# ---- design 1 ----
Fig. 1: design 1, routing congestion
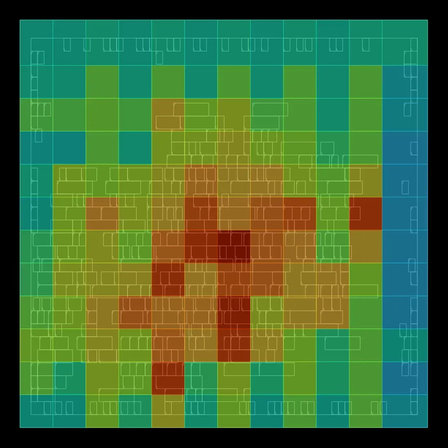

--- src/rtl/pipeline_stall_sequencer.sv ---
// Stall/flush sequencer: merges hazard-unit requests with data-memory waits.
// Optional perf counters are enabled by defining PIPE_STALL_PERF_EN.
module pipeline_stall_sequencer #(
  parameter int unsigned TIMEOUT = 64,
  parameter int unsigned CNT_W   = 32
) (
  input  logic             clk_i,
  input  logic             rst_i,
  input  logic             start_i,
  input  logic             load_use_i,
  input  logic             flush_req_i,
  input  logic             dmem_req_i,
  input  logic             dmem_ready_i,
  output logic             pc_write_o,
  output logic             if_id_write_o,
  output logic             if_id_flush_o,
  output logic             id_ex_write_o,
  output logic             id_ex_bubble_o,
  output logic             ex_mem_write_o,
  output logic             mem_wb_bubble_o,
  output logic             busy_o,
  output logic             error_o,
  output logic [CNT_W-1:0] mem_stall_cnt_o,
  output logic [CNT_W-1:0] load_use_cnt_o,
  output logic [CNT_W-1:0] flush_cnt_o
);

  typedef enum logic [1:0] {
    S_IDLE,
    S_RUN,
    S_WAIT,
    S_ERR
  } state_t;

  localparam logic [CNT_W-1:0] LP_ONE = CNT_W'(1);
  localparam logic [CNT_W-1:0] LP_TO  = CNT_W'(TIMEOUT);
  localparam bit               LP_WD  = (TIMEOUT != 0);

  state_t           r_state;
  logic [CNT_W-1:0] r_wait_cnt;

  logic w_run;
  logic w_wait;
  logic w_miss;
  logic w_go;
  logic w_lu;
  logic w_fl;
  logic w_cnt_max;
  logic w_timeout;

  // A RUN-state access that is not ready freezes everything this cycle.
  assign w_run  = (r_state == S_RUN);
  assign w_wait = (r_state == S_WAIT);
  assign w_miss = w_run & dmem_req_i & ~dmem_ready_i;

  // Pipeline advances in RUN without a miss, or on the release cycle.
  assign w_go = (w_run & ~w_miss) | (w_wait & dmem_ready_i);

  // Load-use wins over a flush: branch operands are not ready yet.
  assign w_lu = w_go & load_use_i;
  assign w_fl = w_go & ~load_use_i & flush_req_i;

  assign w_cnt_max = &r_wait_cnt;
  assign w_timeout = LP_WD && (r_wait_cnt == LP_TO);

  assign pc_write_o      = w_go & ~load_use_i;
  assign if_id_write_o   = w_go & ~load_use_i;
  assign if_id_flush_o   = w_fl;
  assign id_ex_write_o   = w_go;
  assign id_ex_bubble_o  = w_lu;
  assign ex_mem_write_o  = w_go;
  assign mem_wb_bubble_o = ~w_go;
  assign busy_o          = w_wait;
  assign error_o         = (r_state == S_ERR);

  // Sequencer state and memory-wait watchdog counter.
  always_ff @(posedge clk_i) begin
    if (!rst_i) begin
      r_state    <= S_IDLE;
      r_wait_cnt <= '0;
    end else begin
      unique case (r_state)
        S_IDLE: begin
          if (start_i) begin
            r_state <= S_RUN;
          end
        end
        S_RUN: begin
          if (w_miss) begin
            r_state    <= S_WAIT;
            r_wait_cnt <= LP_ONE;
          end
        end
        S_WAIT: begin
          if (dmem_ready_i) begin
            r_state    <= S_RUN;
            r_wait_cnt <= '0;
          end else begin
            if (w_timeout) begin
              r_state <= S_ERR;
            end
            if (!w_cnt_max) begin
              r_wait_cnt <= r_wait_cnt + LP_ONE;
            end
          end
        end
        S_ERR: begin
          r_state <= S_ERR;
        end
        default: begin
          r_state <= S_IDLE;
        end
      endcase
    end
  end

`ifdef PIPE_STALL_PERF_EN
  logic             w_ms;
  logic [CNT_W-1:0] r_ms_cnt;
  logic [CNT_W-1:0] r_lu_cnt;
  logic [CNT_W-1:0] r_fl_cnt;

  assign w_ms = w_wait & ~dmem_ready_i;

  // Saturating per-cycle event counters.
  always_ff @(posedge clk_i) begin
    if (!rst_i) begin
      r_ms_cnt <= '0;
      r_lu_cnt <= '0;
      r_fl_cnt <= '0;
    end else begin
      if (w_ms && !(&r_ms_cnt)) begin
        r_ms_cnt <= r_ms_cnt + LP_ONE;
      end
      if (w_lu && !(&r_lu_cnt)) begin
        r_lu_cnt <= r_lu_cnt + LP_ONE;
      end
      if (w_fl && !(&r_fl_cnt)) begin
        r_fl_cnt <= r_fl_cnt + LP_ONE;
      end
    end
  end

  assign mem_stall_cnt_o = r_ms_cnt;
  assign load_use_cnt_o  = r_lu_cnt;
  assign flush_cnt_o     = r_fl_cnt;
`else
  assign mem_stall_cnt_o = '0;
  assign load_use_cnt_o  = '0;
  assign flush_cnt_o     = '0;
`endif

endmodule

--- config.mk ---
export PLATFORM = sky130hd
export DESIGN_NAME = pipeline_stall_sequencer
export DESIGN_NICKNAME = d
export VERILOG_FILES = /design/src/rtl/pipeline_stall_sequencer.sv
export SDC_FILE = /design/constraint.sdc
export NUM_CORES = 1
export LEC_CHECK = 0
export CAP_MARGIN = 20
export CORE_MARGIN = 2
export CORE_UTILIZATION = 45
export CTS_BUF_LIST = sky130_fd_sc_hd__clkbuf_8
export DETAILED_ROUTE_END_ITERATION = 8
export PLACE_DENSITY = 0.82
export SLEW_MARGIN = 30
export SYNTH_ARGS = -nofsm -noshare
export SYNTH_HDL_FRONTEND = slang
export SYNTH_SLANG_ARGS = --single-unit
--- constraint.sdc ---
create_clock -name clk_i -period 4.6 [get_ports clk_i]
set_input_delay 0.92 -clock clk_i [delete_from_list [all_inputs] [get_ports clk_i]]
set_output_delay 0.92 -clock clk_i [all_outputs]
set_load 0.01 [all_outputs]
# ---- design 2 ----
==> src/rtl/round_judge.sv <==
// round_judge: collects one card code from each player, checks legality against
// per-player used-card masks, decides the round and keeps scores and round count.
// Ports:
//   clk, resetn                       clock, synchronous active-low reset
//   p1_handcard/p1_valid              player 1 code (0..8 legal) and strobe
//   p2_handcard/p2_valid              player 2 code and strobe
//   result/result_valid               00 none, 01 p1, 10 p2, 11 draw; 1-cycle pulse
//   illegal_p1/illegal_p2             last judged card illegal, held to next judgement
//   p1_score/p2_score/round           rounds won per player, rounds judged (0..9)
//   p1_used/p2_used                   one-hot masks of legally played cards
//   game_over                         high once nine rounds are judged
module round_judge (
   input  logic       clk,
   input  logic       resetn,
   input  logic [3:0] p1_handcard,
   input  logic       p1_valid,
   input  logic [3:0] p2_handcard,
   input  logic       p2_valid,
   output logic [1:0] result,
   output logic       result_valid,
   output logic       illegal_p1,
   output logic       illegal_p2,
   output logic [3:0] p1_score,
   output logic [3:0] p2_score,
   output logic [3:0] round,
   output logic [8:0] p1_used,
   output logic [8:0] p2_used,
   output logic       game_over
);

   localparam int unsigned CODE_W  = 4;
   localparam int unsigned CARDS   = 9;
   localparam int unsigned COUNT_W = 4;

   localparam logic [1:0] RES_P1   = 2'b01;
   localparam logic [1:0] RES_P2   = 2'b10;
   localparam logic [1:0] RES_DRAW = 2'b11;

   typedef enum logic [1:0] {S_WAIT, S_JUDGE, S_DONE} state_e;

   state_e              state_q, state_d;
   logic [CODE_W-1:0]   p1_code_q, p1_code_d, p2_code_q, p2_code_d;
   logic                p1_got_q, p1_got_d, p2_got_q, p2_got_d;
   logic [1:0]          result_q, result_d;
   logic                result_valid_q, result_valid_d;
   logic                illegal_p1_q, illegal_p1_d, illegal_p2_q, illegal_p2_d;
   logic [COUNT_W-1:0]  p1_score_q, p1_score_d, p2_score_q, p2_score_d;
   logic [COUNT_W-1:0]  round_q, round_d;
   logic [CARDS-1:0]    p1_used_q, p1_used_d, p2_used_q, p2_used_d;
   logic                game_over_q, game_over_d;

   logic [CARDS-1:0]    p1_oh_c, p2_oh_c;
   logic                p1_legal_c, p2_legal_c;
   logic [1:0]          verdict_c;

   // Decode latched codes and judge; out-of-range codes decode to no bit.
   always_comb begin
      p1_oh_c    = '0;
      p2_oh_c    = '0;
      p1_legal_c = 1'b0;
      p2_legal_c = 1'b0;
      verdict_c  = RES_DRAW;
      if (p1_code_q < CODE_W'(CARDS)) begin
         p1_oh_c    = CARDS'(1) << p1_code_q;
         p1_legal_c = ~|(p1_oh_c & p1_used_q);
      end
      if (p2_code_q < CODE_W'(CARDS)) begin
         p2_oh_c    = CARDS'(1) << p2_code_q;
         p2_legal_c = ~|(p2_oh_c & p2_used_q);
      end
      if (!p1_legal_c && !p2_legal_c) begin
         verdict_c = RES_DRAW;
      end else if (!p1_legal_c) begin
         verdict_c = RES_P2;
      end else if (!p2_legal_c) begin
         verdict_c = RES_P1;
      end else if (p1_code_q == p2_code_q) begin
         verdict_c = RES_DRAW;
      end else if (p1_code_q == CODE_W'(0) && p2_code_q == CODE_W'(CARDS - 1)) begin
         verdict_c = RES_P1;   // card 1 beats card 9
      end else if (p2_code_q == CODE_W'(0) && p1_code_q == CODE_W'(CARDS - 1)) begin
         verdict_c = RES_P2;
      end else begin
         verdict_c = (p1_code_q > p2_code_q) ? RES_P1 : RES_P2;
      end
   end

   // Next-state and output logic.
   always_comb begin
      state_d        = state_q;
      p1_code_d      = p1_code_q;
      p2_code_d      = p2_code_q;
      p1_got_d       = p1_got_q;
      p2_got_d       = p2_got_q;
      result_d       = result_q;
      result_valid_d = 1'b0;
      illegal_p1_d   = illegal_p1_q;
      illegal_p2_d   = illegal_p2_q;
      p1_score_d     = p1_score_q;
      p2_score_d     = p2_score_q;
      round_d        = round_q;
      p1_used_d      = p1_used_q;
      p2_used_d      = p2_used_q;
      game_over_d    = game_over_q;

      case (state_q)
         S_WAIT: begin
            // First strobe per player wins; repeats are ignored.
            if (p1_valid && !p1_got_q) begin
               p1_got_d  = 1'b1;
               p1_code_d = p1_handcard;
            end
            if (p2_valid && !p2_got_q) begin
               p2_got_d  = 1'b1;
               p2_code_d = p2_handcard;
            end
            if (p1_got_d && p2_got_d) begin
               state_d = S_JUDGE;
            end
         end
         S_JUDGE: begin
            result_d       = verdict_c;
            result_valid_d = 1'b1;
            illegal_p1_d   = !p1_legal_c;
            illegal_p2_d   = !p2_legal_c;
            if (p1_legal_c) p1_used_d = p1_used_q | p1_oh_c;
            if (p2_legal_c) p2_used_d = p2_used_q | p2_oh_c;
            if (verdict_c == RES_P1) p1_score_d = p1_score_q + COUNT_W'(1);
            if (verdict_c == RES_P2) p2_score_d = p2_score_q + COUNT_W'(1);
            round_d  = round_q + COUNT_W'(1);
            p1_got_d = 1'b0;
            p2_got_d = 1'b0;
            if (round_d == COUNT_W'(CARDS)) begin
               state_d     = S_DONE;
               game_over_d = 1'b1;
            end else begin
               state_d = S_WAIT;
            end
         end
         S_DONE: begin
            state_d = S_DONE;
         end
         default: begin
            state_d = S_WAIT;
         end
      endcase
   end

   // State register with synchronous reset.
   always_ff @(posedge clk) begin
      if (!resetn) begin
         state_q        <= S_WAIT;
         p1_code_q      <= '0;
         p2_code_q      <= '0;
         p1_got_q       <= 1'b0;
         p2_got_q       <= 1'b0;
         result_q       <= '0;
         result_valid_q <= 1'b0;
         illegal_p1_q   <= 1'b0;
         illegal_p2_q   <= 1'b0;
         p1_score_q     <= '0;
         p2_score_q     <= '0;
         round_q        <= '0;
         p1_used_q      <= '0;
         p2_used_q      <= '0;
         game_over_q    <= 1'b0;
      end else begin
         state_q        <= state_d;
         p1_code_q      <= p1_code_d;
         p2_code_q      <= p2_code_d;
         p1_got_q       <= p1_got_d;
         p2_got_q       <= p2_got_d;
         result_q       <= result_d;
         result_valid_q <= result_valid_d;
         illegal_p1_q   <= illegal_p1_d;
         illegal_p2_q   <= illegal_p2_d;
         p1_score_q     <= p1_score_d;
         p2_score_q     <= p2_score_d;
         round_q        <= round_d;
         p1_used_q      <= p1_used_d;
         p2_used_q      <= p2_used_d;
         game_over_q    <= game_over_d;
      end
   end

   assign result       = result_q;
   assign result_valid = result_valid_q;
   assign illegal_p1   = illegal_p1_q;
   assign illegal_p2   = illegal_p2_q;
   assign p1_score     = p1_score_q;
   assign p2_score     = p2_score_q;
   assign round        = round_q;
   assign p1_used      = p1_used_q;
   assign p2_used      = p2_used_q;
   assign game_over    = game_over_q;

endmodule

==> config.mk <==
export PLATFORM = sky130hd
export DESIGN_NAME = round_judge
export DESIGN_NICKNAME = d
export VERILOG_FILES = /design/src/rtl/round_judge.sv
export SDC_FILE = /design/constraint.sdc
export NUM_CORES = 1
export LEC_CHECK = 0
export CELL_PAD_IN_SITES_DETAIL_PLACEMENT = 1
export CELL_PAD_IN_SITES_GLOBAL_PLACEMENT = 1
export CORE_UTILIZATION = 38
export DETAILED_ROUTE_END_ITERATION = 8
export GPL_ROUTABILITY_DRIVEN = 0
export PLACE_DENSITY = 0.83
export SLEW_MARGIN = 20
export SYNTH_ARGS = -nofsm -noshare
export SYNTH_HDL_FRONTEND = slang
export SYNTH_SLANG_ARGS = --single-unit
==> constraint.sdc <==
create_clock -name clk -period 2.73 [get_ports clk]
set_input_delay 0.546 -clock clk [delete_from_list [all_inputs] [get_ports clk]]
set_output_delay 0.546 -clock clk [all_outputs]
set_load 0.01 [all_outputs]
# ---- design 3 ----
$ cat src/rtl/rob_retire.sv
// Eight-entry reorder buffer that retires one completed entry per cycle, in allocation order.
// A retired entry produces a one-cycle register-file write strobe, or a store-commit pulse for stores.
module rob_retire #(
    parameter int DW = 8
) (
    input  logic          clk,
    input  logic          rst_n,
    input  logic          alloc_valid,
    input  logic [3:0]    alloc_opcode,
    input  logic [3:0]    alloc_dest,
    output logic          alloc_ready,
    output logic [2:0]    alloc_tag,
    input  logic          wb_valid,
    input  logic [2:0]    wb_tag,
    input  logic [DW-1:0] wb_value,
    input  logic          flush,
    output logic          rf_we,
    output logic [3:0]    rf_waddr,
    output logic [DW-1:0] rf_wdata,
    output logic          store_commit,
    output logic [2:0]    retire_tag,
    output logic [3:0]    count
);

    localparam logic [3:0] OP_STORE = 4'b0100;

    logic [2:0]    head;
    logic [2:0]    tail;
    logic [7:0]    busy;
    logic [7:0]    done;
    logic [3:0]    opc_q  [8];
    logic [3:0]    dest_q [8];
    logic [DW-1:0] val_q  [8];

    logic do_alloc;
    logic do_retire;
    logic do_wb;

    // Full is judged from the registered count only, so a full buffer stays full for the cycle.
    assign alloc_ready = ~count[3];
    assign alloc_tag   = tail;
    assign do_alloc    = alloc_valid & alloc_ready;
    assign do_retire   = busy[head] & done[head];
    assign do_wb       = wb_valid & busy[wb_tag];

    always_ff @(posedge clk or negedge rst_n) begin
        if (!rst_n) begin
            head         <= '0;
            tail         <= '0;
            count        <= '0;
            busy         <= '0;
            done         <= '0;
            rf_we        <= 1'b0;
            rf_waddr     <= '0;
            rf_wdata     <= '0;
            store_commit <= 1'b0;
            retire_tag   <= '0;
        end else if (flush) begin
            head         <= '0;
            tail         <= '0;
            count        <= '0;
            busy         <= '0;
            done         <= '0;
            rf_we        <= 1'b0;
            store_commit <= 1'b0;
        end else begin
            rf_we        <= 1'b0;
            store_commit <= 1'b0;
            if (do_wb)
                done[wb_tag] <= 1'b1;
            // Retire looks at the registered done bit, so a same-cycle writeback waits a cycle.
            if (do_retire) begin
                busy[head] <= 1'b0;
                done[head] <= 1'b0;
                head       <= head + 3'd1;
                retire_tag <= head;
                if (opc_q[head] == OP_STORE) begin
                    store_commit <= 1'b1;
                end else begin
                    rf_we    <= 1'b1;
                    rf_waddr <= dest_q[head];
                    rf_wdata <= val_q[head];
                end
            end
            if (do_alloc) begin
                busy[tail] <= 1'b1;
                done[tail] <= 1'b0;
                tail       <= tail + 3'd1;
            end
            case ({do_alloc, do_retire})
                2'b10:   count <= count + 4'd1;
                2'b01:   count <= count - 4'd1;
                default: count <= count;
            endcase
        end
    end

    // Payload needs no reset: busy/done gate every use of it.
    always_ff @(posedge clk) begin
        if (!flush) begin
            if (do_alloc) begin
                opc_q[tail]  <= alloc_opcode;
                dest_q[tail] <= alloc_dest;
            end
            if (do_wb)
                val_q[wb_tag] <= wb_value;
        end
    end

endmodule

$ cat config.mk
export PLATFORM = sky130hd
export DESIGN_NAME = rob_retire
export DESIGN_NICKNAME = d
export VERILOG_FILES = /design/src/rtl/rob_retire.sv
export SDC_FILE = /design/constraint.sdc
export NUM_CORES = 1
export LEC_CHECK = 0
export CAP_MARGIN = 20
export CORE_ASPECT_RATIO = 1.5
export CORE_MARGIN = 2
export CORE_UTILIZATION = 50
export CTS_CLUSTER_DIAMETER = 60
export DETAILED_ROUTE_END_ITERATION = 8
export PLACE_DENSITY = 0.76
export SLEW_MARGIN = 40
export SYNTH_ARGS = -nofsm -noshare
export SYNTH_HDL_FRONTEND = slang
export SYNTH_SLANG_ARGS = --single-unit
$ cat constraint.sdc
create_clock -name clk -period 2.4 [get_ports clk]
set_input_delay 0.24 -clock clk [delete_from_list [all_inputs] [get_ports clk]]
set_output_delay 0.24 -clock clk [all_outputs]
set_load 0.02 [all_outputs]
Fig. 2: design 3, metal 3
Cells faint in the background.
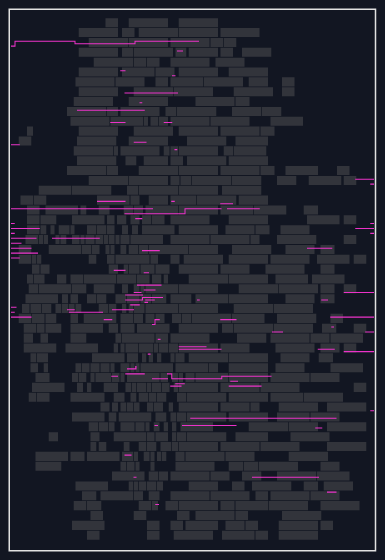
wire length on this layer: 528 um
longest straight run: 40.0 um
nets with wire on the layer: 61
share of all routed wire: 3.5%
main direction: horizontal

Fig. 3: design 3, drive-strength map
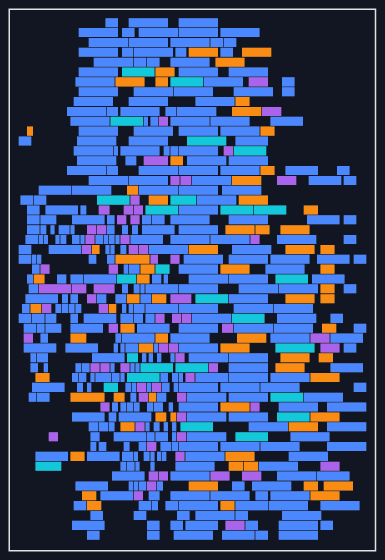
legend:
  _3 and _4 cells:
    color: purple
    cells: 69
    share: 13%
  _6 and larger:
    color: cyan
    cells: 26
    share: 4.9%
  _0 and _1 cells:
    color: blue
    cells: 368
    share: 69%
  _2 cells:
    color: orange
    cells: 69
    share: 13%
Design Area, Final: 8707 sq um
smallest setup slack after layout: 0.03883 ns
Buffers, non-clock: 100

==> flow_metrics.rpt, design 3 <==
=== SYNTHESIS / PLACE & ROUTE SUMMARY ===
----------------------------------------------------
[Final layout]
  Fraction of area in registers ........................ 0.5653
  Count of non-CTS inverters in the layout ........................ 5
  Most flops, register ........................ val_q
  Clock buffer count in the final layout ........................ 19
  Util after Layout ........................ 0.6282
  Top cell excl fill/tap ........................ sky130_fd_sc_hd__edfxtp_1
  Max-area cell class ........................ sequential cells
  Final-layout clock-cell area share ........................ 0.06639

[Run]
  Warning total across the stage logs ........................ 27

[Floorplanning]
  Row cnt ........................ 53

[Synth]
  Yosys Instances ........................ between 400 and 500
  Syn_nets ........................ approximately 450
  Share of synthesized area spent on multiplexers ........................ 0.1344
  Fraction of synthesis flops using an asynchronous set or reset pin ........................ 0.2515
  Main synth FF type ........................ sky130_fd_sc_hd__edfxtp_1

[Drt]
  DR top layer ........................ met4
  M1 WL ........................ approximately 5500 um
  Total wirelength of the detailed-routed design ........................ between 10000 and 15000 um
  DRC Markers ........................ 0

[Global route]
  Most used routing layer in global routing ........................ met2
  Initial antenna violation count ........................ 0
  Largest net degree at the start of global routing ........................ 27

[Setup path]
  Critical register-to-register path startpoint ........................ head[1]$_DFFE_PN0P_
  Arrival time at the worst endpoint ........................ approximately 2.7 ns
  Number of buffers and inverters on the critical path ........................ 4
  Highest cell delay on the worst timing path ........................ around 0.41 ns

[Outcome]
  Status ........................ finished, final reports clean

[Timing]
  Total count of max-transition violations in the final report ........................ 0
  Final count of negative-setup-slack endpoints ........................ 0
  Final hold violations ........................ 0
  Slew @ Worst Pin ........................ 0.7026 ns

[CTS]
  Clock root buffer ........................ sky130_fd_sc_hd__clkbuf_16

[Power and ir drop]
  Largest Pwr Group ........................ registers

[Placed design]
  Worst setup slack after placement ........................ -0.05684 ns

----------------------------------------------------
design 3: through the flow:
stage	setup TNS, ns	instances	hold slack [ns]
finish	0	697	0.4066
CTS	0	691	0.4202
floorplan	-0.05902	420	-0.05559
global route	-0.1430	697	0.4616
global placement	-0.5960	656	0.3227
detailed placement	-0.5207	656	0.3250
design 3: repair_timing:
action / in CTS / in global routing
endpoints found under the setup margin: 7 / 14
buffers inserted: 2 / 5
pin swaps: 1 / 8
gates cloned: 0 / 1
hold buffers: 1 / 0
endpoints found under the hold margin: 23 / 0
gates resized: 2 / 15
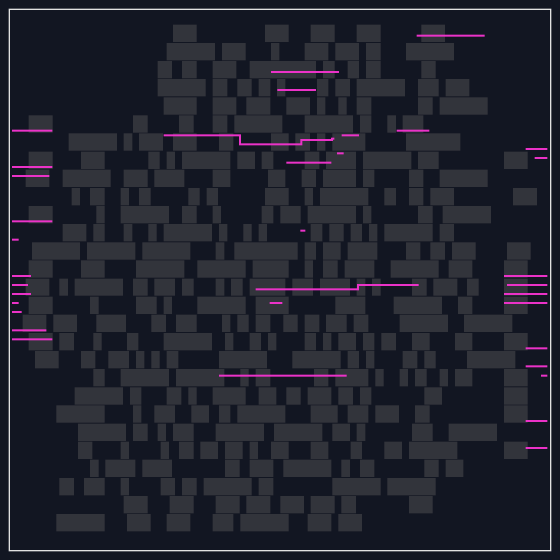
Fig. 4. Metal 3 (design 2).
Cells faint in the background.
wire length on this layer: 197 um
nets with wire on the layer: 30
share of all routed wire: 3.4%
longest straight run: 18.9 um

==> flow_metrics.rpt, design 2 <==
=== SYNTHESIS / PLACE & ROUTE SUMMARY ===
----------------------------------------------------
[Outcome]
  Status ........................ finished, final reports clean

[Power and ir drop]
  Fraction of power consumed by sequential logic ........................ 0.518
  Share of power burned in combinational logic ........................ 0.187
  Power attributed to combinational cells ........................ ~0.28 mW

[Placed design]
  Half-perimeter wire length after placement ........................ roughly 4200 um
  Worst setup slack after placement ........................ 0.4215 ns

[Synth]
  Number of warnings printed during yosys synthesis ........................ 0
  Register share after synthesis ........................ 0.4048
  Post-synth area hogs ........................ sky130_fd_sc_hd__dfxtp_1 (40%), sky130_fd_sc_hd__nor2b_1 (6.9%), sky130_fd_sc_hd__mux2i_1 (4.6%)
  Post-Syn Area per Cell ........................ just over 9 sq um
  Post-synthesis cell count ........................ 262
  Number of distinct library cell variants in the gate-level netlist after synthesis ........................ 44
  Post-Synth Simple-Gate Area ........................ 0.2499

[Final layout]
  Total area of sequential cells ........................ about 960 sq um
  Fraction of area in registers ........................ 0.3226
  Final-layout clock-cell area share ........................ 0.03024
  Comb. cell area ........................ around 1300 sq um
  Design Area, Final ........................ between 2000 and 3000 sq um
  Layout overhead on the synthesized area ........................ 25.51%

[Drt]
  Router iterations before antenna repair ........................ 4
  Total wirelength of the detailed-routed design ........................ roughly 5800 um

[Setup path]
  Arrival time at the worst endpoint ........................ roughly 2.5 ns
  Critical path cell sequence ........................ mux2_2 > a222oi_1 > and3_1 > a31oi_1 > a31o_2
  Highest cell delay on the worst timing path ........................ 0.66 ns
  End of the worst register-to-register path ........................ p1_score[3]$_SDFFE_PN0P_
  Highest net fanout along the worst path ........................ 17

[Min path]
  Worst Hold Path EP ........................ game_over$_SDFFE_PN0P_

[Global route]
  Initial antenna violation count ........................ 0
  Total congestion overflow after global routing ........................ 0

[Timing]
  Final count of negative-setup-slack endpoints ........................ 0
  Final hold violations ........................ 0

[Floorplanning]
  Core area ........................ slightly below 6000 sq um

[CTS]
  Number of buffers inserted to repair setup after CTS ........................ 0
  Maximum number of buffers from clock root to sink ........................ 2
  Clk Latency, worst-skew pair ........................ approximately 0.30 ns

----------------------------------------------------
## design 2: metrics by stage
stage	std cells	utilization
final	380	0.5002
after detailed placement	372	0.4851
after global routing	380	0.5002
after global placement	372	0.4851
after floorplan	262	-
after CTS	380	0.5002
## design 2: critical path: cells and delay by family, from the launching register on
family | cells | cell delay (ns)
simple gates | 1 | 0.41
flops | 1 | 0.66
mux | 1 | 0.39
compound gates | 3 | 0.76
Fig. 5: design 1, metal 3
Cells faint in the background.
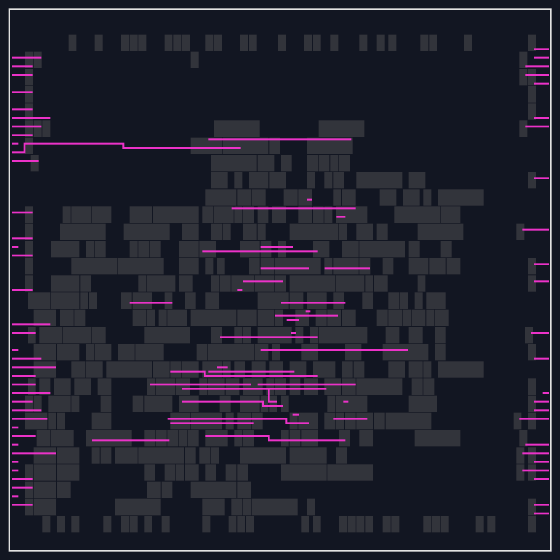
share of all routed wire: 8.9%
longest straight run: 23.0 um
main direction: horizontal
wire length on this layer: 555 um
nets with wire on the layer: 82

Notes on Fig. 1 above:
met3 layer usage reported by global route: 0.04086
Util after Layout: 0.4500

==> flow_metrics.rpt, design 1 <==
=== SYNTHESIS / PLACE & ROUTE SUMMARY ===
----------------------------------------------------
[Setup path]
  CP Capture Type ........................ output pin
  Worst reg-to-reg path cell count ........................ 7
  Highest net fanout along the worst path ........................ 6

[Timing]
  Worst setup skew after layout ........................ between 0.01 and 0.015 ns
  Total count of max-transition violations in the final report ........................ 0
  Unrepaired setup endpoints after global routing ........................ no

[Min path]
  Worst hold path type ........................ flip-flop to flip-flop

[Synth]
  Ao+oa area frac ........................ 0.1946
  Post-Synth Simple-Gate Area ........................ 0.2651
  Post-synth area hogs ........................ sky130_fd_sc_hd__buf_4 (25%), sky130_fd_sc_hd__dfxtp_1 (23%), sky130_fd_sc_hd__o21ai_0 (5.4%)
  Register share after synthesis ........................ 0.2282

[Final layout]
  Commonest non-fill, non-tap cells in the layout ........................ sky130_fd_sc_hd__conb_1 (96), sky130_fd_sc_hd__dfxtp_1 (34), sky130_fd_sc_hd__o21ai_0 (32), sky130_fd_sc_hd__nand2_1 (27), sky130_fd_sc_hd__nor2_1 (22)
  Design Area, Final ........................ 2874 sq um
  Layout overhead on the synthesized area ........................ -3.649%
  Fraction of area in registers ........................ 0.2368

[Outcome]
  Status ........................ finished, final reports clean

[Power and ir drop]
  Switching power as a share of total power ........................ 0.3551
  Net switching power figure ........................ 0.2808 mW
  Worst vdd rail ir drop ........................ 220.8 uV

[CTS]
  Clock transition at path regs ........................ 0.07 ns
  Resized Gates After CTS ........................ 0

[Drt]
  Detailed-routed wire length on met3 ........................ between 500 and 600 um
  Total wirelength of the detailed-routed design ........................ 6247 um

[Floorplanning]
  Io pins ........................ roughly 110

[Placed design]
  Quantity of I/O buffers inserted on ports ........................ 15

----------------------------------------------------
design 1: power by group through the flow:
| stage | clock (mW) | sequential, mW | combinational (mW) |
|---|---|---|---|
| 6_report | 0.227 | 0.317 | 0.247 |
| 5_1_grt | 0.245 | 0.317 | 0.278 |
| 4_1_cts | 0.230 | 0.316 | 0.246 |
| 3_5_place_dp | 0 | 0.323 | 0.245 |
| 3_3_place_gp | 0 | 0.322 | 0.238 |
| 2_1_floorplan | 0 | 0.320 | 0.233 |
design 1: registers in the layout, indices dropped and copies added, names as in the netlist:
register    count
r_state         2
r_wait_cnt     32

==> screenshots <==
Gate-type map.
The bar under the picture is 20 um long.
shot_01.png
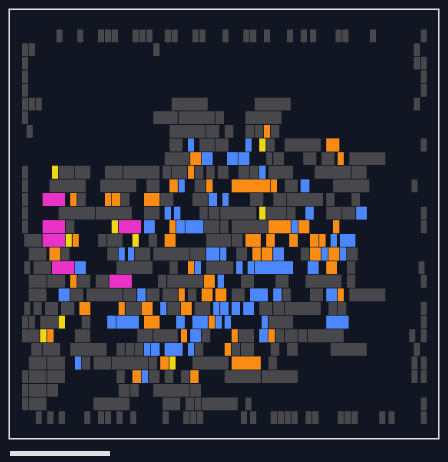
shot_02.png
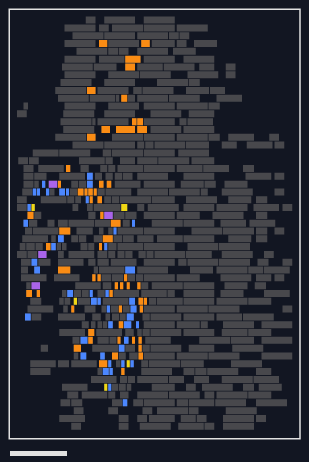
shot_03.png
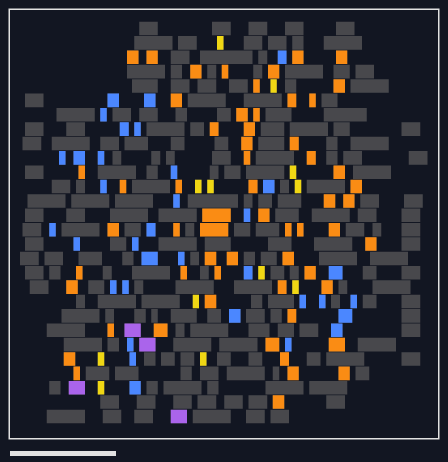
- largest die: shot_02.png
- fewest cells: shot_03.png
Design 2 is shot_03.png.
Design 3 is shot_02.png.
Design 1 is shot_01.png.


# ---- design 4 ----
### config.mk
export PLATFORM = sky130hd
export DESIGN_NAME = pt_write_buffer
export DESIGN_NICKNAME = d
export VERILOG_FILES = /design/src/rtl/pt_pkg.sv /design/src/rtl/pt_fifo.sv /design/src/rtl/pt_write_buffer.sv
export SDC_FILE = /design/constraint.sdc
export NUM_CORES = 1
export LEC_CHECK = 0
export ABC_CLOCK_PERIOD_IN_PS = 11040
export CAP_MARGIN = 20
export CORE_AREA = 2 2 300 302
export CTS_CLUSTER_DIAMETER = 60
export CTS_CLUSTER_SIZE = 24
export DETAILED_ROUTE_END_ITERATION = 16
export DIE_AREA = 0 0 302 304
export SLEW_MARGIN = 20
export SYNTH_ARGS = -nofsm -noshare
export SYNTH_HDL_FRONTEND = slang
export SYNTH_SLANG_ARGS = --single-unit
export TNS_END_PERCENT = 5
### constraint.sdc
create_clock -name clk -period 11.04 [get_ports clk]
set_input_delay 2.208 -clock clk [delete_from_list [all_inputs] [get_ports clk]]
set_output_delay 2.208 -clock clk [all_outputs]
set_load 0.005 [all_outputs]
### src/rtl/pt_pkg.sv
// pt_pkg: shared constants, entry type and address helper for the projective-transform pixel path
//   H_RES/V_RES  : active frame size
//   PIX_W/X_W/Y_W: pixel and coordinate widths
//   ADDR_W       : linear in-bank frame-buffer address width
//   pt_entry_t   : queued write {bank, addr, pixel}
package pt_pkg;
    localparam int H_RES  = 640;
    localparam int V_RES  = 480;
    localparam int PIX_W  = 18;
    localparam int X_W    = 10;
    localparam int Y_W    = 9;
    localparam int ADDR_W = 19;

    typedef struct packed {
        logic              bank;
        logic [ADDR_W-1:0] addr;
        logic [PIX_W-1:0]  pixel;
    } pt_entry_t;

    // 640 = 512 + 128, so the common case becomes two shifts and an add
    function automatic logic [ADDR_W-1:0] pt_lin_addr(
        input logic [X_W-1:0] x,
        input logic [Y_W-1:0] y,
        input int unsigned    hres
    );
        logic [ADDR_W-1:0] w_x;
        logic [ADDR_W-1:0] w_y;
        w_x = ADDR_W'(x);
        w_y = ADDR_W'(y);
        return (hres == 640) ? (w_y << 9) + (w_y << 7) + w_x
                             : w_y * ADDR_W'(hres) + w_x;
    endfunction
endpackage

### src/rtl/pt_fifo.sv
// pt_fifo: generic synchronous first-word-fall-through FIFO
//   clk, reset_n      : clock, synchronous active-low reset
//   push, wr_data     : write request and data (ignored when full unless popping)
//   pop               : consume head (ignored when empty)
//   rd_data           : current head entry
//   full, empty, count: registered occupancy status
module pt_fifo #(
    parameter int W     = 8,
    parameter int DEPTH = 16,
    localparam int AW   = $clog2(DEPTH),
    localparam int CW   = AW + 1
) (
    input  logic          clk,
    input  logic          reset_n,
    input  logic          push,
    input  logic          pop,
    input  logic [W-1:0]  wr_data,
    output logic [W-1:0]  rd_data,
    output logic          full,
    output logic          empty,
    output logic [CW-1:0] count
);
    logic [W-1:0]  r_mem [DEPTH];
    logic [AW-1:0] r_wr_ptr;
    logic [AW-1:0] r_rd_ptr;
    logic [CW-1:0] r_count;
    logic          r_full;
    logic          r_empty;
    logic          w_pop;
    logic          w_push;
    logic [CW-1:0] w_count_next;

    assign w_pop        = pop && !r_empty;
    // a full FIFO still accepts a write when the head leaves on the same edge
    assign w_push       = push && (!r_full || w_pop);
    assign w_count_next = r_count + CW'(w_push) - CW'(w_pop);

    always_ff @(posedge clk) begin
        if (!reset_n) begin
            for (int i = 0; i < DEPTH; i++) r_mem[i] <= '0;
            r_wr_ptr <= '0;
            r_rd_ptr <= '0;
            r_count  <= '0;
            r_full   <= 1'b0;
            r_empty  <= 1'b1;
        end else begin
            if (w_push) r_mem[r_wr_ptr] <= wr_data;
            r_wr_ptr <= r_wr_ptr + AW'(w_push);
            r_rd_ptr <= r_rd_ptr + AW'(w_pop);
            r_count  <= w_count_next;
            r_full   <= w_count_next == CW'(DEPTH);
            r_empty  <= w_count_next == '0;
        end
    end

    assign rd_data = r_mem[r_rd_ptr];
    assign full    = r_full;
    assign empty   = r_empty;
    assign count   = r_count;
endmodule

### src/rtl/pt_write_buffer.sv
// pt_write_buffer: range-checks transformed pixels, converts them to frame-buffer addresses and queues them for the ZBT arbiter
//   clk, reset_n                 : clock, synchronous active-low reset
//   frame_flag                   : new-frame pulse (toggles bank, clears overflow/drop_count)
//   pt_wr, pt_x, pt_y, pt_pixel_write : incoming pixel
//   pt_stall                     : backpressure to the transform
//   mem_req, mem_addr, mem_data, mem_ack : write handshake to the arbiter
//   overflow, drop_count, bank   : status
module pt_write_buffer #(
    parameter int DEPTH = 16,
    parameter int H_RES = pt_pkg::H_RES,
    parameter int V_RES = pt_pkg::V_RES
) (
    input  logic                      clk,
    input  logic                      reset_n,
    input  logic                      frame_flag,
    input  logic                      pt_wr,
    input  logic [pt_pkg::X_W-1:0]    pt_x,
    input  logic [pt_pkg::Y_W-1:0]    pt_y,
    input  logic [pt_pkg::PIX_W-1:0]  pt_pixel_write,
    output logic                      pt_stall,
    output logic                      mem_req,
    output logic [pt_pkg::ADDR_W:0]   mem_addr,
    output logic [pt_pkg::PIX_W-1:0]  mem_data,
    input  logic                      mem_ack,
    output logic                      overflow,
    output logic [15:0]               drop_count,
    output logic                      bank
);
    import pt_pkg::*;

    localparam int CW = $clog2(DEPTH) + 1;

    pt_entry_t     r_a_entry;
    logic          r_a_valid;
    logic          r_bank;
    logic          r_overflow;
    logic [15:0]   r_drop;
    logic          r_stall;
    pt_entry_t     w_head;
    logic          w_in_range;
    logic          w_new_bank;
    logic          w_pop;
    logic          w_lost;
    logic          w_full;
    logic          w_empty;
    logic [CW-1:0] w_count;

    // a pixel arriving with frame_flag belongs to the new frame
    assign w_new_bank = r_bank ^ frame_flag;
    assign w_in_range = (32'(pt_x) < H_RES) && (32'(pt_y) < V_RES);
    assign w_pop      = !w_empty && mem_ack;
    assign w_lost     = r_a_valid && w_full && !w_pop;

    always_ff @(posedge clk) begin
        if (!reset_n) begin
            r_a_valid  <= 1'b0;
            r_a_entry  <= '0;
            r_bank     <= 1'b0;
            r_overflow <= 1'b0;
            r_drop     <= '0;
            r_stall    <= 1'b0;
        end else begin
            r_a_valid  <= pt_wr && w_in_range;
            if (pt_wr && w_in_range)
                r_a_entry <= '{bank: w_new_bank, addr: pt_lin_addr(pt_x, pt_y, H_RES), pixel: pt_pixel_write};
            r_bank     <= w_new_bank;
            r_overflow <= frame_flag ? 1'b0 : (r_overflow || w_lost);
            r_drop     <= frame_flag ? '0
                        : (pt_wr && !w_in_range && r_drop != 16'hFFFF) ? r_drop + 16'd1 : r_drop;
            // two slots of headroom cover the stage-A entry and the pixel sampled alongside
            r_stall    <= w_count >= CW'(DEPTH - 2);
        end
    end

    pt_fifo #(
        .W     ($bits(pt_entry_t)),
        .DEPTH (DEPTH)
    ) u_fifo (
        .clk     (clk),
        .reset_n (reset_n),
        .push    (r_a_valid),
        .pop     (w_pop),
        .wr_data (r_a_entry),
        .rd_data (w_head),
        .full    (w_full),
        .empty   (w_empty),
        .count   (w_count)
    );

    assign pt_stall   = r_stall;
    assign mem_req    = !w_empty;
    assign mem_addr   = {w_head.bank, w_head.addr};
    assign mem_data   = w_head.pixel;
    assign overflow   = r_overflow;
    assign drop_count = r_drop;
    assign bank       = r_bank;
endmodule

# ---- design 5 ----
$ cat src/rtl/oam_banked_memory.sv
// Banked sprite attribute memory: narrow single-bank write port, wide all-bank read port,
// and a clear engine that fills every entry with CLEAR_WORD in ENTRIES cycles.
module oam_banked_memory #(
  parameter int                 WORD_W     = 16,
  parameter int                 BANKS      = 2,
  parameter int                 ENTRIES    = 64,
  parameter logic [WORD_W-1:0]  CLEAR_WORD = 16'hFFFF,
  localparam int                RA_W       = $clog2(ENTRIES),
  localparam int                BS_W       = $clog2(BANKS),
  localparam int                WA_W       = RA_W + BS_W
) (
  input  logic                    clk,
  input  logic                    reset,
  input  logic [WA_W-1:0]         write_addr,
  input  logic [WORD_W-1:0]       write_data,
  input  logic                    write_enable,
  output logic                    write_ready,
  input  logic                    clear_start,
  output logic                    busy,
  input  logic [RA_W-1:0]         read_addr,
  input  logic                    read_enable,
  output logic [BANKS*WORD_W-1:0] read_data,
  output logic                    read_valid
);

  localparam logic [0:0] IDLE     = 1'b0;
  localparam logic [0:0] CLEARING = 1'b1;

  logic [0:0]        state;
  logic [RA_W-1:0]   counter;
  logic [WORD_W-1:0] mem [BANKS][ENTRIES];

  logic              clearing;
  logic [BANKS-1:0]  wr_bank;
  logic [RA_W-1:0]   wr_idx;
  logic [WORD_W-1:0] wr_word;

  assign busy        = (state == CLEARING);
  assign write_ready = (state == IDLE);

  // Clear sequencer: one entry per cycle across all banks, back to IDLE after the last entry
  always_ff @(posedge clk) begin
    if (reset) begin
      state   <= IDLE;
      counter <= '0;
    end else begin
      case (state)
        IDLE: begin
          if (clear_start) begin
            state   <= CLEARING;
            counter <= '0;
          end
        end
        CLEARING: begin
          if (counter == RA_W'(ENTRIES - 1)) begin
            state   <= IDLE;
            counter <= '0;
          end else begin
            counter <= counter + 1'b1;
          end
        end
        default: begin
          state   <= IDLE;
          counter <= '0;
        end
      endcase
    end
  end

  // Writes are gated by reset so an aborted clear leaves the current entry untouched
  always_comb begin
    clearing = (state == CLEARING) && !reset;
    wr_idx   = clearing ? counter : write_addr[WA_W-1:BS_W];
    wr_word  = clearing ? CLEAR_WORD : write_data;
    wr_bank  = '0;
    for (int b = 0; b < BANKS; b++) begin
      wr_bank[b] = clearing ||
                   (!reset && (state == IDLE) && write_enable &&
                    (write_addr[BS_W-1:0] == BS_W'(b)));
    end
  end

  always_ff @(posedge clk) begin
    for (int b = 0; b < BANKS; b++) begin
      if (wr_bank[b]) begin
        mem[b][wr_idx] <= wr_word;
      end
    end
  end

  // Registered read; non-blocking update of mem makes same-edge collisions read-first
  always_ff @(posedge clk) begin
    if (reset) begin
      read_data  <= '0;
      read_valid <= 1'b0;
    end else begin
      read_valid <= read_enable;
      if (read_enable) begin
        for (int b = 0; b < BANKS; b++) begin
          read_data[WORD_W*b +: WORD_W] <= mem[b][read_addr];
        end
      end
    end
  end

endmodule

$ cat config.mk
export PLATFORM = sky130hd
export DESIGN_NAME = oam_banked_memory
export DESIGN_NICKNAME = d
export VERILOG_FILES = /design/src/rtl/oam_banked_memory.sv
export SDC_FILE = /design/constraint.sdc
export NUM_CORES = 2
export LEC_CHECK = 0
export ABC_AREA = 1
export CAP_MARGIN = 20
export CORE_ASPECT_RATIO = 1.25
export CORE_MARGIN = 5
export CORE_UTILIZATION = 45
export CTS_CLUSTER_SIZE = 20
export DETAILED_ROUTE_END_ITERATION = 8
export HOLD_SLACK_MARGIN = 0.1
export PLACE_DENSITY_LB_ADDON = 0.05
export REMOVE_ABC_BUFFERS = 1
export SYNTH_ARGS = -nofsm -noshare
export SYNTH_HDL_FRONTEND = slang
export SYNTH_SLANG_ARGS = --single-unit
$ cat constraint.sdc
create_clock -name clk -period 3.6 [get_ports clk]
set_clock_uncertainty 0.2 [all_clocks]
set_input_delay 0.36 -clock clk [delete_from_list [all_inputs] [get_ports clk]]
set_output_delay 0.36 -clock clk [all_outputs]
set_load 0.01 [all_outputs]
Fig. 6: design 5, clock wires, drivers and flops
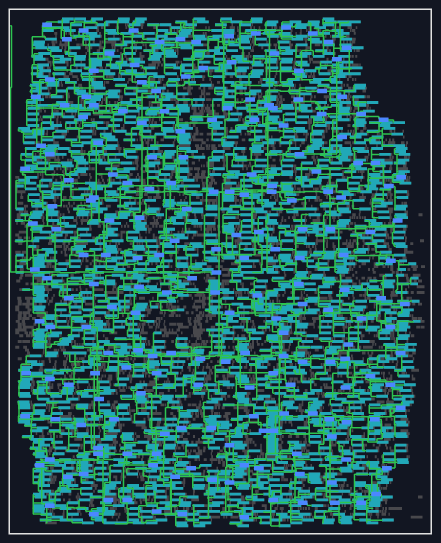
legend:
  clock drivers:
    color: blue
    count: 203
  clock wires:
    color: green
    length: 24.3 mm
  flip-flops:
    color: cyan
    count: 2088
routed clock nets: 204
flops lie: spread over the die

Fig. 7: design 5, routing congestion
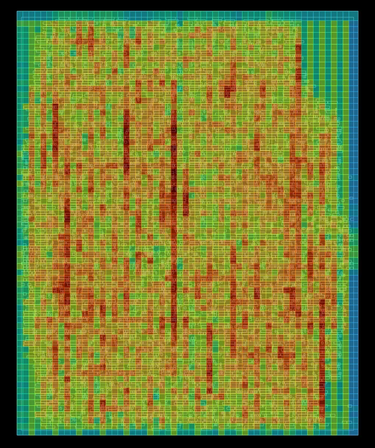
Tot GR Track Use: 0.2554
routed length per placed instance: 25.54 um
Util after Layout: 0.5175
met1 global-route usage: 0.3623
most used routing layer in global routing: met2

==> flow_metrics.rpt, design 5 <==
=== SYNTHESIS / PLACE & ROUTE SUMMARY ===
----------------------------------------------------
[Final layout]
  Count of non-CTS inverters in the layout ........................ 58
  Max-area cell class ........................ sequential cells
  Comb. cell area ........................ 19710 sq um
  Buffers, non-clock ........................ between 400 and 500
  Sequential cells ........................ approximately 2100
  Net count, final ........................ between 7000 and 8000
  Final-layout clock-cell area share ........................ 0.06802

[Drt]
  Detailed-routed wire length on met3 ........................ about 14000 um
  Number of DRC markers after the initial detailed-route iteration ........................ 5189

[CTS]
  Hold Buf Count CTS ........................ 6

[Setup path]
  Highest net fanout along the worst path ........................ 18
  Endpoint of the most critical setup path ........................ mem[0][1175]$_DFFE_PP_

[Global route]
  Wire length of the first global-routing pass ........................ 368900 um

[Floorplanning]
  Chip area ........................ 196200 sq um

[Power and ir drop]
  Internal power summed over all cells ........................ approximately 40 mW
  Fraction of power consumed by sequential logic ........................ 0.519

[Timing]
  Unrepaired setup endpoints after global routing ........................ no

[Outcome]
  Status ........................ finished, final reports clean

----------------------------------------------------
## design 5: critical path, delay by kind of cell
family | cells | cell delay, ns
AND-OR/OR-AND | 1 | 0.15
buffers and inverters | 5 | 1.52
AND/OR/NAND/NOR | 5 | 1.17
## design 5: kinds of logic after synthesis
| logic type | Yosys count | synth area share |
|---|---|---|
| AOI/OAI and AO/OA | 17 | 0.001469 |
| adders and majority gates | 1 | 0.0001483 |
| buffers and inverters | 529 | 0.02942 |
| DFF | 2088 | 0.7387 |
| and+or+nand+nor | 4486 | 0.2302 |
Fig. 8: design 4, metal 3
Cells faint in the background.
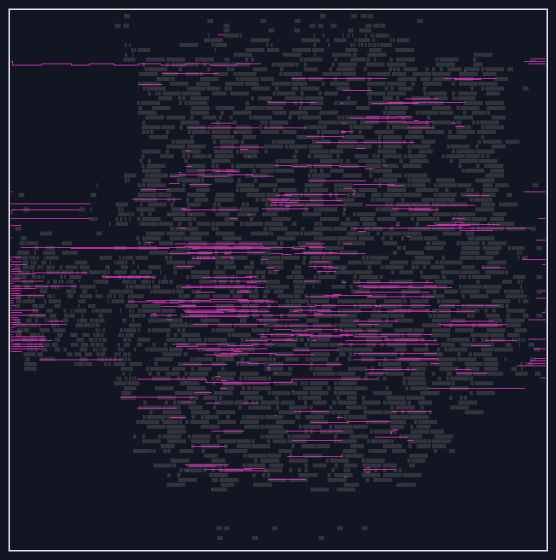
share of all routed wire: 7.6%
longest straight run: 92.7 um
main direction: horizontal
wire length on this layer: 6110 um
nets with wire on the layer: 186

==> flow_metrics.rpt, design 4 <==
=== SYNTHESIS / PLACE & ROUTE SUMMARY ===
----------------------------------------------------
[Outcome]
  Status ........................ finished, final reports clean

[Placed design]
  Quantity of I/O buffers inserted on ports ........................ slightly below 100

[Synth]
  Number of distinct library cell variants in the gate-level netlist after synthesis ........................ 52
  Number of enable flip-flop cells ........................ ~610
  Main logic family after synthesis ........................ simple AND/OR/NAND/NOR gates
  Adder-cell share of the synthesized area ........................ 0.01416

[Setup path]
  End of the worst register-to-register path ........................ u_fifo.r_mem[6][12]$_SDFFCE_PN0P_
  Reg-to-reg slack, setup ........................ 7.57 ns
  CP Data Required Time ........................ between 8 and 9 ns
  Logic depth of the worst path, buffers included ........................ 4

[Power and ir drop]
  Power attributed to combinational cells ........................ about 0.73 mW
  Worst vdd rail ir drop ........................ roughly 140 uV

[Global route]
  Met3 layer usage reported by global route ........................ 0.03891
  Total congestion overflow after global routing ........................ 0

[Final layout]
  Commonest non-fill, non-tap cells in the layout ........................ sky130_fd_sc_hd__and2_1 (616), sky130_fd_sc_hd__edfxtp_1 (608), sky130_fd_sc_hd__mux4_2 (190), sky130_fd_sc_hd__clkdlybuf4s50_1 (98), sky130_fd_sc_hd__dfxtp_1 (69)
  Total area of sequential cells ........................ around 20000 sq um
  Final non-clock buffer share ........................ 0.03846
  Top cell excl fill/tap ........................ sky130_fd_sc_hd__and2_1
  Number of filler instances in the final layout ........................ roughly 8000
  Fraction of area in registers ........................ 0.5647

[Run]
  Warning total across the stage logs ........................ 28

[Drt]
  DRT antenna net count ........................ 0
  Router iterations before antenna repair ........................ 5

[Timing]
  Period utilisation layout ........................ 0.5754
  Crit path time final ........................ approximately 6.4 ns
  Smallest setup slack after layout ........................ around 4.7 ns

[Floorplanning]
  Io pins ........................ 100

----------------------------------------------------
[design 4: sequential cells by signal, indices dropped and copies added (netlist names), 4 cells and up]
| signal | count |
|---|---|
| drop_count | 16 |
| u_fifo.r_wr_ptr | 4 |
| u_fifo.r_rd_ptr | 4 |
| r_a_entry | 38 |
| u_fifo.r_mem | 608 |
| u_fifo.count | 5 |

# ---- design 6 ----
Fig. 9: design 6, drive-strength map
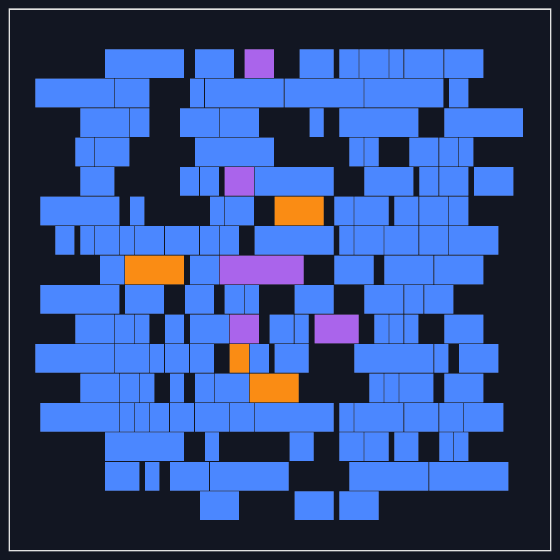

**src/rtl/traffic_pkg.sv**
```systemverilog
// rtl/traffic_pkg.sv - road-state codes, default thresholds and level helper
package traffic_pkg;

  // Thermometer road-state codes shared with the level1 controller
  localparam logic [2:0] RD_EMPTY = 3'b000;
  localparam logic [2:0] RD_LESS  = 3'b001;
  localparam logic [2:0] RD_MORE  = 3'b011;
  localparam logic [2:0] RD_FULL  = 3'b111;

  // Default occupancy capacity, level thresholds and filter hold length
  localparam int CAP     = 32;
  localparam int MORE_TH = 12;
  localparam int FULL_TH = 24;
  localparam int HOLD    = 4;

  typedef enum logic {
    F_STABLE,
    F_PENDING
  } filt_state_t;

  // Map an occupancy count onto its unfiltered road-state code
  function automatic logic [2:0] raw_level(input logic [5:0] cnt,
                                           input int more_th,
                                           input int full_th);
    if (cnt == 6'd0) begin
      return RD_EMPTY;
    end else if (int'(cnt) < more_th) begin
      return RD_LESS;
    end else if (int'(cnt) < full_th) begin
      return RD_MORE;
    end else begin
      return RD_FULL;
    end
  endfunction

endpackage

```
**src/rtl/sensor_filter.sv**
```systemverilog
// rtl/sensor_filter.sv - hold filter turning the raw level into a debounced S
module sensor_filter
  import traffic_pkg::*;
#(
  parameter int HOLD = traffic_pkg::HOLD
) (
  input  logic       clock,
  input  logic       clear,
  input  logic [2:0] raw,
  output logic [2:0] S,
  output logic       changed
);

  // hold_cnt only ever reaches HOLD-1, so $clog2(HOLD) bits are enough
  localparam int HW = (HOLD > 1) ? $clog2(HOLD) : 1;
  localparam logic [HW-1:0] LAST = HW'(HOLD - 1);

  filt_state_t   state;
  logic [2:0]    cand;
  logic [HW-1:0] hold_cnt;

  // Accept a new level only after it has been steady for HOLD edges
  always_ff @(posedge clock) begin
    if (!clear) begin
      state    <= F_STABLE;
      S        <= RD_EMPTY;
      cand     <= RD_EMPTY;
      hold_cnt <= '0;
      changed  <= 1'b0;
    end else begin
      changed <= 1'b0;
      case (state)
        F_STABLE: begin
          if (raw != S) begin
            if (HOLD == 1) begin
              S       <= raw;
              changed <= 1'b1;
            end else begin
              state    <= F_PENDING;
              cand     <= raw;
              hold_cnt <= HW'(1);
            end
          end
        end
        F_PENDING: begin
          if (raw == S) begin
            // Level fell back before settling: drop the candidate silently
            state    <= F_STABLE;
            hold_cnt <= '0;
          end else if (raw == cand) begin
            if (hold_cnt == LAST) begin
              S        <= cand;
              changed  <= 1'b1;
              state    <= F_STABLE;
              hold_cnt <= '0;
            end else begin
              hold_cnt <= hold_cnt + HW'(1);
            end
          end else begin
            // A different level appeared: start timing it from scratch
            cand     <= raw;
            hold_cnt <= HW'(1);
          end
        end
        default: begin
          state    <= F_STABLE;
          hold_cnt <= '0;
        end
      endcase
    end
  end

endmodule

```
**src/rtl/road_sensor.sv**
```systemverilog
// rtl/road_sensor.sv - vehicle occupancy counter with filtered road-state output
module road_sensor
  import traffic_pkg::*;
#(
  parameter int CAP     = traffic_pkg::CAP,
  parameter int MORE_TH = traffic_pkg::MORE_TH,
  parameter int FULL_TH = traffic_pkg::FULL_TH,
  parameter int HOLD    = traffic_pkg::HOLD
) (
  input  logic       clock,
  input  logic       clear,
  input  logic       car_in,
  input  logic       car_out,
  output logic [2:0] S,
  output logic [5:0] count,
  output logic       changed,
  output logic       ovf
);

  logic       car_in_q;
  logic       car_out_q;
  logic       in_evt;
  logic       out_evt;
  logic [2:0] raw;

  assign in_evt  = car_in & ~car_in_q;
  assign out_evt = car_out & ~car_out_q;
  assign raw     = raw_level(count, MORE_TH, FULL_TH);

  // Track detector edges and keep a saturating occupancy count
  always_ff @(posedge clock) begin
    if (!clear) begin
      car_in_q  <= 1'b0;
      car_out_q <= 1'b0;
      count     <= 6'd0;
      ovf       <= 1'b0;
    end else begin
      car_in_q  <= car_in;
      car_out_q <= car_out;
      if (in_evt && !out_evt) begin
        if (count == 6'(CAP)) begin
          ovf <= 1'b1;
        end else begin
          count <= count + 6'd1;
        end
      end else if (out_evt && !in_evt) begin
        if (count == 6'd0) begin
          ovf <= 1'b1;
        end else begin
          count <= count - 6'd1;
        end
      end
    end
  end

  sensor_filter #(
    .HOLD(HOLD)
  ) u_filter (
    .clock  (clock),
    .clear  (clear),
    .raw    (raw),
    .S      (S),
    .changed(changed)
  );

endmodule

```
**config.mk**
```make
export PLATFORM = sky130hd
export DESIGN_NAME = road_sensor
export DESIGN_NICKNAME = d
export VERILOG_FILES = /design/src/rtl/traffic_pkg.sv /design/src/rtl/sensor_filter.sv /design/src/rtl/road_sensor.sv
export SDC_FILE = /design/constraint.sdc
export NUM_CORES = 1
export LEC_CHECK = 0
export CAP_MARGIN = 20
export CORE_MARGIN = 2
export CORE_UTILIZATION = 55
export DETAILED_ROUTE_END_ITERATION = 16
export GPL_TIMING_DRIVEN = 1
export PLACE_DENSITY = 0.78
export SYNTH_ARGS = -nofsm -noshare
export SYNTH_HDL_FRONTEND = slang
export SYNTH_SLANG_ARGS = --single-unit
```
**constraint.sdc**
```tcl
create_clock -name clock -period 6.8 [get_ports clock]
set_clock_uncertainty 0.2 [all_clocks]
set_input_delay 1.36 -clock clock [delete_from_list [all_inputs] [get_ports clock]]
set_output_delay 1.36 -clock clock [all_outputs]
set_load 0.05 [all_outputs]
```
# ---- design 7 ----
[src/rtl/uart_chan_router.sv]
// N-channel UART line router: connects one UART core to one of NCH external links,
// with rx synchronisers, registered outputs and idle-gated channel switching.
module uart_chan_router #(
  parameter int NCH      = 2,
  parameter int SEL_W    = 1,
  parameter int IDLE_CYC = 16
) (
  input  logic             clk,
  input  logic             rst_n,
  input  logic [SEL_W-1:0] sel,
  input  logic             tx,
  output logic             rx,
  input  logic [NCH-1:0]   ch_rx,
  output logic [NCH-1:0]   ch_tx,
  output logic [SEL_W-1:0] active,
  output logic             switching
);

  localparam int CNT_W = $clog2(IDLE_CYC) + 1;
  localparam logic [CNT_W-1:0] CNT_MAX = CNT_W'(IDLE_CYC - 1);
  localparam logic [SEL_W:0]   NCH_V   = (SEL_W + 1)'(NCH);

  typedef enum logic [1:0] {ST_RUN, ST_DRAIN, ST_SWAP} state_t;

  state_t           state_q, state_d;
  logic [NCH-1:0]   sync1_q, sync1_d;
  logic [NCH-1:0]   s_rx_q, s_rx_d;
  logic             rx_q, rx_d;
  logic [NCH-1:0]   ch_tx_q, ch_tx_d;
  logic [SEL_W-1:0] active_q, active_d;
  logic [SEL_W-1:0] target_q, target_d;
  logic [CNT_W-1:0] cnt_q, cnt_d;
  logic             switching_q, switching_d;

  logic             rx_route;
  logic [NCH-1:0]   ch_tx_route;
  logic [SEL_W-1:0] req;
  logic             line_idle;

  // Only the active channel carries tx; every other link is parked idle-high.
  for (genvar gi = 0; gi < NCH; gi++) begin : g_tx_route
    assign ch_tx_route[gi] = (active_q == SEL_W'(gi)) ? tx : 1'b1;
  end

  always_comb begin
    rx_route = 1'b1;
    for (int k = 0; k < NCH; k++) begin
      if (active_q == SEL_W'(k)) rx_route = s_rx_q[k];
    end
  end

  // An out-of-range request behaves as if the current channel were requested.
  assign req       = ({1'b0, sel} < NCH_V) ? sel : active_q;
  assign line_idle = tx & rx_route;
  assign sync1_d   = ch_rx;
  assign s_rx_d    = sync1_q;

  always_comb begin
    state_d  = state_q;
    target_d = target_q;
    cnt_d    = cnt_q;
    active_d = active_q;
    rx_d     = rx_route;
    ch_tx_d  = ch_tx_route;
    case (state_q)
      ST_RUN: begin
        if (req != active_q) begin
          target_d = req;
          cnt_d    = '0;
          state_d  = ST_DRAIN;
        end
      end
      ST_DRAIN: begin
        if (req == active_q) begin
          state_d = ST_RUN;
        end else begin
          target_d = req;
          if (!line_idle) begin
            cnt_d = '0;
          end else if (cnt_q == CNT_MAX) begin
            state_d = ST_SWAP;
          end else begin
            cnt_d = cnt_q + CNT_W'(1);
          end
        end
      end
      ST_SWAP: begin
        rx_d     = 1'b1;
        ch_tx_d  = '1;
        active_d = target_q;
        state_d  = ST_RUN;
      end
      default: state_d = ST_RUN;
    endcase
    switching_d = (state_d != ST_RUN);
  end

  always_ff @(posedge clk) begin
    if (!rst_n) begin
      state_q     <= ST_RUN;
      sync1_q     <= '1;
      s_rx_q      <= '1;
      rx_q        <= 1'b1;
      ch_tx_q     <= '1;
      active_q    <= '0;
      target_q    <= '0;
      cnt_q       <= '0;
      switching_q <= 1'b0;
    end else begin
      state_q     <= state_d;
      sync1_q     <= sync1_d;
      s_rx_q      <= s_rx_d;
      rx_q        <= rx_d;
      ch_tx_q     <= ch_tx_d;
      active_q    <= active_d;
      target_q    <= target_d;
      cnt_q       <= cnt_d;
      switching_q <= switching_d;
    end
  end

  assign rx        = rx_q;
  assign ch_tx     = ch_tx_q;
  assign active    = active_q;
  assign switching = switching_q;

endmodule

[config.mk]
export PLATFORM = sky130hd
export DESIGN_NAME = uart_chan_router
export DESIGN_NICKNAME = d
export VERILOG_FILES = /design/src/rtl/uart_chan_router.sv
export SDC_FILE = /design/constraint.sdc
export NUM_CORES = 1
export LEC_CHECK = 0
export CAP_MARGIN = 20
export CORE_MARGIN = 2
export CORE_UTILIZATION = 31
export DETAILED_ROUTE_END_ITERATION = 6
export GPL_TIMING_DRIVEN = 0
export SLEW_MARGIN = 5
export SYNTH_ARGS = -nofsm -noshare
export SYNTH_HDL_FRONTEND = slang
export SYNTH_SLANG_ARGS = --single-unit
[constraint.sdc]
create_clock -name clk -period 1.95 [get_ports clk]
set_input_delay 0.4875 -clock clk [delete_from_list [all_inputs] [get_ports clk]]
set_output_delay 0.4875 -clock clk [all_outputs]
set_load 0.03 [all_outputs]
# ---- design 8 ----
## src/rtl/alu_seq_unit.sv

```systemverilog
// rtl/alu_seq_unit.sv - handshaked registered ALU with sticky carry and multi-cycle shifts
module alu_seq_unit #(
  parameter int DWIDTH = 32,
  parameter int SHW    = $clog2(DWIDTH)
) (
  input  logic              clk,
  input  logic              rst,
  input  logic              in_valid,
  output logic              in_ready,
  input  logic [DWIDTH-1:0] op1,
  input  logic [DWIDTH-1:0] op2,
  input  logic [2:0]        opsel,
  input  logic              mode,
  output logic              out_valid,
  input  logic              out_ready,
  output logic [DWIDTH-1:0] result,
  output logic              c_flag,
  output logic              z_flag,
  output logic              o_flag,
  output logic              s_flag,
  output logic              busy
);

  typedef enum logic {IDLE, SHIFT} state_t;

  state_t            state;
  logic [DWIDTH-1:0] work;
  logic [SHW-1:0]    cnt;
  logic [1:0]        sh_op;

  logic [SHW-1:0]    amt;
  logic              long_shift;
  logic [DWIDTH:0]   step;
  logic [DWIDTH-1:0] add_b;
  logic              add_cin;
  logic [DWIDTH:0]   sum;
  logic [DWIDTH-1:0] acc_res;
  logic [DWIDTH-1:0] acc_zs;
  logic              acc_c;
  logic              acc_o;

  // One-bit shift step, returned as {bit shifted out, new value}; for rol the
  // bit carried out equals the new bit 0, which is the required carry.
  function automatic logic [DWIDTH:0] shift_step(input logic [1:0] kind,
                                                 input logic [DWIDTH-1:0] v);
    case (kind)
      2'd0:    shift_step = {v[DWIDTH-1], v[DWIDTH-2:0], 1'b0};
      2'd1:    shift_step = {v[0], 1'b0, v[DWIDTH-1:1]};
      2'd2:    shift_step = {v[0], v[DWIDTH-1], v[DWIDTH-1:1]};
      default: shift_step = {v[DWIDTH-1], v[DWIDTH-2:0], v[DWIDTH-1]};
    endcase
  endfunction

  assign in_ready   = (state == IDLE) && (!out_valid || out_ready) && !rst;
  assign busy       = (state == SHIFT);
  assign amt        = op2[SHW-1:0];
  assign long_shift = mode && opsel[2] && (amt > SHW'(1));
  assign step       = shift_step(busy ? sh_op : opsel[1:0], busy ? work : op1);

  always_comb begin
    add_b   = op2;
    add_cin = 1'b0;
    case (opsel)
      3'b001, 3'b110: begin add_b = ~op2; add_cin = 1'b1; end
      3'b010:         add_cin = c_flag;
      3'b011:         begin add_b = ~op2; add_cin = c_flag; end
      3'b100:         begin add_b = '0; add_cin = 1'b1; end
      3'b101:         add_b = '1;
      default:        ;
    endcase
    sum     = {1'b0, op1} + {1'b0, add_b} + (DWIDTH+1)'(add_cin);
    acc_res = sum[DWIDTH-1:0];
    acc_zs  = sum[DWIDTH-1:0];
    acc_c   = sum[DWIDTH];
    acc_o   = (op1[DWIDTH-1] == add_b[DWIDTH-1]) && (sum[DWIDTH-1] != op1[DWIDTH-1]);
    if (!mode) begin
      // cmp keeps op1 as the result but reports the subtraction's flags
      if (opsel == 3'b110) begin
        acc_res = op1;
      end else if (opsel == 3'b111) begin
        acc_res = '0;
        acc_zs  = '0;
        acc_c   = 1'b0;
        acc_o   = 1'b0;
      end
    end else begin
      acc_c = 1'b0;
      acc_o = 1'b0;
      case (opsel)
        3'b000:  acc_res = op1 & op2;
        3'b001:  acc_res = op1 | op2;
        3'b010:  acc_res = op1 ^ op2;
        3'b011:  acc_res = ~op1;
        default: begin
          if (amt != '0) begin
            acc_res = step[DWIDTH-1:0];
            acc_c   = step[DWIDTH];
          end else begin
            acc_res = op1;
          end
        end
      endcase
      acc_zs = acc_res;
    end
  end

  always_ff @(posedge clk) begin
    if (rst) begin
      state     <= IDLE;
      out_valid <= 1'b0;
      result    <= '0;
      c_flag    <= 1'b0;
      z_flag    <= 1'b0;
      o_flag    <= 1'b0;
      s_flag    <= 1'b0;
      cnt       <= '0;
      work      <= '0;
      sh_op     <= 2'b00;
    end else begin
      case (state)
        IDLE: begin
          if (out_valid && out_ready) out_valid <= 1'b0;
          if (in_valid && in_ready) begin
            if (long_shift) begin
              work  <= step[DWIDTH-1:0];
              cnt   <= amt - SHW'(1);
              sh_op <= opsel[1:0];
              state <= SHIFT;
            end else begin
              result    <= acc_res;
              c_flag    <= acc_c;
              o_flag    <= acc_o;
              z_flag    <= (acc_zs == '0);
              s_flag    <= acc_zs[DWIDTH-1];
              out_valid <= 1'b1;
            end
          end
        end
        SHIFT: begin
          work <= step[DWIDTH-1:0];
          cnt  <= cnt - SHW'(1);
          if (cnt == SHW'(1)) begin
            result    <= step[DWIDTH-1:0];
            c_flag    <= step[DWIDTH];
            o_flag    <= 1'b0;
            z_flag    <= (step[DWIDTH-1:0] == '0);
            s_flag    <= step[DWIDTH-1];
            out_valid <= 1'b1;
            state     <= IDLE;
          end
        end
      endcase
    end
  end

endmodule

```

## config.mk

```make
export PLATFORM = sky130hd
export DESIGN_NAME = alu_seq_unit
export DESIGN_NICKNAME = d
export VERILOG_FILES = /design/src/rtl/alu_seq_unit.sv
export SDC_FILE = /design/constraint.sdc
export NUM_CORES = 1
export LEC_CHECK = 0
export CORE_MARGIN = 1
export CORE_UTILIZATION = 53
export DETAILED_ROUTE_END_ITERATION = 6
export PLACE_DENSITY = 0.79
export SYNTH_ARGS = -nofsm -noshare
export SYNTH_HDL_FRONTEND = slang
export SYNTH_SLANG_ARGS = --single-unit
```

## constraint.sdc

```tcl
create_clock -name clk -period 5.2 [get_ports clk]
set_clock_uncertainty 0.15 [all_clocks]
set_input_delay 0.78 -clock clk [delete_from_list [all_inputs] [get_ports clk]]
set_output_delay 0.78 -clock clk [all_outputs]
set_load 0.005 [all_outputs]
```

# ---- design 9 ----
===== config.mk =====
export PLATFORM = sky130hd
export DESIGN_NAME = tdm_demux2
export DESIGN_NICKNAME = d
export VERILOG_FILES = /design/src/rtl/tdm_demux2.sv
export SDC_FILE = /design/constraint.sdc
export NUM_CORES = 1
export LEC_CHECK = 0
export CORE_MARGIN = 2
export CORE_UTILIZATION = 41
export DETAILED_ROUTE_END_ITERATION = 8
export GPL_TIMING_DRIVEN = 0
export PLACE_DENSITY = 0.79
export SYNTH_ARGS = -nofsm -noshare
export SYNTH_HDL_FRONTEND = slang
export SYNTH_SLANG_ARGS = --single-unit

===== constraint.sdc =====
create_clock -name clk -period 1.4 [get_ports clk]
set_clock_uncertainty 0.05 [all_clocks]
set_input_delay 0.21 -clock clk [delete_from_list [all_inputs] [get_ports clk]]
set_output_delay 0.21 -clock clk [all_outputs]
set_load 0.005 [all_outputs]

===== src/rtl/tdm_demux2.sv =====
// Receive side of a 2:1 TDM link: locks to frame sync, splits slot 0/1 into registered channels.
// Optional even-parity beat checking is enabled by defining TDM_DEMUX_PARITY_CHECK_EN.
module tdm_demux2 #(
  parameter int unsigned WIDTH = 8
) (
  input  logic             clk,
  input  logic             rst,
  input  logic [WIDTH-1:0] in_data,
  input  logic             in_valid,
  input  logic             in_sync,
`ifdef TDM_DEMUX_PARITY_CHECK_EN
  input  logic             in_parity,
  output logic             par_err,
`endif
  input  logic             err_clr,
  output logic [WIDTH-1:0] out0,
  output logic             out0_valid,
  output logic [WIDTH-1:0] out1,
  output logic             out1_valid,
  output logic             locked,
  output logic             sync_err
);

  typedef enum logic {
    ST_HUNT = 1'b0,
    ST_LOCK = 1'b1
  } state_t;

  state_t           r_state;
  state_t           w_state_nx;
  logic             r_exp_slot;
  logic             w_exp_nx;
  logic [WIDTH-1:0] r_out0;
  logic [WIDTH-1:0] r_out1;
  logic             r_out0_valid;
  logic             r_out1_valid;
  logic             r_locked;
  logic             r_sync_err;
  logic             w_cap0;
  logic             w_cap1;
  logic             w_serr_set;
  logic             w_par_ok;

`ifdef TDM_DEMUX_PARITY_CHECK_EN
  logic r_par_err;
  logic w_perr_set;

  // Even parity: data bits plus parity bit carry an even number of ones.
  assign w_par_ok   = (in_parity == (^in_data));
  assign w_perr_set = in_valid & ~w_par_ok;
  assign par_err    = r_par_err;

  always_ff @(posedge clk or posedge rst) begin
    if (rst) begin
      r_par_err <= 1'b0;
    end else if (w_perr_set) begin
      r_par_err <= 1'b1;
    end else if (err_clr) begin
      r_par_err <= 1'b0;
    end
  end
`else
  assign w_par_ok = 1'b1;
`endif

  // Next-state and capture decode; a parity-failed beat still steers the slot pointer.
  always_comb begin
    w_state_nx = r_state;
    w_exp_nx   = r_exp_slot;
    w_cap0     = 1'b0;
    w_cap1     = 1'b0;
    w_serr_set = 1'b0;
    if (in_valid) begin
      case (r_state)
        ST_HUNT: begin
          if (in_sync) begin
            w_cap0     = w_par_ok;
            w_state_nx = ST_LOCK;
            w_exp_nx   = 1'b1;
          end
        end
        ST_LOCK: begin
          if (!r_exp_slot) begin
            if (in_sync) begin
              w_cap0   = w_par_ok;
              w_exp_nx = 1'b1;
            end else begin
              w_serr_set = w_par_ok;
              w_state_nx = ST_HUNT;
              w_exp_nx   = 1'b0;
            end
          end else begin
            if (in_sync) begin
              // Early sync: resynchronise on this beat as the new slot 0.
              w_serr_set = w_par_ok;
              w_cap0     = w_par_ok;
              w_exp_nx   = 1'b1;
            end else begin
              w_cap1   = w_par_ok;
              w_exp_nx = 1'b0;
            end
          end
        end
      endcase
    end
  end

  always_ff @(posedge clk or posedge rst) begin
    if (rst) begin
      r_state    <= ST_HUNT;
      r_exp_slot <= 1'b0;
      r_locked   <= 1'b0;
    end else begin
      r_state    <= w_state_nx;
      r_exp_slot <= w_exp_nx;
      r_locked   <= (w_state_nx == ST_LOCK);
    end
  end

  always_ff @(posedge clk or posedge rst) begin
    if (rst) begin
      r_out0       <= '0;
      r_out1       <= '0;
      r_out0_valid <= 1'b0;
      r_out1_valid <= 1'b0;
    end else begin
      r_out0_valid <= w_cap0;
      r_out1_valid <= w_cap1;
      if (w_cap0) begin
        r_out0 <= in_data;
      end
      if (w_cap1) begin
        r_out1 <= in_data;
      end
    end
  end

  // Sticky error: a new error wins over a simultaneous clear.
  always_ff @(posedge clk or posedge rst) begin
    if (rst) begin
      r_sync_err <= 1'b0;
    end else if (w_serr_set) begin
      r_sync_err <= 1'b1;
    end else if (err_clr) begin
      r_sync_err <= 1'b0;
    end
  end

  assign out0       = r_out0;
  assign out1       = r_out1;
  assign out0_valid = r_out0_valid;
  assign out1_valid = r_out1_valid;
  assign locked     = r_locked;
  assign sync_err   = r_sync_err;

endmodule


Fig. 10: design 8, drive-strength map
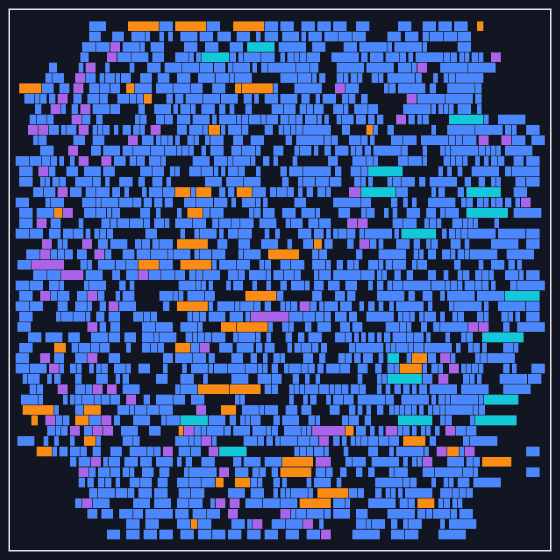
legend:
  _0 and _1 cells:
    color: blue
    cells: 1381
    share: 90%
  _2 cells:
    color: orange
    cells: 51
    share: 3.3%
  _3 and _4 cells:
    color: purple
    cells: 88
    share: 5.7%
  _6 and larger:
    color: cyan
    cells: 17
    share: 1.1%
Design Area, Final: 12350 sq um
smallest setup slack after layout: 0.2710 ns

==> flow_metrics.rpt, design 8 <==
=== SYNTHESIS / PLACE & ROUTE SUMMARY ===
----------------------------------------------------
[Outcome]
  Status ........................ complete, but fails checks
  Violated checks ........................ DRC

[Setup path]
  Number of buffers and inverters on the critical path ........................ 2
  Setup crit start ........................ op2[0]
  CP Data Required Time ........................ about 5.3 ns
  CP Capture Type ........................ flip-flop
  Cell family with the largest share of critical-path delay ........................ AND-OR/OR-AND gates

[Drt]
  Router iterations before antenna repair ........................ 7
  Total number of vias ........................ approximately 12000
  DR top layer ........................ met4
  DRC Markers ........................ 1
  Number of vias per cell after detailed routing ........................ roughly 6.5
  DRT antenna net count ........................ 0

[Power and ir drop]
  Fraction of power consumed by sequential logic ........................ 0.226
  Power attributed to combinational cells ........................ 1.54 mW

[Global route]
  Most used routing layer in global routing ........................ met2
  Tot GR Track Use ........................ 0.3793

[Timing]
  Slew @ Worst Pin ........................ 1.193 ns
  Final hold violations ........................ 0

[Synth]
  Yosys Instances ........................ 1429
  Main logic family after synthesis ........................ AND-OR/OR-AND gates
  Post-Synth Simple-Gate Area ........................ 0.2122

[Run]
  Max Cap Viol ........................ 0

[Floorplanning]
  Pre-placement core utilization ........................ 0.5467
  Row cnt ........................ approximately 50
  Floorplan die height ........................ approximately 140 um

[Min path]
  Number of cells traversed by the worst hold path ........................ 2

[Placed design]
  Placed Cells incl. Taps ........................ approximately 1800
  Worst setup slack after placement ........................ -0.007392 ns

[CTS]
  Maximum number of buffers from clock root to sink ........................ 2
  Hold Buf Count CTS ........................ 0

----------------------------------------------------
design 8: area by class of cell:
| class | instances | area (sq um) |
|---|---|---|
| multi-input combinational | 1156 | 8013 |
| fill | 1732 | 6548 |
| timing repair buffer | 195 | 1769 |
| sequential | 77 | 1543 |
| inverter | 93 | 349.1 |
| tap | 260 | 325.3 |
| clock buffer | 9 | 225.2 |
| clock inverter | 7 | 121.4 |
design 8: tightest hold or removal path, stage by stage (launching register included):
cell	delay [ns]
sky130_fd_sc_hd__dfxtp_1	0.31
sky130_fd_sc_hd__nand2_1	0.05
sky130_fd_sc_hd__a21oi_1	0.05
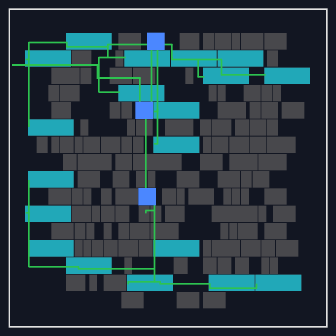
Fig. 11. Clock wires, drivers and flops (design 6).
legend:
  clock drivers:
    color: blue
    count: 3
  clock wires:
    color: green
    length: 214 um
  flip-flops:
    color: cyan
    count: 19
routed clock nets: 4
flops lie: spread over the die

About Fig. 9:
legend:
  _0 and _1 cells:
    color: blue
    cells: 136
    share: 94%
  _2 cells:
    color: orange
    cells: 4
    share: 2.8%
  _3 and _4 cells:
    color: purple
    cells: 5
    share: 3.4%
Design Area, Final: 1324 sq um
Buffers, non-clock: 14
smallest setup slack after layout: 3.071 ns
layout overhead on the synthesized area: 14.63%

==> flow_metrics.rpt, design 6 <==
=== SYNTHESIS / PLACE & ROUTE SUMMARY ===
----------------------------------------------------
[Timing]
  Crit path time final ........................ 3.729 ns
  Period utilisation layout ........................ 0.5484
  Final count of negative-setup-slack endpoints ........................ 0
  Total count of max-transition violations in the final report ........................ 0
  Max Fclk ........................ around 270 MHz
  Final hold slack ........................ approximately 0.29 ns

[Synth]
  Number of warnings printed during yosys synthesis ........................ 0
  Seq cells post-synth ........................ 19
  Cell type with the highest aggregate area in the netlist ........................ sky130_fd_sc_hd__dfxtp_1
  Share of Yosys cell area claimed by the top area cell type ........................ 0.3294
  Cell with the most instances after synthesis ........................ sky130_fd_sc_hd__dfxtp_1
  Cell Area, Synth ........................ approximately 1200 sq um

[Final layout]
  Util after Layout ........................ 0.6747
  Count of non-CTS inverters in the layout ........................ 6

[CTS]
  Clk Latency, worst-skew pair ........................ ~0.29 ns
  Clock root buffer ........................ sky130_fd_sc_hd__clkbuf_4

[Drt]
  DRC Markers ........................ 0
  Detailed-routed wire length on met3 ........................ around 64 um
  Total number of vias ........................ just over 1000
  M1 WL ........................ roughly 1100 um
  Number of DRC markers after the initial detailed-route iteration ........................ 27
  Number of vias per cell after detailed routing ........................ slightly below 6

[Setup path]
  Critical register-to-register path startpoint ........................ car_in_q$_SDFF_PN0_
  Highest net fanout along the worst path ........................ 5
  Endpoint of the most critical setup path ........................ count[5]$_SDFFE_PN0P_
  Highest cell delay on the worst timing path ........................ 0.48 ns
  Reg-to-reg slack, setup ........................ about 4.3 ns

[Floorplanning]
  Row cnt ........................ 16
  Pre-placement core utilization ........................ 0.5886
  Tapcells ........................ 27

[Power and ir drop]
  Net switching power figure ........................ 0.3391 mW
  Power Total ........................ slightly below 0.7 mW
  Power attributed to combinational cells ........................ ~0.43 mW

[Run]
  Max Cap Viol ........................ 0

[Outcome]
  Status ........................ finished, final reports clean

[Global route]
  Most used routing layer in global routing ........................ met2

----------------------------------------------------
## design 6: worst min-delay path: cells and delay by family (launching register included)
family           cells  cell delay, ns
DFF                  1            0.35
and+or+nand+nor      2            0.11
## design 6: cells by family (layout without fill, tap and decap cells)
kind of cell / Yosys count / count (layout) / share of synthesized area
simple gates: 49 / 49 / 0.2394
flops: 19 / 19 / 0.3294
compound gates: 37 / 37 / 0.2286
fa+ha+maj: 7 / 7 / 0.08234
buf+inv: 12 / 24 / 0.04767
xor+xnor: 5 / 5 / 0.03793
mux: 4 / 4 / 0.03467
Fig. 12: design 7, metal 3
Cells faint in the background.
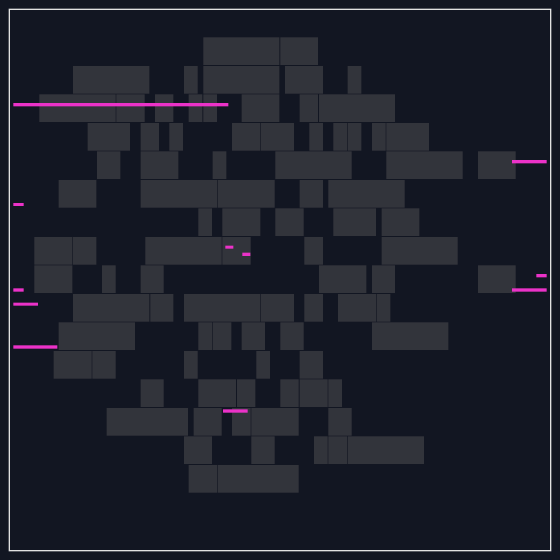
nets with wire on the layer: 9
share of all routed wire: 3.0%
total wirelength of the detailed-routed design: 1227 um
met3 layer usage reported by global route: 0.03448
total number of vias: 535

Fig. 13: design 7, routing congestion
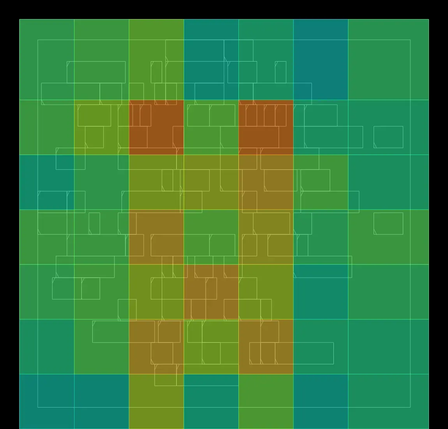
routed length per placed instance: 10.49 um
met2 usage: 0.1902
Tot GR Track Use: 0.1214
Util after Layout: 0.4095

==> flow_metrics.rpt, design 7 <==
=== SYNTHESIS / PLACE & ROUTE SUMMARY ===
----------------------------------------------------
[Setup path]
  End of the worst register-to-register path ........................ cnt_q[3]$_SDFFE_PN0P_
  Cell with the largest stage delay on the worst path ........................ sky130_fd_sc_hd__clkdlybuf4s50_1
  CP Capture Type ........................ output pin
  Cell family with the largest share of critical-path delay ........................ buffers and inverters
  Critical register-to-register path startpoint ........................ cnt_q[0]$_SDFFE_PN0P_
  Highest cell delay on the worst timing path ........................ between 0.6 and 0.7 ns

[Power and ir drop]
  Internal power summed over all cells ........................ 0.4660 mW
  Power Total ........................ 0.6063 mW
  Worst vdd rail ir drop ........................ approximately 360 uV
  Clock Power Share ........................ 0.312

[Drt]
  DRT antenna net count ........................ 0
  Number of DRC markers after the initial detailed-route iteration ........................ 3
  Router iterations before antenna repair ........................ 4

[Global route]
  Initial antenna violation count ........................ 0
  Via count of the first global-routing pass ........................ between 500 and 600
  Total congestion overflow after global routing ........................ 0

[Synth]
  Post-synthesis cell count ........................ 73
  Syn_nets ........................ a little over 80
  Post-Syn Area per Cell ........................ about 9.6 sq um
  Cell with the most instances after synthesis ........................ sky130_fd_sc_hd__dfxtp_1
  Main logic family after synthesis ........................ simple AND/OR/NAND/NOR gates
  Number of enable flip-flop cells ........................ 0
  Share of synthesized area spent on multiplexers ........................ 0.07857
  Seq cells post-synth ........................ 17

[Final layout]
  Buffers, non-clock ........................ 14
  Fraction of area in registers ........................ 0.3859
  Number of multi-input logic gates ........................ 51
  Max-area cell class ........................ sequential cells
  Antenna Diode Count ........................ 0
  Number of filler instances in the final layout ........................ 235
  Ratio of cells with drive above 1 in the final layout ........................ 0.1236
  Number of flip-flops in the largest register ........................ 5

[CTS]
  Maximum number of buffers from clock root to sink ........................ 2
  TritonCTS clock tree ........................ done

[Floorplanning]
  Pre-placement core utilization ........................ 0.3230
  Horizontal extent of the die ........................ roughly 52 um
  Row cnt ........................ 17

[Min path]
  Worst Hold Path EP ........................ s_rx_q[0]$_SDFF_PN1_

[Placed design]
  Placement-stage cell area ........................ 835.8 sq um
  Half-perimeter wire length after placement ........................ around 900 um

[Run]
  Max Cap Viol ........................ 0

[Timing]
  Final hold violations ........................ 0
  Final count of negative-setup-slack endpoints ........................ 0

[Outcome]
  Status ........................ finished, final reports clean

----------------------------------------------------
## design 7: what timing repair did
item,in CTS,in global routing
pin swaps,1,0
setup buffers,1,1
setup endpoints to repair,5,5
hold buffers,0,0
resized,0,7
## design 7: power by group through the flow
stage	sequential [mW]	clock (mW)	combinational (mW)
final	0.360	0.189	0.0567
after global routing	0.362	0.217	0.0633
after floorplan	0.374	0	0.0251
after detailed placement	0.369	0	0.0538
after global placement	0.368	0	0.0531
after CTS	0.360	0.197	0.0555
Fig. 14: design 9, routing congestion
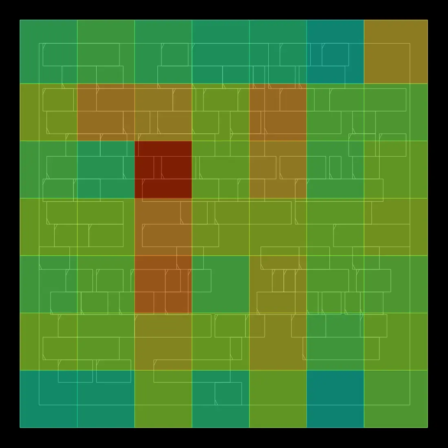
routed length per placed instance: 13.30 um
Tot GR Track Use: 0.1546
met1 global-route usage: 0.1874
Util after Layout: 0.6140
met3 layer usage reported by global route: 0.05215

Fig. 15: design 9, clock wires, drivers and flops
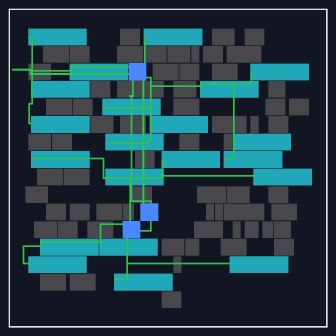
legend:
  clock wires:
    color: green
    length: 266 um
  clock drivers:
    color: blue
    count: 3
  flip-flops:
    color: cyan
    count: 21
flops lie: spread over the die
routed clock nets: 4

==> flow_metrics.rpt, design 9 <==
=== SYNTHESIS / PLACE & ROUTE SUMMARY ===
----------------------------------------------------
[Power and ir drop]
  Seq. pwr ........................ roughly 0.83 mW
  Largest Pwr Group ........................ registers
  Switching power as a share of total power ........................ 0.2650

[Final layout]
  Total area of sequential cells ........................ between 500 and 600 sq um
  Count of non-CTS inverters in the layout ........................ 6
  Final non-clock buffer share ........................ 0.2602

[Floorplanning]
  Horizontal extent of the die ........................ approximately 49 um
  Io pins ........................ 33

[Synth]
  Share of synthesized area spent on multiplexers ........................ 0.2256
  Number of distinct library cell variants in the gate-level netlist after synthesis ........................ 13

[Timing]
  Sum of negative setup slack ........................ 0 ns
  Slew headroom ........................ 0.4651
  Period utilisation layout ........................ 0.9334

[CTS]
  Hold Buf Count CTS ........................ 0
  Clock transition at path regs ........................ roughly 0.11 ns
  TritonCTS clock tree ........................ done

[Setup path]
  CP Data Required Time ........................ between 1.5 and 2 ns
  Cell with the largest stage delay on the worst path ........................ sky130_fd_sc_hd__dfrtp_1
  Highest net fanout along the worst path ........................ 9

[Drt]
  Router iterations before antenna repair ........................ 3
  Number of DRC markers after the initial detailed-route iteration ........................ 2
  M1 WL ........................ a little under 700 um

[Outcome]
  Status ........................ finished, final reports clean

[Global route]
  Most used routing layer in global routing ........................ met2

[Placed design]
  Worst setup slack after placement ........................ -0.4215 ns

----------------------------------------------------
[design 9: worst max-delay path by stage]
| stage | to |
|---|---|
| 3_3_place_gp | out1[2]$_DFFE_PP0P_ |
| 3_5_place_dp | out1[1]$_DFFE_PP0P_ |
| 6_report | out1[0]$_DFFE_PP0P_ |
| 5_1_grt | out1[1]$_DFFE_PP0P_ |
| 2_1_floorplan | out1[0]$_DFFE_PP0P_ |
| 4_1_cts | out1[2]$_DFFE_PP0P_ |

==> layout pictures side by side <==
Gate-type map.
image #1
The bar under the picture is 10 um long.
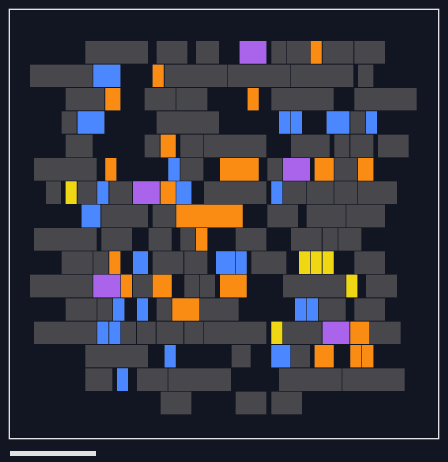
image #2
The bar under the picture is 20 um long.
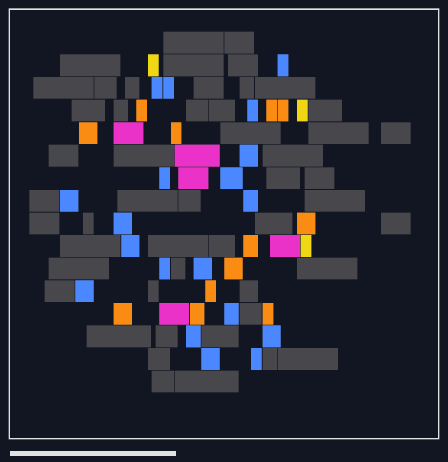
image #3
The bar under the picture is 10 um long.
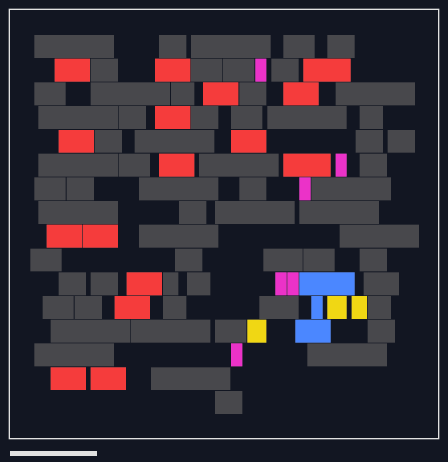
image #4
The bar under the picture is 50 um long.
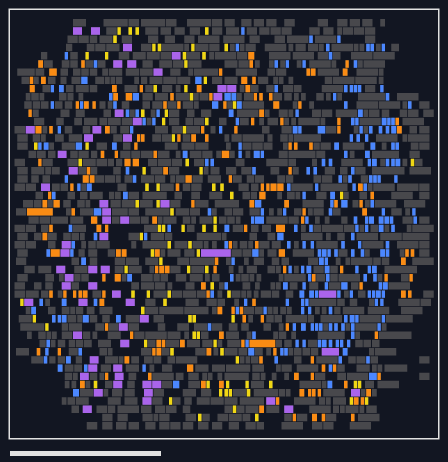
Design 9 is image #3.
Design 7 is image #2.
Design 8 is image #4.
Design 6 is image #1.

Key to image #2:
legend:
  multiplexers:
    color: magenta
    cells: 5
  NAND gates:
    color: blue
    cells: 19
  inverters:
    color: yellow
    cells: 3
  NOR gates:
    color: orange
    cells: 12


# ---- design 10 ----
Fig. 16: design 10, gate-type map
The bar under the picture is 50 um long.
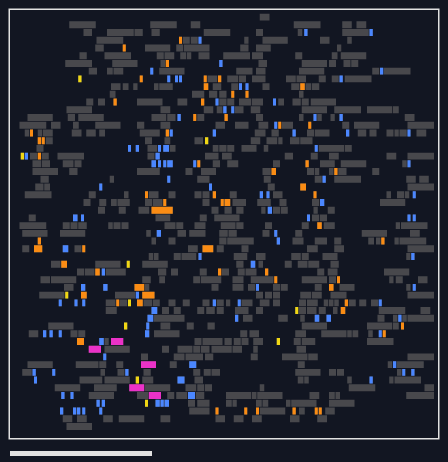

**config.mk**
```make
export PLATFORM = sky130hd
export DESIGN_NAME = left_shift_iter
export DESIGN_NICKNAME = d
export VERILOG_FILES = /design/src/rtl/alu_shift_pkg.sv /design/src/rtl/lshift_stage.sv /design/src/rtl/left_shift_iter.sv
export SDC_FILE = /design/constraint.sdc
export NUM_CORES = 1
export LEC_CHECK = 0
export CAP_MARGIN = 20
export CORE_UTILIZATION = 23
export CTS_CLUSTER_DIAMETER = 80
export DETAILED_ROUTE_END_ITERATION = 8
export DONT_BUFFER_PORTS = 1
export GPL_TIMING_DRIVEN = 1
export HOLD_SLACK_MARGIN = 0.05
export PLACE_DENSITY_LB_ADDON = 0.05
export SLEW_MARGIN = 40
export SYNTH_ARGS = -nofsm -noshare
export SYNTH_HDL_FRONTEND = slang
export SYNTH_SLANG_ARGS = --single-unit
```
**constraint.sdc**
```tcl
create_clock -name clock -period 3.03 [get_ports clock]
set_clock_uncertainty 0.1 [all_clocks]
set_input_delay 0.303 -clock clock [delete_from_list [all_inputs] [get_ports clock]]
set_output_delay 0.303 -clock clock [all_outputs]
set_load 0.1 [all_outputs]
```
**src/rtl/alu_shift_pkg.sv**
```systemverilog
// Shared definitions for the ALU shifters: the FSM state type and the datapath
// sizing constants used by the sequential left shifter.
package alu_shift_pkg;

    localparam int SHIFT_WIDTH  = 32;
    localparam int SHIFT_STAGES = 5;
    localparam int STG_W        = 3;

    // The stage index of the final shift step (stage 4 applies a shift of 16).
    localparam logic [STG_W-1:0] LAST_STG = STG_W'(SHIFT_STAGES - 1);

    typedef enum logic [1:0] {
        IDLE  = 2'd0,
        SHIFT = 2'd1,
        DONE  = 2'd2
    } shift_state_t;

endpackage

```
**src/rtl/lshift_stage.sv**
```systemverilog
// One selectable power-of-two left-shift step: out = in << (1 << stage) when en,
// else in. Built as a cascade of 2:1 muxes, one per possible stage.
module lshift_stage
    import alu_shift_pkg::*;
#(
    parameter int WIDTH = SHIFT_WIDTH
) (
    input  logic [WIDTH-1:0] in,
    input  logic [STG_W-1:0] stage,
    input  logic             en,
    output logic [WIDTH-1:0] out
);

    logic [WIDTH-1:0] lvl [SHIFT_STAGES+1];

    assign lvl[0] = in;

    // At most one mux in the chain is enabled, so only one shift is ever applied.
    for (genvar k = 0; k < SHIFT_STAGES; k++) begin : gen_lvl
        localparam int AMT = 1 << k;
        assign lvl[k+1] = (en && (stage == STG_W'(k))) ? (lvl[k] << AMT) : lvl[k];
    end

    assign out = lvl[SHIFT_STAGES];

endmodule

```
**src/rtl/left_shift_iter.sv**
```systemverilog
// Sequential logical left shifter: one power-of-two stage per clock, fixed
// six-cycle latency, start/busy/result_rdy handshake like the mul/div unit.
module left_shift_iter
    import alu_shift_pkg::*;
#(
    parameter int WIDTH  = SHIFT_WIDTH,
    parameter int STAGES = SHIFT_STAGES
) (
    input  logic              clock,
    input  logic              reset_n,
    input  logic              start,
    input  logic [WIDTH-1:0]  data,
    input  logic [STAGES-1:0] shamt,
    output logic              busy,
    output logic              result_rdy,
    output logic [WIDTH-1:0]  out
);

    shift_state_t      state, next_state;
    logic [WIDTH-1:0]  acc;
    logic [STAGES-1:0] sh;
    logic [STG_W-1:0]  stg;
    logic [WIDTH-1:0]  out_q;
    logic [WIDTH-1:0]  stage_out;

    // A single stage instance is reused every cycle, selected by the counter.
    lshift_stage #(
        .WIDTH (WIDTH)
    ) u_stage (
        .in    (acc),
        .stage (stg),
        .en    (sh[stg]),
        .out   (stage_out)
    );

    always_ff @(posedge clock or negedge reset_n) begin
        if (!reset_n) begin
            state <= IDLE;
        end else begin
            state <= next_state;
        end
    end

    always_comb begin
        next_state = state;
        case (state)
            IDLE:    if (start) next_state = SHIFT;
            SHIFT:   if (stg == LAST_STG) next_state = DONE;
            DONE:    next_state = IDLE;
            default: next_state = IDLE;
        endcase
    end

    always_ff @(posedge clock or negedge reset_n) begin
        if (!reset_n) begin
            acc   <= '0;
            sh    <= '0;
            stg   <= '0;
            out_q <= '0;
        end else begin
            case (state)
                IDLE: begin
                    if (start) begin
                        acc <= data;
                        sh  <= shamt;
                        stg <= '0;
                    end
                end
                SHIFT: begin
                    acc <= stage_out;
                    stg <= stg + STG_W'(1);
                    // The last stage bypasses acc so out is ready on DONE entry.
                    if (stg == LAST_STG) out_q <= stage_out;
                end
                default: ;
            endcase
        end
    end

    assign busy       = (state != IDLE);
    assign result_rdy = (state == DONE);
    assign out        = out_q;

endmodule

```
# ---- design 11 ----
**src/rtl/coffee_recipe_sequencer_pkg.sv**
```systemverilog
// Shared types and default menu for the coffee recipe sequencer.
// Default tables are exposed as functions so any table size can be reset from them.
package coffee_pkg;

  typedef enum logic [0:0] {
    ST_IDLE     = 1'b0,
    ST_DISPENSE = 1'b1
  } state_e;

  localparam int ING_WATER     = 0;
  localparam int ING_COFFEE    = 1;
  localparam int ING_SUGAR     = 2;
  localparam int ING_MILK      = 3;
  localparam int ING_CHOCOLATE = 4;

  localparam int RCP_ESPRESSO  = 0;
  localparam int RCP_AMERICANO = 1;
  localparam int RCP_LATTE     = 2;
  localparam int RCP_MOCHA     = 3;

  typedef logic [7:0] dflt_t;

  function automatic dflt_t default_price(input int recipe);
    dflt_t p;
    case (recipe)
      RCP_ESPRESSO:  p = 8'd10;
      RCP_AMERICANO: p = 8'd10;
      RCP_LATTE:     p = 8'd12;
      RCP_MOCHA:     p = 8'd15;
      default:       p = 8'd0;
    endcase
    return p;
  endfunction

  // Entries outside the default menu fall back to zero.
  function automatic dflt_t default_time(input int recipe, input int ing);
    dflt_t t;
    t = 8'd0;
    case (recipe)
      RCP_ESPRESSO: begin
        case (ing)
          ING_WATER:  t = 8'd2;
          ING_COFFEE: t = 8'd2;
          default:    t = 8'd0;
        endcase
      end
      RCP_AMERICANO: begin
        case (ing)
          ING_WATER:  t = 8'd3;
          ING_COFFEE: t = 8'd1;
          ING_SUGAR:  t = 8'd1;
          default:    t = 8'd0;
        endcase
      end
      RCP_LATTE: begin
        case (ing)
          ING_WATER:  t = 8'd1;
          ING_COFFEE: t = 8'd2;
          ING_MILK:   t = 8'd2;
          default:    t = 8'd0;
        endcase
      end
      RCP_MOCHA: begin
        case (ing)
          ING_WATER:     t = 8'd1;
          ING_COFFEE:    t = 8'd1;
          ING_MILK:      t = 8'd1;
          ING_CHOCOLATE: t = 8'd2;
          default:       t = 8'd0;
        endcase
      end
      default: t = 8'd0;
    endcase
    return t;
  endfunction

endpackage

```
**src/rtl/coffee_recipe_sequencer_if.sv**
```systemverilog
// User-side bus of the sequencer: coin/button/config inputs and status/valve outputs.
interface coffee_recipe_sequencer_if #(
  parameter int NUM_INGREDIENTS = 5,
  parameter int NUM_RECIPES     = 4,
  parameter int CREDIT_W        = 5,
  parameter int TIME_W          = 4
);
  localparam int RCP_W = $clog2(NUM_RECIPES);
  localparam int SEL_W = $clog2(NUM_INGREDIENTS) + 1;
  localparam int CFG_W = (CREDIT_W > TIME_W) ? CREDIT_W : TIME_W;

  logic                       coin_100;
  logic                       coin_500;
  logic [RCP_W-1:0]           coffee_type;
  logic                       start;
  logic                       cancel;
  logic                       cfg_we;
  logic [RCP_W-1:0]           cfg_recipe;
  logic [SEL_W-1:0]           cfg_sel;
  logic [CFG_W-1:0]           cfg_data;
  logic [CREDIT_W-1:0]        credit;
  logic [CREDIT_W-1:0]        change;
  logic [NUM_INGREDIENTS-1:0] dispense;
  logic                       busy;
  logic                       finished;
  logic                       no_credit;
  logic                       coin_reject;
  logic                       cfg_err;

  modport master (
    output coin_100, coin_500, coffee_type, start, cancel,
    output cfg_we, cfg_recipe, cfg_sel, cfg_data,
    input  credit, change, dispense, busy, finished, no_credit, coin_reject, cfg_err
  );

  modport slave (
    input  coin_100, coin_500, coffee_type, start, cancel,
    input  cfg_we, cfg_recipe, cfg_sel, cfg_data,
    output credit, change, dispense, busy, finished, no_credit, coin_reject, cfg_err
  );
endinterface

```
**src/rtl/coffee_recipe_sequencer_tick_prescaler.sv**
```systemverilog
// Seconds prescaler: sec_tick is high on every TICKS_PER_SEC-th cycle counted from the last restart.
module tick_prescaler
  import coffee_pkg::*;
#(
  parameter int TICKS_PER_SEC = 50_000_000
) (
  input  logic clock,
  input  logic reset,
  input  logic restart,
  output logic sec_tick
);
  localparam int CNT_W = (TICKS_PER_SEC > 1) ? $clog2(TICKS_PER_SEC) : 1;
  localparam logic [CNT_W-1:0] LAST = CNT_W'(TICKS_PER_SEC - 1);

  logic [CNT_W-1:0] cnt_q, cnt_d;
  logic             sec_tick_q, sec_tick_d;

  // Next count and registered tick decode of that count.
  always_comb begin
    if (restart) begin
      cnt_d = '0;
    end else if (cnt_q == LAST) begin
      cnt_d = '0;
    end else begin
      cnt_d = cnt_q + CNT_W'(1);
    end
    sec_tick_d = (cnt_d == LAST);
  end

  // Counter and tick registers.
  always_ff @(posedge clock) begin
    if (reset) begin
      cnt_q      <= '0;
      sec_tick_q <= (LAST == {CNT_W{1'b0}});
    end else begin
      cnt_q      <= cnt_d;
      sec_tick_q <= sec_tick_d;
    end
  end

  assign sec_tick = sec_tick_q;
endmodule

```
**src/rtl/coffee_recipe_sequencer.sv**
```systemverilog
// Coin crediting, price check/change, and timed ingredient pouring driven from a writable recipe table.
module coffee_recipe_sequencer
  import coffee_pkg::*;
#(
  parameter int NUM_INGREDIENTS = 5,
  parameter int NUM_RECIPES     = 4,
  parameter int CREDIT_W        = 5,
  parameter int TIME_W          = 4,
  parameter int TICKS_PER_SEC   = 50_000_000
) (
  input  logic                      clock,
  input  logic                      reset,
  coffee_recipe_sequencer_if.slave  bus
);
  localparam int SEL_W = $clog2(NUM_INGREDIENTS) + 1;
  localparam int IX_W  = (NUM_INGREDIENTS > 1) ? $clog2(NUM_INGREDIENTS) : 1;
  localparam int SUM_W = CREDIT_W + 3;
  localparam logic [SUM_W-1:0] CREDIT_MAX = {3'b000, {CREDIT_W{1'b1}}};
  localparam logic [0:0] S_IDLE     = ST_IDLE;
  localparam logic [0:0] S_DISPENSE = ST_DISPENSE;

  logic [0:0]                 state_q, state_d;
  logic [CREDIT_W-1:0]        credit_q, credit_d;
  logic [CREDIT_W-1:0]        change_q, change_d;
  logic [NUM_INGREDIENTS-1:0] dispense_q, dispense_d;
  logic                       busy_q, busy_d;
  logic                       finished_q, finished_d;
  logic                       no_credit_q, no_credit_d;
  logic                       coin_reject_q, coin_reject_d;
  logic                       cfg_err_q, cfg_err_d;
  logic                       active_q, active_d;
  logic [IX_W-1:0]            cur_q, cur_d;
  logic [TIME_W-1:0]          secs_q, secs_d;
  logic [TIME_W-1:0]          lat_time_q [NUM_INGREDIENTS];
  logic [TIME_W-1:0]          lat_time_d [NUM_INGREDIENTS];
  logic [CREDIT_W-1:0]        price_q [NUM_RECIPES];
  logic [CREDIT_W-1:0]        price_d [NUM_RECIPES];
  logic [TIME_W-1:0]          time_q [NUM_RECIPES][NUM_INGREDIENTS];
  logic [TIME_W-1:0]          time_d [NUM_RECIPES][NUM_INGREDIENTS];

  logic [CREDIT_W-1:0]        row_price_s;
  logic [TIME_W-1:0]          row_time_s [NUM_INGREDIENTS];
  logic [TIME_W-1:0]          src_time_s [NUM_INGREDIENTS];
  int                         from_idx_s;
  logic                       nxt_found_s;
  logic [IX_W-1:0]            nxt_idx_s;
  logic [TIME_W-1:0]          nxt_time_s;
  logic [NUM_INGREDIENTS-1:0] nxt_onehot_s;
  logic [2:0]                 coin_add_s;
  logic [SUM_W-1:0]           coin_sum_s;
  logic                       coin_any_s;
  logic                       cfg_wr_s;
  logic                       restart_s;
  logic                       sec_tick_s;

  tick_prescaler #(.TICKS_PER_SEC(TICKS_PER_SEC)) u_prescaler (
    .clock    (clock),
    .reset    (reset),
    .restart  (restart_s),
    .sec_tick (sec_tick_s)
  );

  // Recipe row addressed by coffee_type, plus coin arithmetic.
  always_comb begin
    row_price_s = '0;
    for (int i = 0; i < NUM_INGREDIENTS; i++) begin
      row_time_s[i] = '0;
    end
    for (int r = 0; r < NUM_RECIPES; r++) begin
      if (int'(bus.coffee_type) == r) begin
        row_price_s = price_q[r];
        for (int i = 0; i < NUM_INGREDIENTS; i++) begin
          row_time_s[i] = time_q[r][i];
        end
      end else begin
        row_price_s = row_price_s;
      end
    end
    coin_add_s = (bus.coin_100 ? 3'd1 : 3'd0) + (bus.coin_500 ? 3'd5 : 3'd0);
    coin_sum_s = {3'b000, credit_q} + {{CREDIT_W{1'b0}}, coin_add_s};
    coin_any_s = bus.coin_100 | bus.coin_500;
  end

  // Next nonzero ingredient after from_idx: from the selected row when idle, the latched recipe when pouring.
  always_comb begin
    if (state_q == S_IDLE) begin
      from_idx_s = -1;
      for (int i = 0; i < NUM_INGREDIENTS; i++) begin
        src_time_s[i] = row_time_s[i];
      end
    end else begin
      from_idx_s = int'(cur_q);
      for (int i = 0; i < NUM_INGREDIENTS; i++) begin
        src_time_s[i] = lat_time_q[i];
      end
    end
    nxt_found_s  = 1'b0;
    nxt_idx_s    = '0;
    nxt_time_s   = '0;
    nxt_onehot_s = '0;
    for (int i = 0; i < NUM_INGREDIENTS; i++) begin
      if (!nxt_found_s && (i > from_idx_s) && (src_time_s[i] != '0)) begin
        nxt_found_s     = 1'b1;
        nxt_idx_s       = IX_W'(i);
        nxt_time_s      = src_time_s[i];
        nxt_onehot_s[i] = 1'b1;
      end else begin
        nxt_found_s = nxt_found_s;
      end
    end
  end

  // Table writes are only honoured while idle; an ongoing pour uses its latched copy.
  always_comb begin
    cfg_wr_s = bus.cfg_we & (state_q == S_IDLE);
    for (int r = 0; r < NUM_RECIPES; r++) begin
      price_d[r] = (cfg_wr_s && (int'(bus.cfg_recipe) == r) && bus.cfg_sel[SEL_W-1])
                   ? bus.cfg_data[CREDIT_W-1:0] : price_q[r];
      for (int i = 0; i < NUM_INGREDIENTS; i++) begin
        time_d[r][i] = (cfg_wr_s && (int'(bus.cfg_recipe) == r) && !bus.cfg_sel[SEL_W-1]
                        && (int'(bus.cfg_sel[SEL_W-2:0]) == i))
                       ? bus.cfg_data[TIME_W-1:0] : time_q[r][i];
      end
    end
  end

  // Main controller: crediting and purchase in IDLE, timed pouring in DISPENSE.
  always_comb begin
    state_d       = state_q;
    credit_d      = credit_q;
    change_d      = change_q;
    dispense_d    = dispense_q;
    active_d      = active_q;
    cur_d         = cur_q;
    secs_d        = secs_q;
    finished_d    = 1'b0;
    no_credit_d   = 1'b0;
    coin_reject_d = 1'b0;
    cfg_err_d     = 1'b0;
    restart_s     = 1'b0;
    for (int i = 0; i < NUM_INGREDIENTS; i++) begin
      lat_time_d[i] = lat_time_q[i];
    end
    case (state_q)
      S_IDLE: begin
        if (bus.start) begin
          coin_reject_d = coin_any_s;
          if (credit_q >= row_price_s) begin
            state_d    = S_DISPENSE;
            change_d   = credit_q - row_price_s;
            credit_d   = '0;
            restart_s  = 1'b1;
            for (int i = 0; i < NUM_INGREDIENTS; i++) begin
              lat_time_d[i] = row_time_s[i];
            end
            active_d   = nxt_found_s;
            cur_d      = nxt_idx_s;
            secs_d     = nxt_time_s;
            dispense_d = nxt_onehot_s;
            finished_d = ~nxt_found_s;
          end else begin
            no_credit_d = 1'b1;
          end
        end else if (bus.cancel) begin
          change_d      = credit_q;
          credit_d      = '0;
          coin_reject_d = coin_any_s;
        end else if (coin_any_s) begin
          if (coin_sum_s > CREDIT_MAX) begin
            coin_reject_d = 1'b1;
          end else begin
            credit_d = coin_sum_s[CREDIT_W-1:0];
            change_d = '0;
          end
        end else begin
          credit_d = credit_q;
        end
      end
      S_DISPENSE: begin
        coin_reject_d = coin_any_s;
        cfg_err_d     = bus.cfg_we;
        if (!active_q) begin
          state_d = S_IDLE;
        end else if (sec_tick_s) begin
          if (secs_q == TIME_W'(1)) begin
            // Handover restarts the prescaler so the next pour gets whole seconds.
            restart_s  = 1'b1;
            active_d   = nxt_found_s;
            cur_d      = nxt_idx_s;
            secs_d     = nxt_time_s;
            dispense_d = nxt_onehot_s;
            finished_d = ~nxt_found_s;
          end else begin
            secs_d = secs_q - TIME_W'(1);
          end
        end else begin
          secs_d = secs_q;
        end
      end
      default: begin
        state_d    = S_IDLE;
        dispense_d = '0;
        active_d   = 1'b0;
      end
    endcase
    busy_d = (state_d == S_DISPENSE);
  end

  // State, outputs and recipe table; reset reloads the default menu.
  always_ff @(posedge clock) begin
    if (reset) begin
      state_q       <= S_IDLE;
      credit_q      <= '0;
      change_q      <= '0;
      dispense_q    <= '0;
      busy_q        <= 1'b0;
      finished_q    <= 1'b0;
      no_credit_q   <= 1'b0;
      coin_reject_q <= 1'b0;
      cfg_err_q     <= 1'b0;
      active_q      <= 1'b0;
      cur_q         <= '0;
      secs_q        <= '0;
      for (int i = 0; i < NUM_INGREDIENTS; i++) begin
        lat_time_q[i] <= '0;
      end
      for (int r = 0; r < NUM_RECIPES; r++) begin
        price_q[r] <= CREDIT_W'(default_price(r));
        for (int i = 0; i < NUM_INGREDIENTS; i++) begin
          time_q[r][i] <= TIME_W'(default_time(r, i));
        end
      end
    end else begin
      state_q       <= state_d;
      credit_q      <= credit_d;
      change_q      <= change_d;
      dispense_q    <= dispense_d;
      busy_q        <= busy_d;
      finished_q    <= finished_d;
      no_credit_q   <= no_credit_d;
      coin_reject_q <= coin_reject_d;
      cfg_err_q     <= cfg_err_d;
      active_q      <= active_d;
      cur_q         <= cur_d;
      secs_q        <= secs_d;
      for (int i = 0; i < NUM_INGREDIENTS; i++) begin
        lat_time_q[i] <= lat_time_d[i];
      end
      for (int r = 0; r < NUM_RECIPES; r++) begin
        price_q[r] <= price_d[r];
        for (int i = 0; i < NUM_INGREDIENTS; i++) begin
          time_q[r][i] <= time_d[r][i];
        end
      end
    end
  end

  assign bus.credit      = credit_q;
  assign bus.change      = change_q;
  assign bus.dispense    = dispense_q;
  assign bus.busy        = busy_q;
  assign bus.finished    = finished_q;
  assign bus.no_credit   = no_credit_q;
  assign bus.coin_reject = coin_reject_q;
  assign bus.cfg_err     = cfg_err_q;
endmodule
```
**src/flat_wrapper.sv**
```systemverilog
// flat-port wrapper written by rule: the top's interface ports become plain ports
module coffee_recipe_sequencer_flat import coffee_pkg::*;
#(
  parameter int NUM_INGREDIENTS = 5,
  parameter int NUM_RECIPES     = 4,
  parameter int CREDIT_W        = 5,
  parameter int TIME_W          = 4,
  parameter int TICKS_PER_SEC   = 50_000_000
)
  (clock, reset, bus_coin_100, bus_coin_500, bus_coffee_type, bus_start, bus_cancel, bus_cfg_we, bus_cfg_recipe, bus_cfg_sel, bus_cfg_data, bus_credit, bus_change, bus_dispense, bus_busy, bus_finished, bus_no_credit, bus_coin_reject, bus_cfg_err);
  coffee_recipe_sequencer_if #(.NUM_INGREDIENTS(NUM_INGREDIENTS), .NUM_RECIPES(NUM_RECIPES), .CREDIT_W(CREDIT_W), .TIME_W(TIME_W)) bus_i ();
  input  logic clock;
  input  logic reset;
  input wire logic [$bits(bus_i.coin_100)-1:0] bus_coin_100;
  input wire logic [$bits(bus_i.coin_500)-1:0] bus_coin_500;
  input wire logic [$bits(bus_i.coffee_type)-1:0] bus_coffee_type;
  input wire logic [$bits(bus_i.start)-1:0] bus_start;
  input wire logic [$bits(bus_i.cancel)-1:0] bus_cancel;
  input wire logic [$bits(bus_i.cfg_we)-1:0] bus_cfg_we;
  input wire logic [$bits(bus_i.cfg_recipe)-1:0] bus_cfg_recipe;
  input wire logic [$bits(bus_i.cfg_sel)-1:0] bus_cfg_sel;
  input wire logic [$bits(bus_i.cfg_data)-1:0] bus_cfg_data;
  output wire logic [$bits(bus_i.credit)-1:0] bus_credit;
  output wire logic [$bits(bus_i.change)-1:0] bus_change;
  output wire logic [$bits(bus_i.dispense)-1:0] bus_dispense;
  output wire logic [$bits(bus_i.busy)-1:0] bus_busy;
  output wire logic [$bits(bus_i.finished)-1:0] bus_finished;
  output wire logic [$bits(bus_i.no_credit)-1:0] bus_no_credit;
  output wire logic [$bits(bus_i.coin_reject)-1:0] bus_coin_reject;
  output wire logic [$bits(bus_i.cfg_err)-1:0] bus_cfg_err;
  assign bus_i.coin_100 = bus_coin_100;
  assign bus_i.coin_500 = bus_coin_500;
  assign bus_i.coffee_type = bus_coffee_type;
  assign bus_i.start = bus_start;
  assign bus_i.cancel = bus_cancel;
  assign bus_i.cfg_we = bus_cfg_we;
  assign bus_i.cfg_recipe = bus_cfg_recipe;
  assign bus_i.cfg_sel = bus_cfg_sel;
  assign bus_i.cfg_data = bus_cfg_data;
  assign bus_credit = bus_i.credit;
  assign bus_change = bus_i.change;
  assign bus_dispense = bus_i.dispense;
  assign bus_busy = bus_i.busy;
  assign bus_finished = bus_i.finished;
  assign bus_no_credit = bus_i.no_credit;
  assign bus_coin_reject = bus_i.coin_reject;
  assign bus_cfg_err = bus_i.cfg_err;
  coffee_recipe_sequencer #(.NUM_INGREDIENTS(NUM_INGREDIENTS), .NUM_RECIPES(NUM_RECIPES), .CREDIT_W(CREDIT_W), .TIME_W(TIME_W), .TICKS_PER_SEC(TICKS_PER_SEC)) u_core (.clock(clock), .reset(reset), .bus(bus_i));
endmodule
```
**config.mk**
```make
export PLATFORM = sky130hd
export DESIGN_NAME = coffee_recipe_sequencer_flat
export DESIGN_NICKNAME = d
export VERILOG_FILES = /design/src/rtl/coffee_recipe_sequencer_pkg.sv /design/src/rtl/coffee_recipe_sequencer_if.sv /design/src/rtl/coffee_recipe_sequencer_tick_prescaler.sv /design/src/rtl/coffee_recipe_sequencer.sv /design/src/flat_wrapper.sv
export SDC_FILE = /design/constraint.sdc
export NUM_CORES = 1
export LEC_CHECK = 0
export ABC_AREA = 1
export ABC_CLOCK_PERIOD_IN_PS = 10300
export CAP_MARGIN = 15
export CORE_MARGIN = 4
export CORE_UTILIZATION = 55
export DETAILED_ROUTE_END_ITERATION = 10
export PLACE_DENSITY = 0.82
export SYNTH_ARGS = -nofsm -noshare
export SYNTH_HDL_FRONTEND = slang
export SYNTH_SLANG_ARGS = --single-unit
```
**constraint.sdc**
```tcl
create_clock -name clock -period 10.3 [get_ports clock]
set_input_delay 2.06 -clock clock [delete_from_list [all_inputs] [get_ports clock]]
set_output_delay 2.06 -clock clock [all_outputs]
set_load 0.03 [all_outputs]
```

==> gallery <==
Clock wires, drivers and flops.
(a)
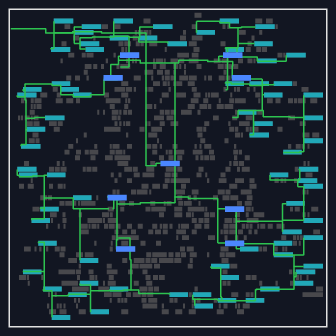
(b)
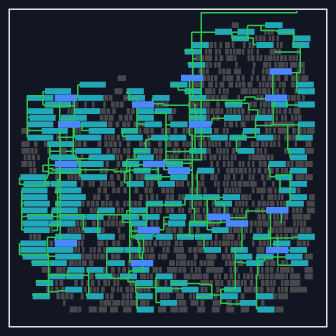
design 10 -> (a)
design 11 -> (b)
- most sequential cells: (b)

Fig. 17: design 11, routing congestion
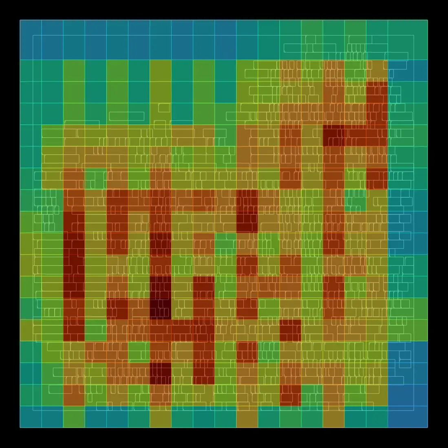
most used routing layer in global routing: met2
Tot GR Track Use: 0.2440
met3 layer usage reported by global route: 0.05649

==> flow_metrics.rpt, design 11 <==
=== SYNTHESIS / PLACE & ROUTE SUMMARY ===
----------------------------------------------------
[Floorplanning]
  Horizontal extent of the die ........................ about 130 um
  Row cnt ........................ between 40 and 50
  Pre-placement core utilization ........................ 0.5632

[Placed design]
  Placed Cells incl. Taps ........................ between 1000 and 1500
  Half-perimeter wire length after placement ........................ roughly 14000 um
  Placement-stage cell area ........................ 8642 sq um

[Setup path]
  Logic depth of the worst path, buffers included ........................ 16
  Worst reg-to-reg path cell count ........................ 7
  Highest cell delay on the worst timing path ........................ 0.83 ns
  CP Data Required Time ........................ approximately 11 ns
  Arrival time at the worst endpoint ........................ 6.84 ns
  Critical path cell sequence ........................ clkdlybuf4s50_1 > nor2_2 > inv_1 > o22ai_1 > a21oi_1 > a21boi_0 > ha_1 > nand2_1 > inv_1 > nand4_1 > nand4_1 > nand3_2 > nand2_1 > nor2_1 > nand2_1 > and3b_1
  CP Capture Type ........................ flip-flop
  Reg-to-reg slack, setup ........................ 6.90 ns

[Final layout]
  Top cell excl fill/tap ........................ sky130_fd_sc_hd__nand2_1
  Fraction of area in registers ........................ 0.4174
  Sequential cells ........................ roughly 170
  Antenna Diode Count ........................ 0
  Comb. cell area ........................ roughly 3700 sq um
  Number of multi-input logic gates ........................ roughly 740
  Commonest non-fill, non-tap cells in the layout ........................ sky130_fd_sc_hd__nand2_1 (216), sky130_fd_sc_hd__dfxtp_1 (126), sky130_fd_sc_hd__inv_1 (118), sky130_fd_sc_hd__nor2_1 (104), sky130_fd_sc_hd__o21ai_0 (96)

[CTS]
  Clock root buffer ........................ sky130_fd_sc_hd__clkbuf_16
  Hold Buf Count CTS ........................ 0

[Synth]
  Number of enable flip-flop cells ........................ roughly 44
  Yosys Chip Area ........................ just over 8000 sq um
  Fraction of synthesis flops using an asynchronous set or reset pin ........................ 0

[Min path]
  Worst Hold Path EP ........................ u_core.lat_time_q[0][11]$_SDFFE_PP0P_

[Global route]
  Via count of the first global-routing pass ........................ roughly 6700

[Outcome]
  Status ........................ finished, final reports clean

[Drt]
  DRT antenna net count ........................ 0
  DRC Markers ........................ 0

[Timing]
  Slew headroom ........................ 0.4348
  Slew @ Worst Pin ........................ between 0.8 and 0.9 ns

----------------------------------------------------
[design 11: tightest hold or removal path: stages, from the launching register on]
cell and delay [ns]:
sky130_fd_sc_hd__dfxtp_1 0.30, sky130_fd_sc_hd__inv_1 0.06, sky130_fd_sc_hd__a21oi_1 0.06
[design 11: flip-flops by register name, indices dropped and copies added, names as in the netlist, 4 cells and up]
name                      count
u_core.bus.change             5
u_core.bus.credit             5
u_core.bus.dispense           4
u_core.lat_time_q            16
u_core.price_q               20
u_core.secs_q                 4
u_core.time_q                80
u_core.u_prescaler.cnt_q     26
Fig. 18: design 10, routing congestion
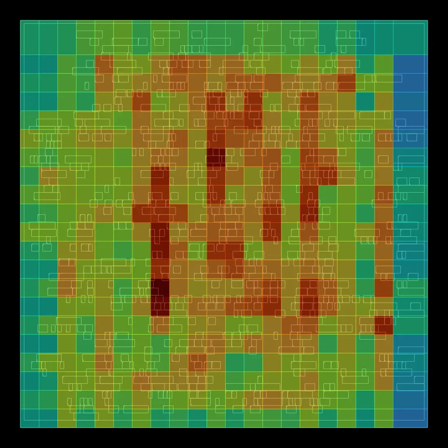
met3 layer usage reported by global route: 0.03485
met1 global-route usage: 0.3165
Tot GR Track Use: 0.2256
met2 usage: 0.3502
most used routing layer in global routing: met2

About Fig. 16:
legend:
  NOR gates:
    color: orange
    cells: 62
  adder and majority cells:
    color: magenta
    cells: 5
  inverters:
    color: yellow
    cells: 11
  NAND gates:
    color: blue
    cells: 108
    where: spread over the die

==> flow_metrics.rpt, design 10 <==
=== SYNTHESIS / PLACE & ROUTE SUMMARY ===
----------------------------------------------------
[Timing]
  Unrepaired setup endpoints after global routing ........................ yes
  Slew headroom ........................ 0.4527

[Setup path]
  Setup crit start ........................ stg[1]$_DFFE_PN0P_
  Kind of start point of the critical path ........................ flip-flop
  Critical path cell sequence ........................ inv_2 > ha_2 > or3b_4 > o22a_4 > mux2_4 > mux2_2 > o21ai_4 > mux2i_2 > buf_4 > a221o_1
  CP Capture Type ........................ flip-flop
  Logic depth of the worst path, buffers included ........................ 10

[Floorplanning]
  Core area ........................ between 20000 and 25000 sq um

[Synth]
  Commonest cells in the synthesized netlist ........................ sky130_fd_sc_hd__nand2_1 (86), sky130_fd_sc_hd__dfrtp_1 (74), sky130_fd_sc_hd__nor2_1 (47)
  Post-Synth Simple-Gate Area ........................ 0.1628
  Register share after synthesis ........................ 0.3639
  Share of synthesized area spent on multiplexers ........................ 0.1360
  Number of warnings printed during yosys synthesis ........................ 0
  Cell type with the highest aggregate area in the netlist ........................ sky130_fd_sc_hd__dfrtp_1

[Drt]
  DRT antenna net count ........................ 0
  Total number of vias ........................ 5291

[Min path]
  Worst hold path type ........................ input port to flip-flop
  Worst Hold Path EP ........................ acc[5]$_DFFE_PN0P_

[Final layout]
  Count of non-CTS inverters in the layout ........................ 11
  Post-layout instance count excluding filler cells ........................ 986
  Commonest non-fill, non-tap cells in the layout ........................ sky130_fd_sc_hd__buf_4 (107), sky130_fd_sc_hd__nand2_1 (85), sky130_fd_sc_hd__nor2_1 (44), sky130_fd_sc_hd__dfrtp_1 (42)
  Number of multi-input logic gates ........................ around 460
  Net count, final ........................ approximately 750
  Total area of sequential cells ........................ around 1900 sq um

[CTS]
  Maximum number of buffers from clock root to sink ........................ 2
  Clock transition at path regs ........................ around 0.070 ns
  Sink Count ........................ between 70 and 80

[Outcome]
  Status ........................ finished, final reports clean

----------------------------------------------------
==> design 10: flip-flops by register name (all words and copies together) (netlist names) <==
register,cells
acc,32
out,32
sh,5
state,2
stg,3
==> design 10: per-layer routing <==
metal  GRT usage  vias to the layer above  routed length, um
met5           0                        -                  0
met3     0.03485                       28               1083
met4     0.07450                        0                608
met1      0.3165                     2663              11920
met2      0.3502                      152              11070
li1            -                     2448                  -
==> design 10: repair_timing <==
action / in CTS / in global routing
hold buffers: 32 / 0
pin swaps: 2 / 8
gates resized: 23 / 52
hold endpoints to repair: 104 / 0
cloned: 0 / 0
setup buffers: 0 / 8
endpoints found under the setup margin: 31 / 43


==> layout pictures side by side <==
Routing congestion.
picture 1
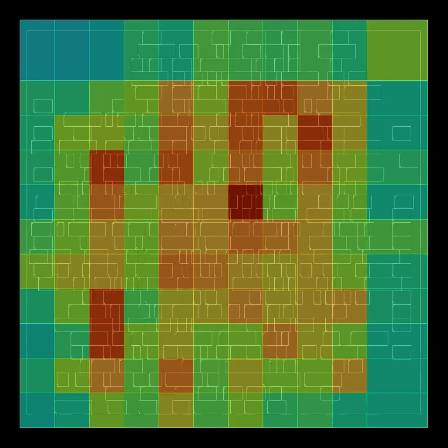
picture 2
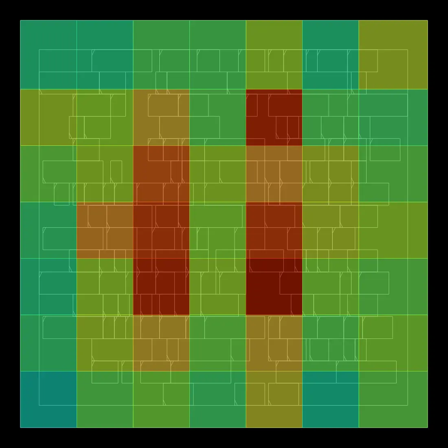
picture 3
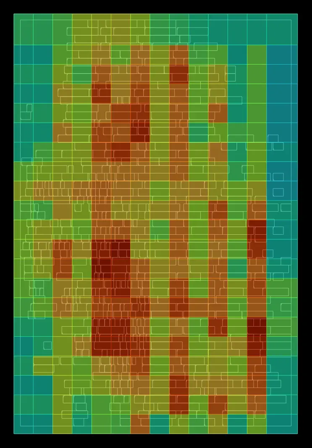
picture 4
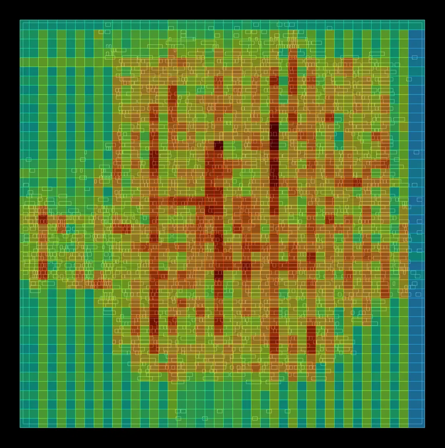
picture 5
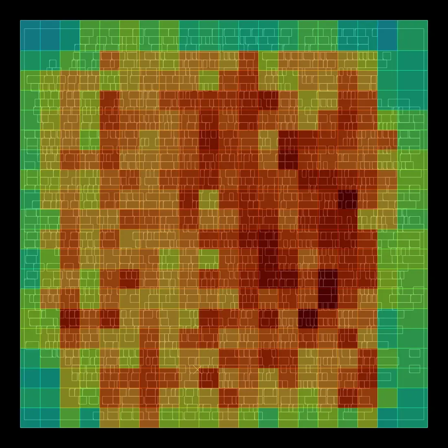
The one with the most wire per cell is picture 4.
design 8 -> picture 5
design 2 -> picture 1
design 3 -> picture 3
design 4 -> picture 4
design 6 -> picture 2


## Gallery

Clock wires, drivers and flops.
panel A
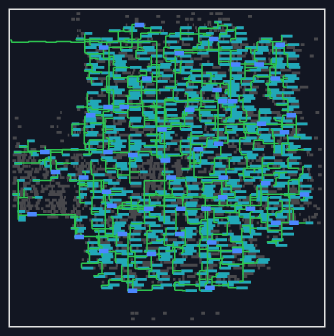
panel B
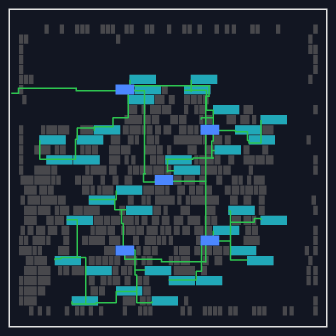
panel C
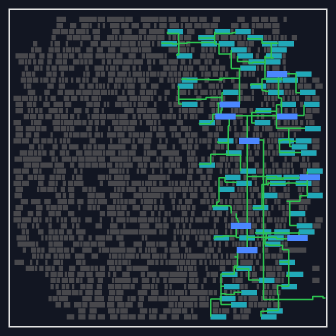
panel D
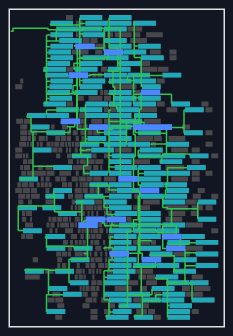
panel E
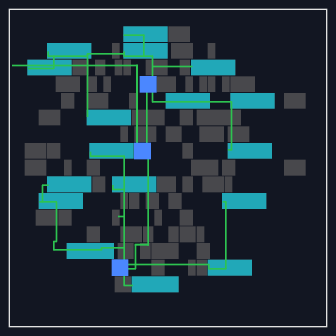
panel F
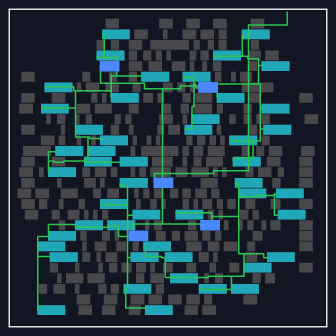
Of these, fewest sequential cells: panel E
Of these, most sequential cells: panel A
For design 4, see panel A.
For design 2, see panel F.
For design 7, see panel E.
For design 1, see panel B.
For design 8, see panel C.
For design 3, see panel D.

Power figures rest on the tool's default switching activity, not on a simulated workload.
